=== design 1 ===
Figure 1. The metal 3 layer (design 1).
Bar = 20 microns. Cells faint in the background.
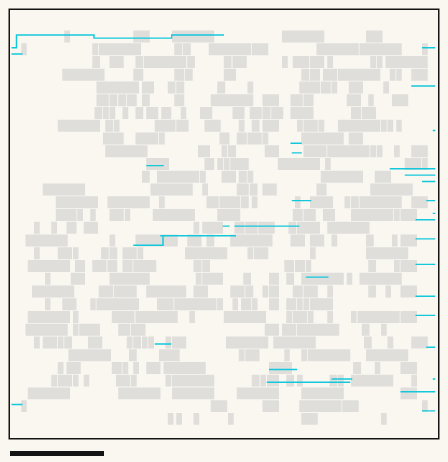

### src/rtl/reaction_sequencer.sv
`default_nettype none
// ============================================================================
// Module   : reaction_sequencer
// Brief    : Reaction-timer trial controller. Latches a random delay on an
//            accepted start, waits (d+1)*DELAY_UNIT ticks, lights the
//            stimulus LED and counts millisecond ticks until the player
//            reacts. Flags false starts (FOUL) and saturated results
//            (timeout).
// Options  : BEST_TIME_EN - when defined, keeps a best-score register and
//            pulses new_best whenever a non-timeout result beats it.
// Revision : 1.0 - initial release
// ============================================================================
module reaction_sequencer #(
    parameter int TICK_DIV   = 50000,
    parameter int DELAY_UNIT = 250,
    parameter int DELAY_W    = 4,
    parameter int RT_W       = 10
) (
    input  logic               clock,
    input  logic               reset,
    input  logic               start_btn,
    input  logic               react_btn,
    input  logic [DELAY_W-1:0] rand_val,
    output logic               led,
    output logic               busy,
    output logic [RT_W-1:0]    result,
    output logic               result_valid,
    output logic               foul,
    output logic               timeout,
    output logic [RT_W-1:0]    best,
    output logic               new_best
);

    localparam int c_presc_w = (TICK_DIV > 1) ? $clog2(TICK_DIV) : 1;
    localparam int c_unit_w  = (DELAY_UNIT > 1) ? $clog2(DELAY_UNIT) : 1;

    localparam logic [c_presc_w-1:0] c_presc_last = c_presc_w'(TICK_DIV - 1);
    localparam logic [c_unit_w-1:0]  c_unit_last  = c_unit_w'(DELAY_UNIT - 1);
    localparam logic [RT_W-1:0]      c_rt_max     = '1;

    localparam logic [2:0] c_st_idle  = 3'd0;
    localparam logic [2:0] c_st_delay = 3'd1;
    localparam logic [2:0] c_st_react = 3'd2;
    localparam logic [2:0] c_st_show  = 3'd3;
    localparam logic [2:0] c_st_foul  = 3'd4;

    logic [2:0]           r_state;
    logic [2:0]           w_state_nxt;
    logic [c_presc_w-1:0] r_presc;
    logic [c_unit_w-1:0]  r_unit;
    logic [DELAY_W-1:0]   r_step;
    logic [DELAY_W-1:0]   r_d;
    logic [RT_W-1:0]      r_rt;
    logic [RT_W-1:0]      r_result;
    logic                 r_result_valid;
    logic                 r_timeout;
    logic                 r_led;
    logic                 r_busy;
    logic                 r_foul;

    logic w_tick;
    logic w_enter;
    logic w_start_ok;
    logic w_delay_done;
    logic w_rt_sat;
    logic w_react_hit;

    assign w_tick       = (r_presc == c_presc_last);
    assign w_enter      = (w_state_nxt != r_state);
    assign w_start_ok   = start_btn && ((r_state == c_st_idle) ||
                                        (r_state == c_st_show) ||
                                        (r_state == c_st_foul));
    // The last tick of the last unit of the last step ends the delay.
    assign w_delay_done = w_tick && (r_unit == c_unit_last) && (r_step == r_d);
    // One more tick would overflow the reaction counter.
    assign w_rt_sat     = w_tick && (r_rt == c_rt_max);
    assign w_react_hit  = (r_state == c_st_react) && react_btn;

    // State register; reset aborts any trial straight back to IDLE.
    always_ff @(posedge clock or posedge reset) begin
        if (reset) begin
            r_state <= c_st_idle;
        end else begin
            r_state <= w_state_nxt;
        end
    end

    // Next-state logic; react_btn takes priority over delay expiry/saturation.
    always_comb begin
        w_state_nxt = r_state;
        case (r_state)
            c_st_idle, c_st_show, c_st_foul: begin
                if (start_btn) w_state_nxt = c_st_delay;
            end
            c_st_delay: begin
                if (react_btn)         w_state_nxt = c_st_foul;
                else if (w_delay_done) w_state_nxt = c_st_react;
            end
            c_st_react: begin
                if (react_btn || w_rt_sat) w_state_nxt = c_st_show;
            end
            default: w_state_nxt = c_st_idle;
        endcase
    end

    // Tick prescaler, restarted on every state entry so timing is edge-exact.
    always_ff @(posedge clock or posedge reset) begin
        if (reset) begin
            r_presc <= '0;
        end else if (w_enter || w_tick) begin
            r_presc <= '0;
        end else begin
            r_presc <= r_presc + 1'b1;
        end
    end

    // Delay bookkeeping: unit counter inside step counter replaces a multiplier.
    always_ff @(posedge clock or posedge reset) begin
        if (reset) begin
            r_d    <= '0;
            r_unit <= '0;
            r_step <= '0;
        end else if (w_start_ok) begin
            r_d    <= rand_val;
            r_unit <= '0;
            r_step <= '0;
        end else if ((r_state == c_st_delay) && w_tick) begin
            if (r_unit == c_unit_last) begin
                r_unit <= '0;
                r_step <= r_step + 1'b1;
            end else begin
                r_unit <= r_unit + 1'b1;
            end
        end
    end

    // Reaction counter: zeroed on REACT entry, one count per tick.
    always_ff @(posedge clock or posedge reset) begin
        if (reset) begin
            r_rt <= '0;
        end else if ((r_state == c_st_delay) && (w_state_nxt == c_st_react)) begin
            r_rt <= '0;
        end else if ((r_state == c_st_react) && w_tick) begin
            r_rt <= r_rt + 1'b1;
        end
    end

    // Result capture, single-cycle valid pulse and timeout flag.
    always_ff @(posedge clock or posedge reset) begin
        if (reset) begin
            r_result       <= '0;
            r_result_valid <= 1'b0;
            r_timeout      <= 1'b0;
        end else begin
            r_result_valid <= 1'b0;
            if (w_start_ok) begin
                r_result  <= '0;
                r_timeout <= 1'b0;
            end else if (w_react_hit) begin
                r_result       <= r_rt;
                r_result_valid <= 1'b1;
            end else if ((r_state == c_st_react) && w_rt_sat) begin
                r_result       <= c_rt_max;
                r_timeout      <= 1'b1;
                r_result_valid <= 1'b1;
            end
        end
    end

    // Status outputs registered from the next state so they align with it.
    always_ff @(posedge clock or posedge reset) begin
        if (reset) begin
            r_led  <= 1'b0;
            r_busy <= 1'b0;
            r_foul <= 1'b0;
        end else begin
            r_led  <= (w_state_nxt == c_st_react);
            r_busy <= (w_state_nxt == c_st_delay) || (w_state_nxt == c_st_react);
            r_foul <= (w_state_nxt == c_st_foul);
        end
    end

    assign led          = r_led;
    assign busy         = r_busy;
    assign foul         = r_foul;
    assign result       = r_result;
    assign result_valid = r_result_valid;
    assign timeout      = r_timeout;

`ifdef BEST_TIME_EN
    logic [RT_W-1:0] r_best;
    logic            r_new_best;

    // Best score: only real reactions (never timeouts) can improve it.
    always_ff @(posedge clock or posedge reset) begin
        if (reset) begin
            r_best     <= '1;
            r_new_best <= 1'b0;
        end else begin
            r_new_best <= 1'b0;
            if (w_react_hit && (r_rt < r_best)) begin
                r_best     <= r_rt;
                r_new_best <= 1'b1;
            end
        end
    end

    assign best     = r_best;
    assign new_best = r_new_best;
`else
    assign best     = '1;
    assign new_best = 1'b0;
`endif

endmodule
`default_nettype wire

### config.mk
export PLATFORM = sky130hd
export DESIGN_NAME = reaction_sequencer
export DESIGN_NICKNAME = d
export VERILOG_FILES = /design/src/rtl/reaction_sequencer.sv
export SDC_FILE = /design/constraint.sdc
export NUM_CORES = 1
export LEC_CHECK = 0
export CORE_MARGIN = 2
export CORE_UTILIZATION = 40
export CTS_BUF_LIST = sky130_fd_sc_hd__clkbuf_2 sky130_fd_sc_hd__clkbuf_4 sky130_fd_sc_hd__clkbuf_8
export CTS_CLUSTER_SIZE = 12
export DETAILED_ROUTE_END_ITERATION = 8
export MAX_ROUTING_LAYER = met4
export PLACE_DENSITY_LB_ADDON = 0.08
export SLEW_MARGIN = 10
export SYNTH_ARGS = -nofsm -noshare
export SYNTH_HDL_FRONTEND = slang
export SYNTH_SLANG_ARGS = --single-unit
### constraint.sdc
create_clock -name clock -period 3.5 [get_ports clock]
set_input_delay 0.7 -clock clock [delete_from_list [all_inputs] [get_ports clock]]
set_output_delay 0.7 -clock clock [all_outputs]
set_load 0.005 [all_outputs]
=== design 2 ===
[config.mk]
export PLATFORM = sky130hd
export DESIGN_NAME = multi_timer_flat
export DESIGN_NICKNAME = d
export VERILOG_FILES = /design/src/rtl/multi_timer_if.sv /design/src/rtl/multi_timer.sv /design/src/flat_wrapper.sv
export SDC_FILE = /design/constraint.sdc
export NUM_CORES = 1
export LEC_CHECK = 0
export CAP_MARGIN = 15
export CORE_ASPECT_RATIO = 2
export CORE_MARGIN = 2
export CORE_UTILIZATION = 49
export DETAILED_ROUTE_END_ITERATION = 7
export PLACE_DENSITY = 0.87
export REMOVE_ABC_BUFFERS = 1
export SETUP_SLACK_MARGIN = 0.3
export SLEW_MARGIN = 20
export SYNTH_ARGS = -nofsm -noshare
export SYNTH_HDL_FRONTEND = slang
export SYNTH_SLANG_ARGS = --single-unit
[constraint.sdc]
create_clock -name clk -period 5.41 [get_ports clk]
set_input_delay 1.082 -clock clk [delete_from_list [all_inputs] [get_ports clk]]
set_output_delay 1.082 -clock clk [all_outputs]
set_load 0.05 [all_outputs]
[src/rtl/multi_timer_if.sv]
// multi_timer bus: control/config from the host side,
// count, compare outputs and status back from the timer.
interface multi_timer_if #(
  parameter int WIDTH    = 24,
  parameter int CHANNELS = 4,
  parameter int PRE_W    = 8
);
  logic                      en;
  logic [1:0]                mode;
  logic                      start;
  logic [PRE_W-1:0]          prescale;
  logic [WIDTH-1:0]          tmr_period;
  logic [CHANNELS*WIDTH-1:0] tmr_compare;
  logic                      flag_clr;
  logic [WIDTH-1:0]          tmr_count;
  logic [CHANNELS-1:0]       cmp_out;
  logic                      period_flag;
  logic                      running;

  modport master (
    output en, mode, start, prescale,
    output tmr_period, tmr_compare, flag_clr,
    input  tmr_count, cmp_out,
    input  period_flag, running
  );

  modport slave (
    input  en, mode, start, prescale,
    input  tmr_period, tmr_compare, flag_clr,
    output tmr_count, cmp_out,
    output period_flag, running
  );
endinterface

[src/rtl/multi_timer.sv]
// Shared-counter multi-channel timer/PWM with prescaler,
// up / up-down / one-shot modes and double-buffered config.
module multi_timer #(
  parameter int WIDTH    = 24,
  parameter int CHANNELS = 4,
  parameter int PRE_W    = 8
) (
  input logic           clk,
  input logic           rst,
  multi_timer_if.slave  bus
);
  localparam logic [1:0] M_UP = 2'd0;
  localparam logic [1:0] M_UD = 2'd1;
  localparam logic [1:0] M_OS = 2'd2;

  logic [WIDTH-1:0]          count;
  logic [WIDTH-1:0]          period_sh;
  logic [CHANNELS*WIDTH-1:0] compare_sh;
  logic [1:0]                mode_sh;
  logic [PRE_W-1:0]          pre_cnt;
  logic                      dir_dn;
  logic                      flag;
  logic                      os_run;

  logic [1:0]       mode_in;
  logic             active;
  logic             tick;
  logic             running;
  logic             upd;
  logic             set_flag;
  logic [WIDTH-1:0] cnt_nx;
  logic             dir_nx;
  logic             run_nx;

  assign mode_in = (bus.mode == 2'd3) ? M_UP : bus.mode;
  assign active  = (mode_sh == M_OS) ? os_run : 1'b1;
  assign tick    = bus.en & active & (pre_cnt == bus.prescale);
  assign running = rst & ((mode_sh == M_OS) ? os_run : bus.en);

  always_comb begin
    upd      = 1'b0;
    set_flag = 1'b0;
    cnt_nx   = count;
    dir_nx   = dir_dn;
    run_nx   = os_run;
    unique case (mode_sh)
      M_UD: begin
        if (tick) begin
          if (!dir_dn) begin
            if (count == period_sh) begin
              set_flag = 1'b1;
              if (period_sh == '0) begin
                upd = 1'b1;
              end else begin
                dir_nx = 1'b1;
                cnt_nx = count - 1'b1;
              end
            end else begin
              cnt_nx = count + 1'b1;
            end
          end else if (count == '0) begin
            upd    = 1'b1;
            dir_nx = 1'b0;
            cnt_nx = (bus.tmr_period == '0) ? '0 : WIDTH'(1);
          end else begin
            cnt_nx = count - 1'b1;
          end
        end
      end
      M_OS: begin
        if (!os_run) begin
          if (bus.start) begin
            upd    = 1'b1;
            run_nx = 1'b1;
            cnt_nx = '0;
          end
        end else if (tick) begin
          if (count == period_sh) begin
            cnt_nx   = '0;
            run_nx   = 1'b0;
            set_flag = 1'b1;
          end else begin
            cnt_nx = count + 1'b1;
          end
        end
      end
      default: begin
        if (tick) begin
          if (count == period_sh) begin
            cnt_nx   = '0;
            upd      = 1'b1;
            set_flag = 1'b1;
          end else begin
            cnt_nx = count + 1'b1;
          end
        end
      end
    endcase
    // a new mode always begins from a clean, idle, upward state
    if (upd && (mode_in != mode_sh)) begin
      cnt_nx = '0;
      dir_nx = 1'b0;
      run_nx = 1'b0;
    end
  end

  always_ff @(posedge clk) begin
    if (!rst) begin
      count      <= '0;
      pre_cnt    <= '0;
      dir_dn     <= 1'b0;
      flag       <= 1'b0;
      os_run     <= 1'b0;
      period_sh  <= bus.tmr_period;
      compare_sh <= bus.tmr_compare;
      mode_sh    <= mode_in;
    end else if (bus.en) begin
      count  <= cnt_nx;
      dir_dn <= dir_nx;
      os_run <= run_nx;
      if (upd) begin
        pre_cnt    <= '0;
        period_sh  <= bus.tmr_period;
        compare_sh <= bus.tmr_compare;
        mode_sh    <= mode_in;
      end else if (active) begin
        pre_cnt <= tick ? '0 : pre_cnt + 1'b1;
      end
      if (set_flag) begin
        flag <= 1'b1;
      end else if (bus.flag_clr) begin
        flag <= 1'b0;
      end
    end
  end

  for (genvar i = 0; i < CHANNELS; i++) begin : g_cmp
    assign bus.cmp_out[i] =
      running & (count < compare_sh[i*WIDTH +: WIDTH]);
  end

  assign bus.tmr_count   = count;
  assign bus.period_flag = flag;
  assign bus.running     = running;
endmodule

[src/flat_wrapper.sv]
// flat-port wrapper written by rule: the top's interface ports become plain ports
module multi_timer_flat 
#(
  parameter int WIDTH    = 24,
  parameter int CHANNELS = 4,
  parameter int PRE_W    = 8
)
  (clk, rst, bus_en, bus_mode, bus_start, bus_prescale, bus_tmr_period, bus_tmr_compare, bus_flag_clr, bus_tmr_count, bus_cmp_out, bus_period_flag, bus_running);
  multi_timer_if #(.WIDTH(WIDTH), .CHANNELS(CHANNELS), .PRE_W(PRE_W)) bus_i ();
  input logic clk;
  input logic rst;
  input wire logic [$bits(bus_i.en)-1:0] bus_en;
  input wire logic [$bits(bus_i.mode)-1:0] bus_mode;
  input wire logic [$bits(bus_i.start)-1:0] bus_start;
  input wire logic [$bits(bus_i.prescale)-1:0] bus_prescale;
  input wire logic [$bits(bus_i.tmr_period)-1:0] bus_tmr_period;
  input wire logic [$bits(bus_i.tmr_compare)-1:0] bus_tmr_compare;
  input wire logic [$bits(bus_i.flag_clr)-1:0] bus_flag_clr;
  output wire logic [$bits(bus_i.tmr_count)-1:0] bus_tmr_count;
  output wire logic [$bits(bus_i.cmp_out)-1:0] bus_cmp_out;
  output wire logic [$bits(bus_i.period_flag)-1:0] bus_period_flag;
  output wire logic [$bits(bus_i.running)-1:0] bus_running;
  assign bus_i.en = bus_en;
  assign bus_i.mode = bus_mode;
  assign bus_i.start = bus_start;
  assign bus_i.prescale = bus_prescale;
  assign bus_i.tmr_period = bus_tmr_period;
  assign bus_i.tmr_compare = bus_tmr_compare;
  assign bus_i.flag_clr = bus_flag_clr;
  assign bus_tmr_count = bus_i.tmr_count;
  assign bus_cmp_out = bus_i.cmp_out;
  assign bus_period_flag = bus_i.period_flag;
  assign bus_running = bus_i.running;
  multi_timer #(.WIDTH(WIDTH), .CHANNELS(CHANNELS), .PRE_W(PRE_W)) u_core (.clk(clk), .rst(rst), .bus(bus_i));
endmodule
=== design 3 ===
<file path="config.mk">
export PLATFORM = sky130hd
export DESIGN_NAME = vga_sync_gen
export DESIGN_NICKNAME = d
export VERILOG_FILES = /design/src/rtl/vga_timing_pkg.sv /design/src/rtl/vga_line_counter.sv /design/src/rtl/vga_sync_gen.sv
export SDC_FILE = /design/constraint.sdc
export NUM_CORES = 1
export LEC_CHECK = 0
export CORE_ASPECT_RATIO = 0.6
export CORE_MARGIN = 3
export CORE_UTILIZATION = 54
export CTS_BUF_LIST = sky130_fd_sc_hd__clkbuf_4 sky130_fd_sc_hd__clkbuf_8
export CTS_CLUSTER_SIZE = 30
export DETAILED_ROUTE_END_ITERATION = 7
export PLACE_DENSITY = 0.94
export SYNTH_ARGS = -nofsm -noshare
export SYNTH_HDL_FRONTEND = slang
export SYNTH_HIERARCHICAL = 1
export SYNTH_SLANG_ARGS = --single-unit
</file>
<file path="constraint.sdc">
create_clock -name Clk -period 4.25 [get_ports Clk]
set_clock_uncertainty 0.15 [all_clocks]
set_input_delay 0.85 -clock Clk [delete_from_list [all_inputs] [get_ports Clk]]
set_output_delay 0.85 -clock Clk [all_outputs]
set_load 0.05 [all_outputs]
</file>
<file path="src/rtl/vga_timing_pkg.sv">
// Shared VGA 640x480@60 timing defaults and small helpers for the sync generator.
// Used by vga_line_counter and vga_sync_gen.
package vga_timing_pkg;

    localparam int CNT_W       = 10;

    localparam int H_VISIBLE_DEF = 640;
    localparam int H_FP_DEF      = 16;
    localparam int H_SYNC_DEF    = 96;
    localparam int H_BP_DEF      = 48;
    localparam int H_TOTAL_DEF   = H_VISIBLE_DEF + H_FP_DEF + H_SYNC_DEF + H_BP_DEF;

    localparam int V_VISIBLE_DEF = 480;
    localparam int V_FP_DEF      = 10;
    localparam int V_SYNC_DEF    = 2;
    localparam int V_BP_DEF      = 33;
    localparam int V_TOTAL_DEF   = V_VISIBLE_DEF + V_FP_DEF + V_SYNC_DEF + V_BP_DEF;

    // Half-open window test: lo <= val < hi
    function automatic logic in_window(
        input logic [CNT_W-1:0] val,
        input logic [CNT_W-1:0] lo,
        input logic [CNT_W-1:0] hi
    );
        return (val >= lo) && (val < hi);
    endfunction

endpackage

</file>
<file path="src/rtl/vga_line_counter.sv">
// Vertical line counter advanced on the rising edge of the upstream end-of-line flag.
// wrap is high in the cycle whose clock edge takes line_cnt from V_TOTAL-1 back to 0.
module vga_line_counter
    import vga_timing_pkg::*;
#(
    parameter int V_TOTAL = V_TOTAL_DEF
) (
    input  logic             Clk,
    input  logic             Reset,
    input  logic             vflag,
    output logic [CNT_W-1:0] line_cnt,
    output logic             wrap
);

    localparam logic [CNT_W-1:0] LINE_LAST = CNT_W'(V_TOTAL - 1);

    logic vflag_d_r;
    logic advance_s;

    // Rising-edge detect on vflag and wrap decode at the last line
    always_comb begin
        advance_s = vflag & ~vflag_d_r;
        wrap      = advance_s && (line_cnt == LINE_LAST);
    end

    // Line counter state; reset overrides any advance in the same cycle
    always_ff @(posedge Clk) begin
        if (Reset) begin
            vflag_d_r <= 1'b0;
            line_cnt  <= {CNT_W{1'b0}};
        end else begin
            vflag_d_r <= vflag;
            if (wrap) begin
                line_cnt <= {CNT_W{1'b0}};
            end else if (advance_s) begin
                line_cnt <= line_cnt + CNT_W'(1);
            end else begin
                line_cnt <= line_cnt;
            end
        end
    end

endmodule

</file>
<file path="src/rtl/vga_sync_gen.sv">
// VGA sync/visible-area generator driven by an upstream horizontal pixel counter.
// Optional frame_tick output is enabled by defining VGA_FRAME_TICK_EN.
module vga_sync_gen
    import vga_timing_pkg::*;
#(
    parameter int H_VISIBLE = H_VISIBLE_DEF,
    parameter int H_FP      = H_FP_DEF,
    parameter int H_SYNC    = H_SYNC_DEF,
    parameter int V_VISIBLE = V_VISIBLE_DEF,
    parameter int V_FP      = V_FP_DEF,
    parameter int V_SYNC    = V_SYNC_DEF,
    parameter int V_TOTAL   = V_TOTAL_DEF
) (
    input  logic             Clk,
    input  logic             Reset,
    input  logic [CNT_W-1:0] cntHorizontal,
    input  logic             vflag,
    output logic             hsync,
    output logic             vsync,
    output logic             video_on,
    output logic [CNT_W-1:0] pixel_x,
    output logic [CNT_W-1:0] pixel_y
`ifdef VGA_FRAME_TICK_EN
    ,
    output logic             frame_tick
`endif
);

    localparam logic [CNT_W-1:0] H_VIS_L   = CNT_W'(H_VISIBLE);
    localparam logic [CNT_W-1:0] HS_START  = CNT_W'(H_VISIBLE + H_FP);
    localparam logic [CNT_W-1:0] HS_END    = CNT_W'(H_VISIBLE + H_FP + H_SYNC);
    localparam logic [CNT_W-1:0] H_TOTAL_L = CNT_W'(H_TOTAL_DEF);
    localparam logic [CNT_W-1:0] V_VIS_L   = CNT_W'(V_VISIBLE);
    localparam logic [CNT_W-1:0] VS_START  = CNT_W'(V_VISIBLE + V_FP);
    localparam logic [CNT_W-1:0] VS_END    = CNT_W'(V_VISIBLE + V_FP + V_SYNC);

    logic [CNT_W-1:0] line_cnt_s;
    logic             h_active_s;
    logic             hsync_s;
    logic             vsync_s;
    logic             video_on_s;
    logic [CNT_W-1:0] pixel_x_s;
    logic [CNT_W-1:0] pixel_y_s;

`ifdef VGA_FRAME_TICK_EN
    logic wrap_s;
`else
    logic wrap_unused_s;
`endif

    vga_line_counter #(
        .V_TOTAL (V_TOTAL)
    ) u_line_counter (
        .Clk      (Clk),
        .Reset    (Reset),
        .vflag    (vflag),
        .line_cnt (line_cnt_s),
`ifdef VGA_FRAME_TICK_EN
        .wrap     (wrap_s)
`else
        .wrap     (wrap_unused_s)
`endif
    );

    // Next-output decode; columns past the line length are pure blanking
    always_comb begin
        h_active_s = (cntHorizontal < H_TOTAL_L);
        hsync_s    = ~(h_active_s && in_window(cntHorizontal, HS_START, HS_END));
        vsync_s    = ~in_window(line_cnt_s, VS_START, VS_END);
        video_on_s = h_active_s && (cntHorizontal < H_VIS_L) && (line_cnt_s < V_VIS_L);
        if (video_on_s) begin
            pixel_x_s = cntHorizontal;
            pixel_y_s = line_cnt_s;
        end else begin
            pixel_x_s = {CNT_W{1'b0}};
            pixel_y_s = {CNT_W{1'b0}};
        end
    end

    // Output registers, one cycle behind the sampled column and line
    always_ff @(posedge Clk) begin
        if (Reset) begin
            hsync    <= 1'b1;
            vsync    <= 1'b1;
            video_on <= 1'b0;
            pixel_x  <= {CNT_W{1'b0}};
            pixel_y  <= {CNT_W{1'b0}};
        end else begin
            hsync    <= hsync_s;
            vsync    <= vsync_s;
            video_on <= video_on_s;
            pixel_x  <= pixel_x_s;
            pixel_y  <= pixel_y_s;
        end
    end

`ifdef VGA_FRAME_TICK_EN
    // Frame tick pulses once, right after the line counter wraps to 0
    always_ff @(posedge Clk) begin
        if (Reset) begin
            frame_tick <= 1'b0;
        end else begin
            frame_tick <= wrap_s;
        end
    end
`endif

endmodule

</file>
Figure 2. I/O pins on the die edge (design 3).
Bar = 20 microns. Pins as bars across the die edge, other pins in gray.
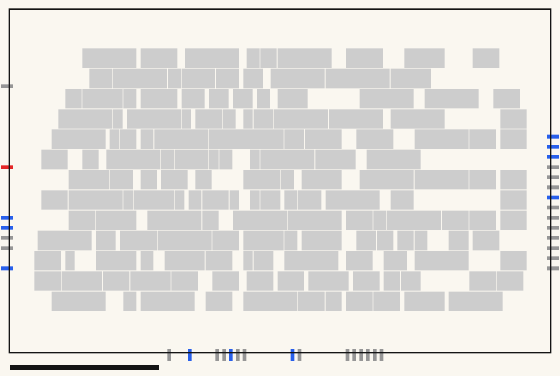
`vflag`: shown in red, pins 1, direction input, edge left. `pixel_y`: shown in blue, pins 10, direction output, edge 4 right, 3 bottom, 3 left.

==> flow_metrics.env, design 3 <==
# flow metrics
export IMPL_cts_root_buf="clkbuf_8"
export IMPL_clkSlewWorstSetupHoldPaths_ns=0.07
export IMPL_io_buffer_count=35
export IMPL_grt_start_max_net_pins=22
export IMPL_max_cap_violations=0
export IMPL_grt_use_met1_pct=25.9
export IMPL_place_worst_setup_slack_ns=1.44
export IMPL_critical_path_class="input port to flip-flop"
export IMPL_cp_data_arrival_time_ns=2.57
export IMPL_holdCritPathClass="flip-flop to flip-flop"
export IMPL_n_multi_input_combinational_cell=74
export IMPL_wl_met3_microns=267
export IMPL_whs_ns=0.424
export IMPL_hpwl_after_detailed_placement_mm=2.29
export IMPL_clk_power_w=0.000247
export IMPL_gr_layer_usage_met3_pct=6.61
export IMPL_post_synth_inst_count=120
export IMPL_register_area_sq_um=681
export IMPL_clock_fmax_mhz=386
export IMPL_critPathCaptureType="flip-flop"
export IMPL_grt_first_pass_wirelength_mm=5.42
export IMPL_num_vias=1094
export IMPL_critical_path_stages=4
export IMPL_initial_antenna_violation_count=0
export IMPL_tritoncts="done"
export IMPL_slowest_stage="o41ai_4"
export IMPL_cp_data_required_time_ns=4.23
export IMPL_final_cell_area_sq_um=1850
export IMPL_placement_cell_area_sq_um=1760
export IMPL_hold_viol_final=0
export IMPL_area_dominant_class="sequential cells"
export IMPL_p_sw_w=0.000165
export IMPL_whs_path_depth=2
export IMPL_pwr_share_clk_pct=37.2
export IMPL_hold_path_endpoint="u_line_counter/line_cnt[9]"
export IMPL_power_top_consumer="registers"
export IMPL_worst_skew_pair_late_latency_ns=0.28
export IMPL_final_nonclk_buf_share_pct=18.9
export IMPL_area_combinational_sq_um=668
export IMPL_met2_length_mm=1.64
export IMPL_numPlacedInstances=178
export IMPL_core_sq_um=2340
export IMPL_critPathBufInv=1
export IMPL_first_global_vias=1096
export IMPL_maxUsedRoutingLayer="met4"
export IMPL_grt_setup_unrepaired="false"
export IMPL_cts_max_path_buffers=2
export IMPL_drive_gt1_share_pct=20.5
export IMPL_comb_share_pct=36.1
export IMPL_cp_cell_sequence="clkdlybuf4s50_1, nand4b_2, o41ai_4, a21oi_1"
export IMPL_r2r_start="u_line_counter/line_cnt[0]"
export IMPL_num_antenna_cells=0
export IMPL_drt_initial_drc_count=116
export IMPL_share_comb_of_total_power_pct=12.6
export IMPL_final_clkbuf_count=7
export IMPL_cts_sinks=34
export IMPL_pwr_group_sequential_w=0.000333
export IMPL_static_leakage_power_nw=0.638
export IMPL_period_used_pct=60.9
export IMPL_max_slew_margin_pct=35.5
export IMPL_reg2reg_to="u_line_counter/line_cnt[7]"
export IMPL_die_area_sq_um=3330
export IMPL_status="finished, final reports clean"
export IMPL_irDropWorstVdd_v=0.000244
export IMPL_cts_setup_buffers=0
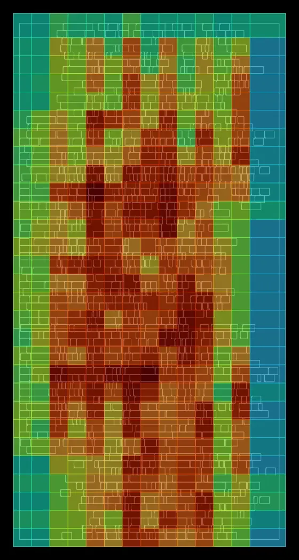
Figure 3: design 2, congestion heat map.
met2 track demand over resource: 51.3%
busiest grt layer: met2

==> flow_metrics.env, design 2 <==
# flow metrics
export IMPL_layout_setup_ws_ns=0.506
export IMPL_hpwl_after_detailed_placement_mm=20.8
export IMPL_static_leakage_power_nw=5.18
export IMPL_final_nonclk_buf_share_pct=15.0
export IMPL_hold_path_endpoint="u_core.bus.period_flag"
export IMPL_core_sq_um=19300
export IMPL_final_util_pct=62.7
export IMPL_largest_register_ff_count=96
export IMPL_post_synth_cell_area_avg_sq_um=10.5
export IMPL_postRouteWirelength_mm=28.4
export IMPL_yosys_area_sq_um=9640
export IMPL_detail_route_antenna_nets=0
export IMPL_status="finished, final reports clean"
export IMPL_grt_first_pass_wirelength_mm=43.7
export IMPL_share_comb_of_total_power_pct=10.7
export IMPL_whs_path_depth=2
export IMPL_cts_root_buf="clkbuf_16"
export IMPL_whs_ns=0.465
export IMPL_compound_area_share_pct=15.6
export IMPL_num_vias=8201
export IMPL_critPathBufInv=2
export IMPL_post_synthesis_register_bit_count=157
export IMPL_log_warning_count=28
export IMPL_cts_hold_buf=0
export IMPL_clock_skew_final_ns=0.0119
export IMPL_synthDistinctLibCells=77
export IMPL_common_cells="edfxtp_1 (122), inv_1 (106), ha_1 (98)"
export IMPL_cts_htree_levels=4
export IMPL_sequential_share_of_cell_area_pct=36.1
export IMPL_drt_initial_drc_count=690
export IMPL_tritoncts="done"
export IMPL_boundary_pins=165
export IMPL_transition_time_at_the_pin_with_the_least_slew_margin_ns=1.24
export IMPL_grtUsageTotal_pct=28.2
export IMPL_setup_tns_final_ns=0
export IMPL_area_dominant_class="combinational gates"
export IMPL_critPathCaptureType="output pin"
export IMPL_cpPeakStageDelay_ns=0.80
export IMPL_syn_cell_area_sq_um=9640
export IMPL_crit_path_start_kind="flip-flop"
export IMPL_io_buffer_count=164
export IMPL_critPathCapture="bus_cmp_out[0]"
export IMPL_worst_r2r_cell_count=8
export IMPL_comb_share_pct=38.0
export IMPL_maxUsedRoutingLayer="met4"
export IMPL_power_switching_share_pct=25.4
export IMPL_number_of_synthesized_flops_with_an_enable_pin=122
export IMPL_synth_warning_count=0
export IMPL_irDropWorstVdd_v=0.000230
export IMPL_clkSlewWorstSetupHoldPaths_ns=0.07
export IMPL_critical_path_class="flip-flop to output pin"
export IMPL_grt_setup_unrepaired="false"
export IMPL_area_combinational_sq_um=4590
export IMPL_p_total_w=0.00291
export IMPL_post_synthesis_xor_xnor_area_fraction_pct=3.54
Figure 4. The metal 2 layer (design 1).
Bar = 20 microns. Cells faint in the background.
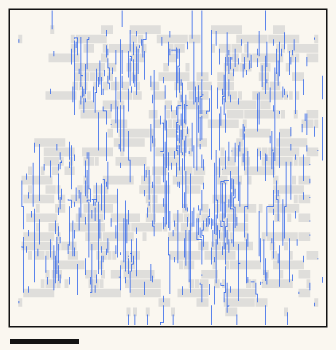
The longest straight run is 44.5 microns. The wires run mostly vertical.

About Figure 1:
The layer holds 3.2% of the routed length. The longest straight run is 17.5 microns.

==> flow_metrics.env, design 1 <==
# flow metrics
export IMPL_status="finished, final reports clean"
export IMPL_synth_cellmix_simpleShare_pct=25.0
export IMPL_area_combinational_sq_um=1420
export IMPL_final_util_pct=48.2
export IMPL_reg2reg_to="r_presc[2]"
export IMPL_max_slew_margin_pct=53.2
export IMPL_num_antenna_cells=0
export IMPL_hold_viol_final=0
export IMPL_nNonClkInverters=8
export IMPL_grt_first_pass_wirelength_mm=10.4
export IMPL_asyncSetResetFlopFracSynth_pct=100
export IMPL_synth_adder_area_share_pct=2.05
export IMPL_power_top_consumer="registers"
export IMPL_grt_setup_unrepaired="false"
export IMPL_drtPass1Iterations=4
export IMPL_detail_route_antenna_nets=0
export IMPL_numnets_final=361
export IMPL_postRouteWirelength_mm=6.06
export IMPL_holdCritPathClass="flip-flop to flip-flop"
export IMPL_static_leakage_power_nw=1.60
export IMPL_place_worst_setup_slack_ns=0.741
export IMPL_irDropWorstVdd_v=0.000195
export IMPL_post_synth_inst_count=322
export IMPL_compound_area_share_pct=8.65
export IMPL_logic_family="simple AND/OR/NAND/NOR gates"
export IMPL_die_width_microns=91.3
export IMPL_post_synthesis_register_bit_count=60
export IMPL_clkSlewWorstSetupHoldPaths_ns=0.06
export IMPL_grtUsageTotal_pct=16.2
export IMPL_final_instance_count_excl_fill=452
export IMPL_flops=60

=== design 4 ===
Figure 5. The metal 1 layer (design 4).
Bar = 100 microns. Cells faint in the background.
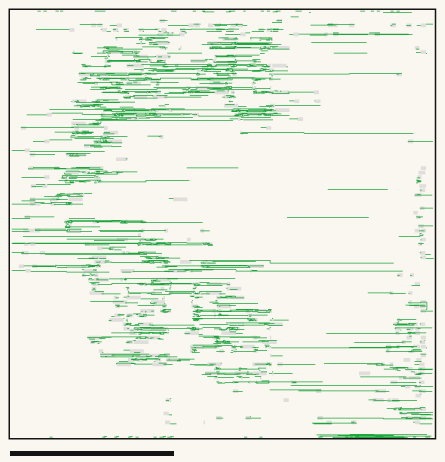

File: src/rtl/axi_wr_pkg.sv
// rtl/axi_wr_pkg.sv - shared burst, response and FSM definitions for the AXI write bridge
package axi_wr_pkg;

  typedef enum logic [1:0] {
    BURST_FIXED = 2'd0,
    BURST_INCR  = 2'd1,
    BURST_WRAP  = 2'd2,
    BURST_RSVD  = 2'd3
  } burst_e;

  localparam logic [1:0] RESP_OKAY   = 2'b00;
  localparam logic [1:0] RESP_SLVERR = 2'b10;

  localparam logic [1:0] ST_IDLE  = 2'd0;
  localparam logic [1:0] ST_CMD   = 2'd1;
  localparam logic [1:0] ST_DATA  = 2'd2;
  localparam logic [1:0] ST_DRAIN = 2'd3;

  typedef enum logic [1:0] {
    FSM_IDLE  = ST_IDLE,
    FSM_CMD   = ST_CMD,
    FSM_DATA  = ST_DATA,
    FSM_DRAIN = ST_DRAIN
  } fsm_state_e;

  localparam int BEAT_BYTES = 32;

endpackage

File: src/rtl/axi_wr_bresp_fifo.sv
// rtl/axi_wr_bresp_fifo.sv - B-response queue holding {id, resp}; DEPTH must be a power of two >= 2
module axi_wr_bresp_fifo #(
  parameter int DEPTH = 4,
  parameter int WIDTH = 3
) (
  input  logic             clk,
  input  logic             rst,
  input  logic             push,
  input  logic [WIDTH-1:0] push_data,
  input  logic             pop,
  output logic [WIDTH-1:0] pop_data,
  output logic             not_empty,
  output logic             full
);

  localparam int PW = $clog2(DEPTH);

  logic [WIDTH-1:0] mem [DEPTH];
  logic [PW-1:0]    wr_ptr;
  logic [PW-1:0]    rd_ptr;
  logic [PW:0]      count;
  logic             do_pop;

  assign do_pop    = pop && (count != '0);
  assign not_empty = (count != '0);
  assign full      = (count == (PW+1)'(DEPTH));
  assign pop_data  = mem[rd_ptr];

  always_ff @(posedge clk or negedge rst) begin
    if (!rst) begin
      wr_ptr <= '0;
      rd_ptr <= '0;
      count  <= '0;
      for (int i = 0; i < DEPTH; i++) mem[i] <= '0;
    end else begin
      if (push) begin
        mem[wr_ptr] <= push_data;
        wr_ptr      <= wr_ptr + 1'b1;
      end
      if (do_pop) rd_ptr <= rd_ptr + 1'b1;
      case ({push, do_pop})
        2'b10:   count <= count + 1'b1;
        2'b01:   count <= count - 1'b1;
        default: count <= count;
      endcase
    end
  end

endmodule

File: src/rtl/axi_native_wr_bridge.sv
// rtl/axi_native_wr_bridge.sv - AXI write bursts to native cmd/data beats; WRAP bursts enabled by AXI_WR_WRAP_EN
module axi_native_wr_bridge
  import axi_wr_pkg::*;
#(
  parameter int NATIVE_AW   = 26,
  parameter int BRESP_DEPTH = 4
) (
  input  logic                 clk,
  input  logic                 rst,
  input  logic                 aw_valid,
  output logic                 aw_ready,
  input  logic [31:0]          aw_addr,
  input  logic [1:0]           aw_burst,
  input  logic [7:0]           aw_len,
  input  logic                 aw_id,
  input  logic                 w_valid,
  output logic                 w_ready,
  input  logic                 w_last,
  input  logic [255:0]         w_data,
  input  logic [31:0]          w_strb,
  output logic                 b_valid,
  input  logic                 b_ready,
  output logic [1:0]           b_resp,
  output logic                 b_id,
  output logic                 native_cmd_valid,
  input  logic                 native_cmd_ready,
  output logic                 native_cmd_payload_we,
  output logic                 native_cmd_payload_mw,
  output logic [NATIVE_AW-1:0] native_cmd_payload_addr,
  output logic                 wdata_valid,
  input  logic                 wdata_ready,
  output logic [255:0]         wdata_payload_data,
  output logic [31:0]          wdata_payload_we
);

  logic [1:0]           state;
  logic [NATIVE_AW-1:0] addr_q;
  logic [NATIVE_AW-1:0] addr_next;
  logic [7:0]           len_q;
  logic [7:0]           cnt_q;
  logic [1:0]           burst_q;
  logic                 id_q;
  logic                 err_q;
  logic                 aw_hs;
  logic                 w_hs;
  logic                 last_beat;
  logic                 last_bad;
  logic                 drain_burst;
  logic                 q_push;
  logic [2:0]           q_push_data;
  logic [2:0]           q_pop_data;
  logic                 q_not_empty;
  logic                 q_full;
  logic                 unused_addr_bits;

  // Byte offset and bits above the native window never reach the native side.
  assign unused_addr_bits = ^aw_addr;

  assign aw_ready = rst && (state == ST_IDLE) && !q_full;
  assign aw_hs    = aw_valid && aw_ready;

  assign native_cmd_valid        = (state == ST_CMD) && w_valid;
  assign native_cmd_payload_we   = native_cmd_valid;
  assign native_cmd_payload_mw   = native_cmd_valid && !(&w_strb);
  assign native_cmd_payload_addr = addr_q;

  assign wdata_valid        = (state == ST_DATA) && w_valid;
  assign wdata_payload_data = w_data;
  assign wdata_payload_we   = w_strb;

  assign w_ready   = ((state == ST_DATA) && wdata_ready) || (state == ST_DRAIN);
  assign w_hs      = w_valid && w_ready;
  assign last_beat = (cnt_q == len_q);
  assign last_bad  = (w_last != last_beat);

`ifdef AXI_WR_WRAP_EN
  logic [NATIVE_AW-1:0] wrap_mask;
  assign wrap_mask   = NATIVE_AW'(len_q);
  assign drain_burst = (aw_burst == BURST_RSVD);
`else
  assign drain_burst = (aw_burst == BURST_RSVD) || (aw_burst == BURST_WRAP);
`endif

  always_comb begin
    addr_next = addr_q;
    case (burst_q)
      BURST_INCR: addr_next = addr_q + 1'b1;
`ifdef AXI_WR_WRAP_EN
      // Wrap windows are len+1 beats, always a power of two for legal bursts.
      BURST_WRAP: addr_next = (addr_q & ~wrap_mask) | ((addr_q + 1'b1) & wrap_mask);
`endif
      default:    addr_next = addr_q;
    endcase
  end

  always_ff @(posedge clk or negedge rst) begin
    if (!rst) begin
      state   <= ST_IDLE;
      addr_q  <= '0;
      len_q   <= '0;
      cnt_q   <= '0;
      burst_q <= '0;
      id_q    <= 1'b0;
      err_q   <= 1'b0;
    end else begin
      case (state)
        ST_IDLE: if (aw_hs) begin
          addr_q  <= aw_addr[NATIVE_AW+4:5];
          len_q   <= aw_len;
          burst_q <= aw_burst;
          id_q    <= aw_id;
          cnt_q   <= '0;
          err_q   <= 1'b0;
          state   <= drain_burst ? ST_DRAIN : ST_CMD;
        end
        ST_CMD: if (native_cmd_valid && native_cmd_ready) state <= ST_DATA;
        ST_DATA: if (w_hs) begin
          if (last_bad) err_q <= 1'b1;
          if (last_beat) begin
            state <= ST_IDLE;
          end else begin
            cnt_q  <= cnt_q + 1'b1;
            addr_q <= addr_next;
            state  <= ST_CMD;
          end
        end
        ST_DRAIN: if (w_hs) begin
          if (last_beat) state <= ST_IDLE;
          else           cnt_q <= cnt_q + 1'b1;
        end
        default: state <= ST_IDLE;
      endcase
    end
  end

  // w_ready is only high in DATA/DRAIN, so a final-beat handshake always ends a burst.
  assign q_push      = w_hs && last_beat;
  assign q_push_data = {id_q, ((state == ST_DRAIN) || err_q || last_bad) ? RESP_SLVERR : RESP_OKAY};

  axi_wr_bresp_fifo #(
    .DEPTH (BRESP_DEPTH),
    .WIDTH (3)
  ) u_bresp_fifo (
    .clk       (clk),
    .rst       (rst),
    .push      (q_push),
    .push_data (q_push_data),
    .pop       (b_ready),
    .pop_data  (q_pop_data),
    .not_empty (q_not_empty),
    .full      (q_full)
  );

  assign b_valid = q_not_empty;
  assign b_resp  = q_pop_data[1:0];
  assign b_id    = q_pop_data[2];

endmodule

File: config.mk
export PLATFORM = sky130hd
export DESIGN_NAME = axi_native_wr_bridge
export DESIGN_NICKNAME = d
export VERILOG_FILES = /design/src/rtl/axi_wr_pkg.sv /design/src/rtl/axi_wr_bresp_fifo.sv /design/src/rtl/axi_native_wr_bridge.sv
export SDC_FILE = /design/constraint.sdc
export NUM_CORES = 1
export LEC_CHECK = 0
export CORE_AREA = 5 5 254 256
export CTS_BUF_LIST = sky130_fd_sc_hd__clkbuf_8 sky130_fd_sc_hd__clkbuf_16
export DETAILED_ROUTE_END_ITERATION = 10
export DIE_AREA = 0 0 259 261
export PLACE_DENSITY_LB_ADDON = 0.15
export SYNTH_ARGS = -nofsm -noshare
export SYNTH_HDL_FRONTEND = slang
export SYNTH_SLANG_ARGS = --single-unit
File: constraint.sdc
create_clock -name clk -period 2.93 [get_ports clk]
set_clock_uncertainty 0.1 [all_clocks]
set_input_delay 0.7325 -clock clk [delete_from_list [all_inputs] [get_ports clk]]
set_output_delay 0.7325 -clock clk [all_outputs]
set_load 0.01 [all_outputs]
=== design 5 ===
==> src/rtl/stopwatch_pkg.sv <==
// Shared types and digit limits for the BCD stopwatch.
package stopwatch_pkg;

  typedef enum logic [1:0] {
    IDLE  = 2'd0,
    RUN   = 2'd1,
    PAUSE = 2'd2,
    LAP   = 2'd3
  } state_t;

  typedef logic [3:0] bcd_t;

  localparam bcd_t DIGIT_MAX = 4'd9;
  localparam bcd_t TENS_MAX  = 4'd5;

endpackage

==> src/rtl/stopwatch_bcd_digit_counter.sv <==
// One BCD digit of the live counter; wraps at LIMIT and reports carry to the next digit.
module bcd_digit_counter #(
  parameter logic [3:0] LIMIT = 4'd9
) (
  input  logic       clk,
  input  logic       rst_n,
  input  logic       clear,
  input  logic       enable,
  output logic [3:0] next_digit,
  output logic       carry
);

  logic [3:0] digit;

  // next_digit is exported so the top can capture the post-increment value
  // into the display register on the same edge.
  always_comb begin
    next_digit = digit;
    if (clear)
      next_digit = 4'd0;
    else if (enable)
      next_digit = (digit == LIMIT) ? 4'd0 : digit + 4'd1;
  end

  assign carry = enable && (digit == LIMIT);

  // NOTE: synchronous reset: rst_n is only sampled on the clock edge, so it sits
  // inside the clocked block rather than in the sensitivity list.
  always_ff @(posedge clk) begin
    if (!rst_n)
      digit <= 4'd0;
    else
      digit <= next_digit;
  end

endmodule

==> src/rtl/stopwatch_counter.sv <==
// BCD stopwatch MM:SS.cc driven by a toggling 10 ms tick, with start/stop, clear and lap freeze.
module stopwatch_counter
  import stopwatch_pkg::*;
#(
  parameter int MAX_MIN_TENS = 5
) (
  input  logic       i_sclk,
  input  logic       i_reset_n,
  input  logic       i_base_tick,
  input  logic       i_startstop,
  input  logic       i_clear,
  input  logic       i_lap,
  output logic [3:0] o_cs_ones,
  output logic [3:0] o_cs_tens,
  output logic [3:0] o_sec_ones,
  output logic [3:0] o_sec_tens,
  output logic [3:0] o_min_ones,
  output logic [3:0] o_min_tens,
  output logic       o_running,
  output logic       o_lap_active,
  output logic       o_rollover
);

  state_t            state;
  state_t            state_next;
  logic              tick_d;
  logic              step;
  logic              count_en;
  logic              freeze;
  logic [5:0]        enable;
  logic [5:0]        carry;
  logic [5:0][3:0]   live_next;
  logic [5:0][3:0]   shown;
  logic              rollover;
  logic              running;
  logic              lap_active;

  // Loaded during reset as well, so a high tick at release is not seen as a step.
  always_ff @(posedge i_sclk) tick_d <= i_base_tick;

  assign step     = (i_base_tick != tick_d);
  assign count_en = step && !i_clear && ((state == RUN) || (state == LAP));

  // Display holds only while LAP persists; any command leaving or re-entering LAP reloads it.
  assign freeze = (state == LAP) && !i_clear && !i_startstop && !i_lap;

  assign enable[0] = count_en;
  assign enable[5:1] = carry[4:0];

  for (genvar i = 0; i < 6; i++) begin : g_digit
    localparam logic [3:0] LIM = (i == 3) ? TENS_MAX :
                                 (i == 5) ? 4'(MAX_MIN_TENS) : DIGIT_MAX;
    bcd_digit_counter #(.LIMIT(LIM)) u_digit (
      .clk        (i_sclk),
      .rst_n      (i_reset_n),
      .clear      (i_clear),
      .enable     (enable[i]),
      .next_digit (live_next[i]),
      .carry      (carry[i])
    );
  end

  // NOTE: every path assigns state_next a default first, so no latch is inferred.
  always_comb begin
    state_next = state;
    if (i_clear) begin
      state_next = IDLE;
    end else begin
      case (state)
        IDLE:    if (i_startstop) state_next = RUN;
        RUN:     if (i_startstop) state_next = PAUSE;
                 else if (i_lap)  state_next = LAP;
        LAP:     if (i_startstop) state_next = PAUSE;
                 else if (i_lap)  state_next = RUN;
        PAUSE:   if (i_startstop) state_next = RUN;
        default: state_next = IDLE;
      endcase
    end
  end

  // NOTE: non-blocking assignments so each flop samples the values from before the edge.
  always_ff @(posedge i_sclk) begin
    if (!i_reset_n) begin
      state      <= IDLE;
      running    <= 1'b0;
      lap_active <= 1'b0;
    end else begin
      state      <= state_next;
      running    <= (state_next == RUN) || (state_next == LAP);
      lap_active <= (state_next == LAP);
    end
  end

  always_ff @(posedge i_sclk) begin
    if (!i_reset_n) begin
      shown    <= '0;
      rollover <= 1'b0;
    end else begin
      rollover <= carry[5];
      if (!freeze)
        shown <= live_next;
    end
  end

  assign o_cs_ones    = shown[0];
  assign o_cs_tens    = shown[1];
  assign o_sec_ones   = shown[2];
  assign o_sec_tens   = shown[3];
  assign o_min_ones   = shown[4];
  assign o_min_tens   = shown[5];
  assign o_running    = running;
  assign o_lap_active = lap_active;
  assign o_rollover   = rollover;

endmodule

==> config.mk <==
export PLATFORM = sky130hd
export DESIGN_NAME = stopwatch_counter
export DESIGN_NICKNAME = d
export VERILOG_FILES = /design/src/rtl/stopwatch_pkg.sv /design/src/rtl/stopwatch_bcd_digit_counter.sv /design/src/rtl/stopwatch_counter.sv
export SDC_FILE = /design/constraint.sdc
export NUM_CORES = 1
export LEC_CHECK = 0
export CAP_MARGIN = 20
export CELL_PAD_IN_SITES_DETAIL_PLACEMENT = 2
export CELL_PAD_IN_SITES_GLOBAL_PLACEMENT = 2
export CORE_MARGIN = 2
export CORE_UTILIZATION = 35
export DETAILED_ROUTE_END_ITERATION = 16
export PLACE_DENSITY = 0.93
export SLEW_MARGIN = 25
export SYNTH_ARGS = -nofsm -noshare
export SYNTH_HDL_FRONTEND = slang
export SYNTH_SLANG_ARGS = --single-unit
==> constraint.sdc <==
create_clock -name i_sclk -period 4.5 [get_ports i_sclk]
set_input_delay 0.675 -clock i_sclk [delete_from_list [all_inputs] [get_ports i_sclk]]
set_output_delay 0.675 -clock i_sclk [all_outputs]
set_load 0.02 [all_outputs]
=== design 6 ===
### src/rtl/sd_cmd_pkg.sv
// Shared types and constants for the SD command engine.
// Also holds the command-frame packing helpers.
package sd_cmd_pkg;

  typedef enum logic [3:0] {
    IDLE,
    CONF,
    INIT_CLK,
    SEND,
    WAIT_RISE,
    WAIT_FALL,
    POLL,
    EXT,
    GAP,
    DONE
  } state_t;

  localparam logic [7:0] SD_FILL_BYTE  = 8'hFF;
  localparam logic [1:0] SD_START_BITS = 2'b01;
  localparam int         FRAME_LEN     = 6;
  localparam int         EXT_LEN       = 4;

  // Six-byte frame: start bits, index, argument MSB first, CRC7 and end bit.
  function automatic logic [47:0] build_frame(input logic [5:0]  index,
                                               input logic [31:0] arg,
                                               input logic [6:0]  crc);
    return {SD_START_BITS, index, arg, crc, 1'b1};
  endfunction

  function automatic logic [7:0] frame_byte(input logic [47:0] frame,
                                            input logic [2:0]  idx);
    logic [7:0] b;
    case (idx)
      3'd0:    b = frame[47:40];
      3'd1:    b = frame[39:32];
      3'd2:    b = frame[31:24];
      3'd3:    b = frame[23:16];
      3'd4:    b = frame[15:8];
      3'd5:    b = frame[7:0];
      default: b = SD_FILL_BYTE;
    endcase
    return b;
  endfunction

endpackage

### src/rtl/spi_byte_xfer.sv
// One byte exchange with the SPI master: w_data pulse, wait for busy to rise
// (bounded by XFER_TIMEOUT), then wait for busy to fall and hand back the rx byte.
module spi_byte_xfer
  import sd_cmd_pkg::*;
#(
  parameter int XFER_TIMEOUT = 64
) (
  input  logic       clk,
  input  logic       rst,
  input  logic       start,
  input  logic [7:0] tx_byte,
  input  logic       spi_busy,
  input  logic [7:0] spi_data_out,
  output logic       spi_w_data,
  output logic [7:0] spi_data_in,
  output logic [7:0] rx_byte,
  output logic       xfer_done,
  output logic       xfer_err
);

  state_t      state, next_state;
  logic [31:0] cyc_cnt;
  logic [7:0]  tx_reg;

  always_ff @(posedge clk or negedge rst) begin
    if (!rst) begin
      state   <= IDLE;
      cyc_cnt <= '0;
      tx_reg  <= '0;
    end else begin
      state <= next_state;
      if (start)
        tx_reg <= tx_byte;
      if (state == SEND)
        cyc_cnt <= '0;
      else if (state == WAIT_RISE)
        cyc_cnt <= cyc_cnt + 32'd1;
    end
  end

  // A new start may arrive on the completing cycle so bytes chain back to back.
  always_comb begin
    next_state = state;
    xfer_done  = 1'b0;
    xfer_err   = 1'b0;
    case (state)
      IDLE:      if (start) next_state = SEND;
      SEND:      next_state = WAIT_RISE;
      WAIT_RISE: begin
        if (spi_busy) begin
          next_state = WAIT_FALL;
        end else if (cyc_cnt == 32'(XFER_TIMEOUT - 1)) begin
          xfer_err   = 1'b1;
          next_state = IDLE;
        end
      end
      WAIT_FALL: begin
        if (!spi_busy) begin
          xfer_done  = 1'b1;
          next_state = start ? SEND : IDLE;
        end
      end
      default:   next_state = IDLE;
    endcase
  end

  assign spi_w_data  = (state == SEND);
  assign spi_data_in = tx_reg;
  assign rx_byte     = spi_data_out;

endmodule

### src/rtl/sd_cmd_engine.sv
// SD command sequencer: divider setup plus dummy clocks, or a full command
// frame with R1 polling, optional R3/R7 tail and the trailing Ncr byte.
module sd_cmd_engine
  import sd_cmd_pkg::*;
#(
  parameter int POLL_MAX     = 8,
  parameter int INIT_CYCLES  = 1024,
  parameter int XFER_TIMEOUT = 64
) (
  input  logic        clk,
  input  logic        rst,
  input  logic        init_start,
  input  logic [7:0]  clk_div,
  input  logic        cmd_start,
  input  logic [5:0]  cmd_index,
  input  logic [31:0] cmd_arg,
  input  logic [6:0]  cmd_crc,
  input  logic        cmd_ext,
  output logic        busy,
  output logic        done,
  output logic        err_timeout,
  output logic [7:0]  resp_r1,
  output logic [31:0] resp_ext,
  output logic [7:0]  spi_data_in,
  input  logic [7:0]  spi_data_out,
  output logic        spi_w_data,
  output logic        spi_w_conf,
  output logic        spi_ss_in,
  input  logic        spi_busy
);

  state_t      state, next_state;
  logic [47:0] frame;
  logic [7:0]  div_reg;
  logic        ext_en;
  logic [2:0]  idx;
  logic [7:0]  poll_cnt;
  logic [31:0] cyc_cnt;
  logic        err_reg;
  logic        xfer_start, xfer_done, xfer_err;
  logic [7:0]  tx_byte, rx_byte, xfer_data_in;

  spi_byte_xfer #(.XFER_TIMEOUT(XFER_TIMEOUT)) u_xfer (
    .clk          (clk),
    .rst          (rst),
    .start        (xfer_start),
    .tx_byte      (tx_byte),
    .spi_busy     (spi_busy),
    .spi_data_out (spi_data_out),
    .spi_w_data   (spi_w_data),
    .spi_data_in  (xfer_data_in),
    .rx_byte      (rx_byte),
    .xfer_done    (xfer_done),
    .xfer_err     (xfer_err)
  );

  always_ff @(posedge clk or negedge rst) begin
    if (!rst) begin
      state    <= IDLE;
      frame    <= '0;
      div_reg  <= '0;
      ext_en   <= 1'b0;
      idx      <= '0;
      poll_cnt <= '0;
      cyc_cnt  <= '0;
      err_reg  <= 1'b0;
      resp_r1  <= SD_FILL_BYTE;
      resp_ext <= '0;
    end else begin
      state <= next_state;
      case (state)
        IDLE: begin
          if (init_start) begin
            div_reg <= clk_div;
            err_reg <= 1'b0;
          end else if (cmd_start) begin
            frame    <= build_frame(cmd_index, cmd_arg, cmd_crc);
            ext_en   <= cmd_ext;
            idx      <= '0;
            poll_cnt <= '0;
            err_reg  <= 1'b0;
            resp_r1  <= SD_FILL_BYTE;
          end
        end
        CONF:     cyc_cnt <= '0;
        INIT_CLK: cyc_cnt <= cyc_cnt + 32'd1;
        SEND, POLL, EXT, GAP: begin
          if (xfer_err) begin
            err_reg <= 1'b1;
            resp_r1 <= SD_FILL_BYTE;
          end else if (xfer_done) begin
            if (state == SEND) begin
              idx <= (idx == 3'(FRAME_LEN - 1)) ? 3'd0 : idx + 3'd1;
            end else if (state == POLL) begin
              if (!rx_byte[7]) begin
                resp_r1 <= rx_byte;
                idx     <= '0;
              end else begin
                if (poll_cnt != 8'hFF)
                  poll_cnt <= poll_cnt + 8'd1;
                if (poll_cnt == 8'(POLL_MAX - 1)) begin
                  err_reg <= 1'b1;
                  resp_r1 <= SD_FILL_BYTE;
                end
              end
            end else if (state == EXT) begin
              resp_ext <= {resp_ext[23:0], rx_byte};
              idx      <= idx + 3'd1;
            end
          end
        end
        default: ;
      endcase
    end
  end

  // The next byte is launched on the same cycle the previous one completes.
  always_comb begin
    next_state = state;
    xfer_start = 1'b0;
    tx_byte    = SD_FILL_BYTE;
    case (state)
      IDLE: begin
        if (init_start) begin
          next_state = CONF;
        end else if (cmd_start) begin
          next_state = SEND;
          xfer_start = 1'b1;
          tx_byte    = {SD_START_BITS, cmd_index};
        end
      end
      CONF:     next_state = INIT_CLK;
      INIT_CLK: if (cyc_cnt == 32'(INIT_CYCLES - 1)) next_state = DONE;
      SEND: begin
        if (xfer_err) begin
          next_state = DONE;
        end else if (xfer_done) begin
          xfer_start = 1'b1;
          if (idx == 3'(FRAME_LEN - 1))
            next_state = POLL;
          else
            tx_byte = frame_byte(frame, idx + 3'd1);
        end
      end
      POLL: begin
        if (xfer_err) begin
          next_state = DONE;
        end else if (xfer_done) begin
          if (!rx_byte[7]) begin
            xfer_start = 1'b1;
            next_state = ext_en ? EXT : GAP;
          end else if (poll_cnt == 8'(POLL_MAX - 1)) begin
            next_state = DONE;
          end else begin
            xfer_start = 1'b1;
          end
        end
      end
      EXT: begin
        if (xfer_err) begin
          next_state = DONE;
        end else if (xfer_done) begin
          xfer_start = 1'b1;
          if (idx == 3'(EXT_LEN - 1))
            next_state = GAP;
        end
      end
      GAP:     if (xfer_err || xfer_done) next_state = DONE;
      DONE:    next_state = IDLE;
      default: next_state = IDLE;
    endcase
  end

  assign busy        = (state != IDLE) && (state != DONE);
  assign done        = (state == DONE);
  assign err_timeout = err_reg;
  assign spi_w_conf  = (state == CONF);
  assign spi_ss_in   = (state == INIT_CLK);
  assign spi_data_in = (state == CONF) ? div_reg : xfer_data_in;

endmodule

### config.mk
export PLATFORM = sky130hd
export DESIGN_NAME = sd_cmd_engine
export DESIGN_NICKNAME = d
export VERILOG_FILES = /design/src/rtl/sd_cmd_pkg.sv /design/src/rtl/spi_byte_xfer.sv /design/src/rtl/sd_cmd_engine.sv
export SDC_FILE = /design/constraint.sdc
export NUM_CORES = 1
export LEC_CHECK = 0
export ABC_AREA = 1
export CAP_MARGIN = 20
export CORE_MARGIN = 2
export CORE_UTILIZATION = 50
export CTS_BUF_LIST = sky130_fd_sc_hd__clkbuf_8 sky130_fd_sc_hd__clkbuf_16
export DETAILED_ROUTE_END_ITERATION = 7
export DONT_BUFFER_PORTS = 1
export SYNTH_ARGS = -nofsm -noshare
export SYNTH_HDL_FRONTEND = slang
export SYNTH_SLANG_ARGS = --single-unit
### constraint.sdc
create_clock -name clk -period 4.8 [get_ports clk]
set_input_delay 0.96 -clock clk [delete_from_list [all_inputs] [get_ports clk]]
set_output_delay 0.96 -clock clk [all_outputs]
set_load 0.005 [all_outputs]
=== design 7 ===
## config.mk

```make
export PLATFORM = sky130hd
export DESIGN_NAME = fir_decimator
export DESIGN_NICKNAME = d
export VERILOG_FILES = /design/src/rtl/fir_decimator.sv
export SDC_FILE = /design/constraint.sdc
export NUM_CORES = 1
export LEC_CHECK = 0
export CAP_MARGIN = 20
export CORE_UTILIZATION = 40
export DETAILED_ROUTE_END_ITERATION = 6
export PLACE_DENSITY = 0.66
export SLEW_MARGIN = 30
export SYNTH_ARGS = -nofsm -noshare
export SYNTH_HDL_FRONTEND = slang
export SYNTH_SLANG_ARGS = --single-unit
```

## constraint.sdc

```tcl
create_clock -name clk -period 2.89 [get_ports clk]
set_clock_uncertainty 0.15 [all_clocks]
set_input_delay 0.4335 -clock clk [delete_from_list [all_inputs] [get_ports clk]]
set_output_delay 0.4335 -clock clk [all_outputs]
set_load 0.02 [all_outputs]
```

## src/rtl/fir_decimator.sv

```systemverilog
// Accumulate-and-dump decimator: averages each block of 2^LOG2_DEC accepted samples
// into one round-half-up output, with ready/valid backpressure on both sides.
module fir_decimator #(
  parameter int WW_INPUT  = 16,
  parameter int WW_OUTPUT = 16,
  parameter int LOG2_DEC  = 2
) (
  input  logic                 clk,
  input  logic                 i_arst,
  input  logic                 i_en,
  input  logic [WW_INPUT-1:0]  i_is_data,
  input  logic                 i_is_dv,
  output logic                 o_is_rfd,
  output logic [WW_OUTPUT-1:0] o_os_data,
  output logic                 o_os_dv,
  input  logic                 i_os_rfd
);

  localparam int AW = WW_INPUT + LOG2_DEC;
  // Extended width leaves headroom for the rounding add and a clean output slice.
  localparam int EW = WW_OUTPUT + LOG2_DEC + 1;
  localparam int PW = (LOG2_DEC > 0) ? LOG2_DEC : 1;
  localparam logic [PW-1:0] LAST = PW'((1 << LOG2_DEC) - 1);
  localparam logic [EW-1:0] RND  = EW'((1 << LOG2_DEC) >> 1);

  logic [AW-1:0]        acc_q, acc_d;
  logic [PW-1:0]        phase_q, phase_d;
  logic [WW_OUTPUT-1:0] data_q, data_d;
  logic                 dv_q, dv_d;

  logic          last_s;
  logic          in_xfer_s;
  logic          out_xfer_s;
  logic [EW-1:0] sum_s;
  logic [EW-1:0] rnd_s;
  logic [EW-1:0] shr_s;
  logic          unused_s;

  assign last_s     = (phase_q == LAST);
  // Stall only when this input would dump into an output that downstream has not taken.
  assign o_is_rfd   = i_en & ~i_arst & ~(last_s & dv_q & ~i_os_rfd);
  assign in_xfer_s  = i_is_dv & o_is_rfd;
  assign out_xfer_s = i_en & dv_q & i_os_rfd;

  assign sum_s    = {{(EW-AW){acc_q[AW-1]}}, acc_q}
                  + {{(EW-WW_INPUT){i_is_data[WW_INPUT-1]}}, i_is_data};
  assign rnd_s    = sum_s + RND;
  assign shr_s    = $signed(rnd_s) >>> LOG2_DEC;
  assign unused_s = ^shr_s[EW-1:WW_OUTPUT];

  always_comb begin
    acc_d   = acc_q;
    phase_d = phase_q;
    data_d  = data_q;
    if (out_xfer_s) begin
      dv_d = 1'b0;
    end else begin
      dv_d = dv_q;
    end
    if (in_xfer_s) begin
      if (last_s) begin
        acc_d   = '0;
        phase_d = '0;
        data_d  = shr_s[WW_OUTPUT-1:0];
        dv_d    = 1'b1;
      end else begin
        acc_d   = sum_s[AW-1:0];
        phase_d = phase_q + PW'(1);
      end
    end else begin
      acc_d   = acc_q;
      phase_d = phase_q;
    end
  end

  always_ff @(posedge clk or posedge i_arst) begin
    if (i_arst) begin
      acc_q   <= '0;
      phase_q <= '0;
      data_q  <= '0;
      dv_q    <= 1'b0;
    end else begin
      acc_q   <= acc_d;
      phase_q <= phase_d;
      data_q  <= data_d;
      dv_q    <= dv_d;
    end
  end

  assign o_os_data = data_q;
  assign o_os_dv   = dv_q;

endmodule
```

Figure 6. The metal 2 layer (design 6).
Bar = 50 microns. Cells faint in the background.
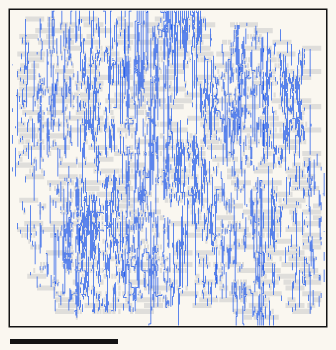
The longest straight run is 62.2 microns. The layer carries 10800 microns of wire. The layer holds 45% of the routed length. 1023 nets have wire on it. The wires run mostly vertical.

==> flow_metrics.env, design 6 <==
# flow metrics
export IMPL_met2_length_mm=10.8
export IMPL_top_usage_layer="met2"
export IMPL_tapcell_inserted=270
export IMPL_top_flip_flop_cell_by_instance_count_after_synthesis="dfrtp_1"
export IMPL_rows=52
export IMPL_final_cell_area_sq_um=11000
export IMPL_die_width_microns=147
export IMPL_grt_util_met2_pct=35.3
export IMPL_status="finished, final reports clean"
export IMPL_syn_cell_area_sq_um=10200
export IMPL_cp_data_arrival_time_ns=2.16
export IMPL_transition_time_at_the_pin_with_the_least_slew_margin_ns=1.01
export IMPL_power_density_nw_per_um2=494
export IMPL_period_used_pct=65.0
export IMPL_p_sw_w=0.00213
export IMPL_common_cells="nand2_1 (289), dfrtp_1 (178), inv_1 (151)"
export IMPL_wl_met3_mm=1.33
export IMPL_core_sq_um=20200
export IMPL_critPathBufInv=3
export IMPL_critical_path_stages=7
export IMPL_maxUsedRoutingLayer="met4"
export IMPL_largest_register_ff_count=46
export IMPL_synth_warning_count=0
export IMPL_nNonClkInverters=160
export IMPL_synth_yosys_num_cells=1285
export IMPL_static_leakage_power_nw=5.19
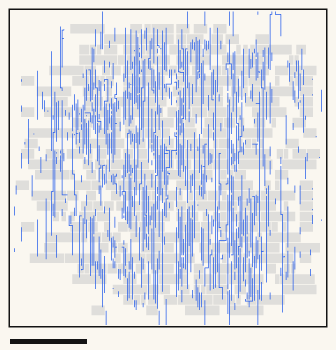
Figure 7: design 7, the metal 2 layer.
Bar = 20 microns. Cells faint in the background.
383 nets have wire on it. The layer carries 3540 microns of wire. The longest straight run is 54.1 microns. The wires run mostly vertical. The layer holds 48% of the routed length.

==> flow_metrics.env, design 7 <==
# flow metrics
export IMPL_clock_fmax_mhz=317
export IMPL_area_dominant_class="combinational gates"
export IMPL_grt_setup_unrepaired="true"
export IMPL_gr_layer_usage_met3_pct=4.51
export IMPL_routed_wire_length_per_instance_microns=15.1
export IMPL_max_slew_margin_pct=63.7
export IMPL_setup_violations_final=10
export IMPL_maxUsedRoutingLayer="met4"
export IMPL_failed_checks="negative setup slack"
export IMPL_sequential_share_of_cell_area_pct=22.7
export IMPL_max_cap_violations=0
export IMPL_reg2reg_to="o_os_data[15]"
export IMPL_cp_cell_sequence="dlygate4sd2_1, buf_4, fa_2, a21o_1, a221oi_4, o2111ai_2, buf_4, a31oi_4, nor4b_2, nand4_1, o31a_1, o31ai_2"
export IMPL_layout_setup_ws_ns=-0.264
export IMPL_status="finished, violations left"
export IMPL_tritoncts="done"
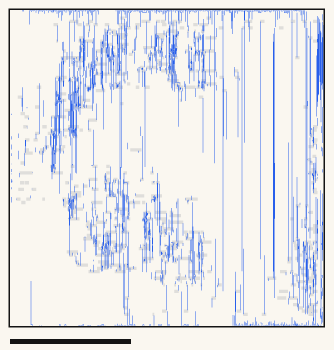
Figure 8: design 4, the metal 2 layer.
Bar = 100 microns. Cells faint in the background.
The wires run mostly vertical. 784 nets have wire on it. The longest straight run is 228 microns.

About Figure 5:
The layer carries 10800 microns of wire. The wires run mostly horizontal. 673 nets have wire on it.

==> flow_metrics.env, design 4 <==
# flow metrics
export IMPL_share_comb_of_total_power_pct=49.0
export IMPL_n_multi_input_combinational_cell=326
export IMPL_met1_length_mm=10.8
export IMPL_num_antenna_cells=1
export IMPL_largest_register_ff_count=26
export IMPL_detail_route_vias_per_cell=3.08
export IMPL_power_density_nw_per_um2=787
export IMPL_layout_non_clock_buffers=194
export IMPL_sequential_share_of_cell_area_pct=22.2
export IMPL_synth_yosys_num_cells=718
export IMPL_log_warning_count=35
export IMPL_layout_setup_ws_ns=0.0568
export IMPL_die_width_microns=259
export IMPL_cts_repair_resized_insts=11
export IMPL_grt_util_met2_pct=12.8
export IMPL_top_usage_layer="met2"
export IMPL_clkSlewWorstSetupHoldPaths_ns=0.06
export IMPL_cp_cell_sequence="dlygate4sd2_1, and3_4, buf_12, buf_4, clkdlybuf4s50_1"
export IMPL_irDropWorstVdd_v=0.000259
export IMPL_final_fill_count=7189
export IMPL_critPathCapture="native_cmd_payload_we"
export IMPL_synthDistinctLibCells=68
export IMPL_post_synth_inst_count=718
export IMPL_static_leakage_power_nw=2.72
export IMPL_drive_gt1_share_pct=15.6
export IMPL_numnets_final=957
export IMPL_area_dominant_class="combinational gates"
export IMPL_top_flip_flop_cell_by_instance_count_after_synthesis="dfrtp_1"
export IMPL_hold_viol_final=0
export IMPL_boundary_pins=663
export IMPL_core_sq_um=62300
export IMPL_p_total_w=0.00558
export IMPL_slowest_stage="clkdlybuf4s50_1"
export IMPL_initial_antenna_violation_count=4
export IMPL_pwr_share_clk_pct=20.8
export IMPL_final_clkbuf_count=10
export IMPL_clock_fmax_mhz=348
export IMPL_power_report_internal_total_w=0.00316
export IMPL_worst_setup_path_startpoint="w_valid"
export IMPL_fp_dieH_microns=261
export IMPL_status="finished, final reports clean"
export IMPL_rows=92
export IMPL_holdCritPathClass="input port to async pin"
export IMPL_cpPeakStageDelay_ns=0.53
export IMPL_synth_dominant_cell_count="buf_4"
export IMPL_cts_root_buf="clkbuf_16"
export IMPL_seq_area_frac_synth_pct=25.8
export IMPL_syn_cell_area_sq_um=6110
export IMPL_period_used_pct=98.1
export IMPL_transition_time_at_the_pin_with_the_least_slew_margin_ns=0.831
export IMPL_synth_warning_count=0
export IMPL_detail_route_antenna_nets=0
export IMPL_final_instance_count_excl_fill=1462
export IMPL_synth_adder_area_share_pct=1.76
export IMPL_ys_top_cells_by_area="buf_4 (36%), dfrtp_1 (26%), nand2_1 (3.8%)"
export IMPL_critical_path_stages=5
export IMPL_reg2reg_to="u_bresp_fifo.count[2]"
export IMPL_post_synthesis_register_bit_count=63
export IMPL_flops=63
export IMPL_grt_start_max_net_pins=51
export IMPL_tritoncts="done"
export IMPL_critical_path_class="input port to output pin"
Figure 9. I/O pins on the die edge (design 5).
Bar = 20 microns. Pins as bars across the die edge, other pins in gray.
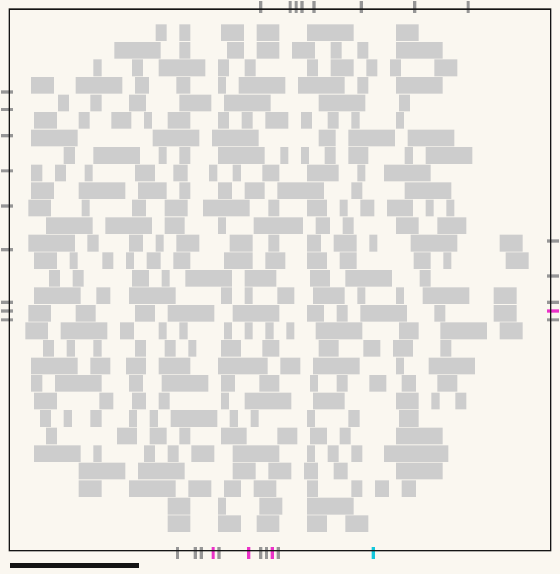
`o_lap_active`: shown in cyan, pins 1, direction output, edge bottom. `o_cs_ones`: shown in magenta, pins 4, direction output, edge 3 bottom, 1 right.
All pins by edge: 11 bottom, 9 left, 8 top, 5 right.

==> flow_metrics.env, design 5 <==
# flow metrics
export IMPL_status="finished, final reports clean"
export IMPL_area_combinational_sq_um=1090
export IMPL_power_report_internal_total_w=0.000603
export IMPL_die_area_sq_um=7020
export IMPL_power_switching_share_pct=22.0
export IMPL_yosys_mux_area_fraction_pct=1.80
export IMPL_cts_root_buf="clkbuf_8"
export IMPL_largest_register_ff_count=24
export IMPL_logic_family="simple AND/OR/NAND/NOR gates"
export IMPL_final_cell_area_sq_um=2710
export IMPL_met1_length_mm=2.67
export IMPL_cts_sinks=53
export IMPL_numCtsBuffers=5
export IMPL_hold_viol_final=0
export IMPL_pwr_group_sequential_w=0.000472
export IMPL_drv_slew=0
export IMPL_static_leakage_power_nw=0.877
export IMPL_top_usage_layer="met2"
export IMPL_whs_path_depth=2
export IMPL_transition_time_at_the_pin_with_the_least_slew_margin_ns=0.661
export IMPL_layout_top_cells_excl_fill_tap="dfxtp_1 (53), clkdlybuf4s50_1 (32), nor2_1 (30)"
export IMPL_io_buffer_count=32
export IMPL_first_global_vias=1997
export IMPL_detail_route_drc_violations=0
export IMPL_cp_data_required_time_ns=4.69
export IMPL_gr_layer_usage_met3_pct=3.56
export IMPL_period_minus_slack_ns=2.59
export IMPL_setup_tns_final_ns=0
export IMPL_compound_area_share_pct=17.1
export IMPL_seq_area_frac_synth_pct=47.6
export IMPL_core_sq_um=6240
export IMPL_cp_cell_sequence="clkdlybuf4s50_1, nand3b_1, or3_1, a211o_1, a22oi_1, a21oi_1"
export IMPL_asyncSetResetFlopFracSynth_pct=0
export IMPL_drt_initial_drc_count=66
export IMPL_ys_top_cells_by_area="dfxtp_1 (48%), a21oi_1 (5.2%), nor2_1 (5.1%)"
export IMPL_initial_antenna_violation_count=0
export IMPL_setup_violations_final=0
export IMPL_clkSlewWorstSetupHoldPaths_ns=0.09
export IMPL_cts_max_path_buffers=2
export IMPL_tapcell_inserted=77
export IMPL_yosys_area_sq_um=2230
export IMPL_timing_reg2reg_setup_slack_ns=2.31
export IMPL_drive_gt1_share_pct=5.82
export IMPL_worst_skew_pair_late_latency_ns=0.31
export IMPL_tritoncts="done"
export IMPL_clock_skew_final_ns=0.00647
export IMPL_num_antenna_cells=0
export IMPL_postSynthNetCount=251
export IMPL_grt_setup_unrepaired="false"
export IMPL_grtUsageTotal_pct=17.9
export IMPL_hpwl_after_detailed_placement_mm=4.28
export IMPL_fp_dieH_microns=83.8
export IMPL_pwr_share_clk_pct=35.1
export IMPL_synth_warning_count=0
export IMPL_cp_data_arrival_time_ns=2.78

==> screenshots <==
The metal 3 layer.
(a)
Bar = 100 microns. Cells faint in the background.
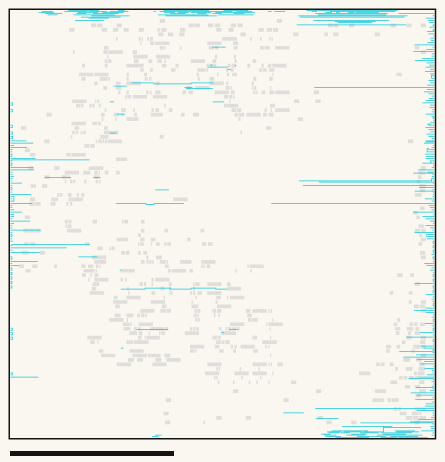
(b)
Bar = 20 microns. Cells faint in the background.
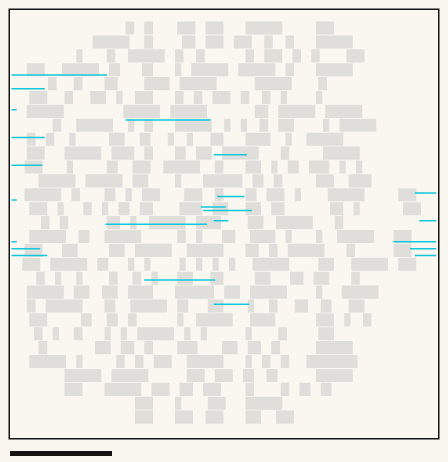
(c)
Bar = 50 microns. Cells faint in the background.
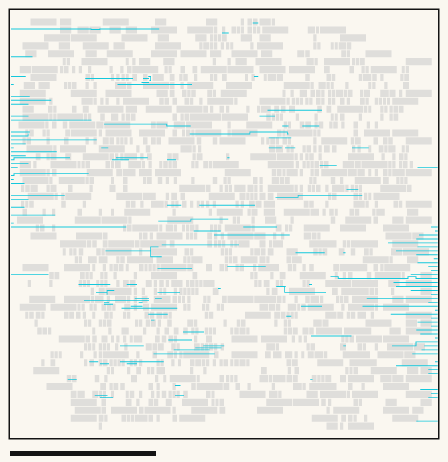
(d)
Bar = 20 microns. Cells faint in the background.
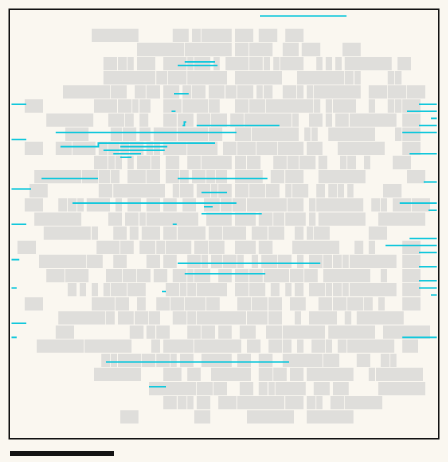
Of these, largest die: (a)
| picture | from |
|---|---|
| (c) | design 6 |
| (b) | design 5 |
| (a) | design 4 |
| (d) | design 7 |

Key to (a):
272 nets have wire on it. The layer holds 12% of the routed length. The longest straight run is 99.2 microns.



==> layout pictures side by side <==
The metal 1 layer.
Plate I
Bar = 20 microns. Cells faint in the background.
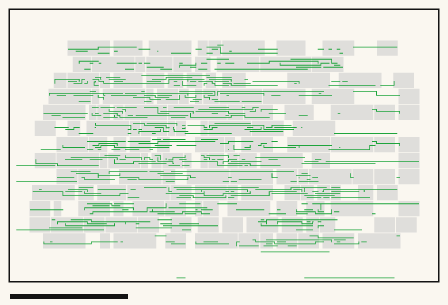
Plate II
Bar = 20 microns. Cells faint in the background.
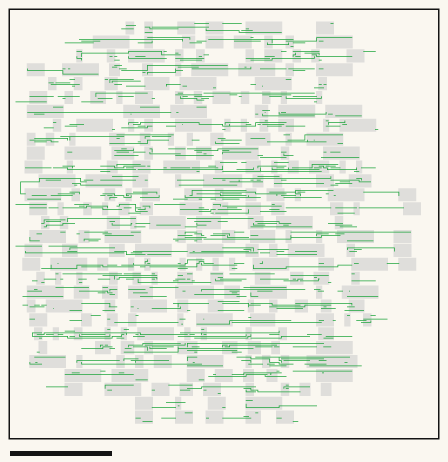
Plate III
Bar = 20 microns. Cells faint in the background.
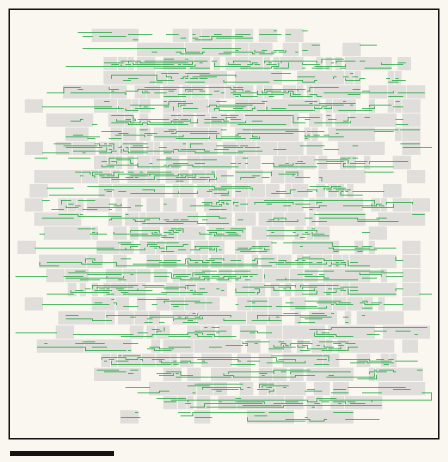
Plate IV
Bar = 50 microns. Cells faint in the background.
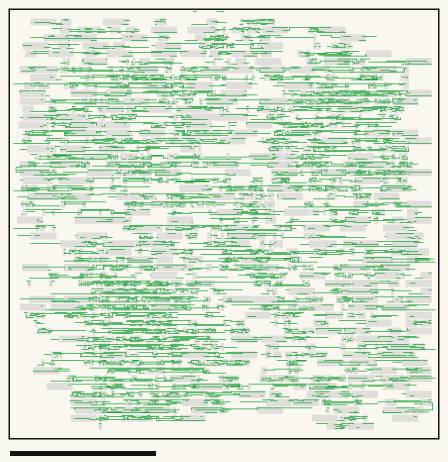
Plate V
Bar = 20 microns. Cells faint in the background.
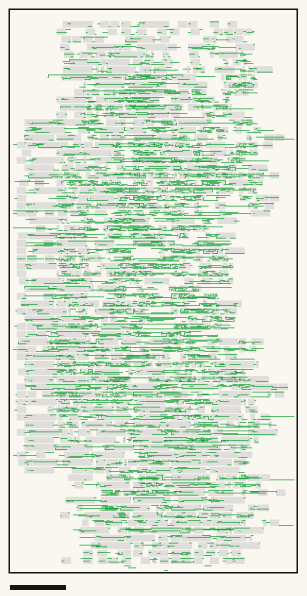
Plate VI
Bar = 20 microns. Cells faint in the background.
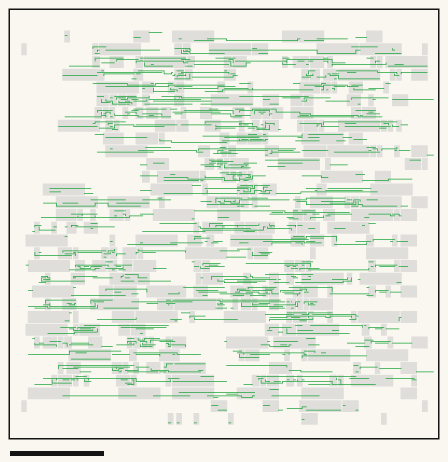
design 2: Plate V
design 7: Plate III
design 1: Plate VI
design 5: Plate II
design 6: Plate IV
design 3: Plate I
- smallest die: Plate I

Key to Plate VI:
The longest straight run is 23.0 microns. The layer carries 3110 microns of wire.


## Gallery

Met4 routing.
picture 1
Bar = 100 microns.
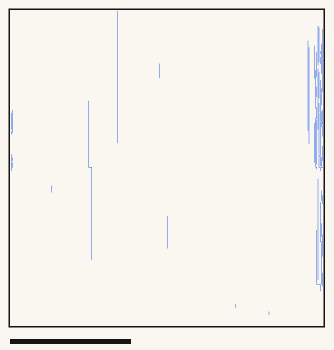
picture 2
Bar = 50 microns.
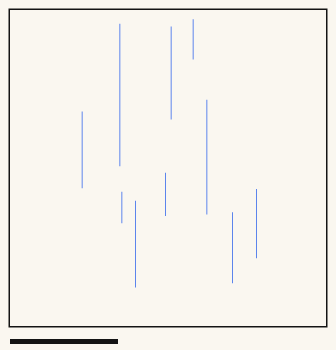
picture 3
Bar = 20 microns.
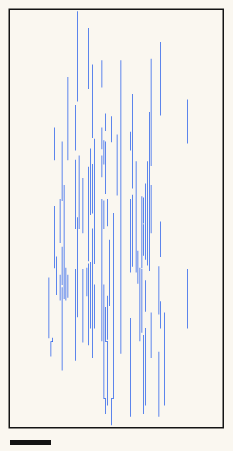
Of these, largest die: picture 1
design 2: picture 3
design 4: picture 1
design 6: picture 2

Key to picture 2:
The layer holds 1.5% of the routed length. The longest straight run is 66.0 microns.

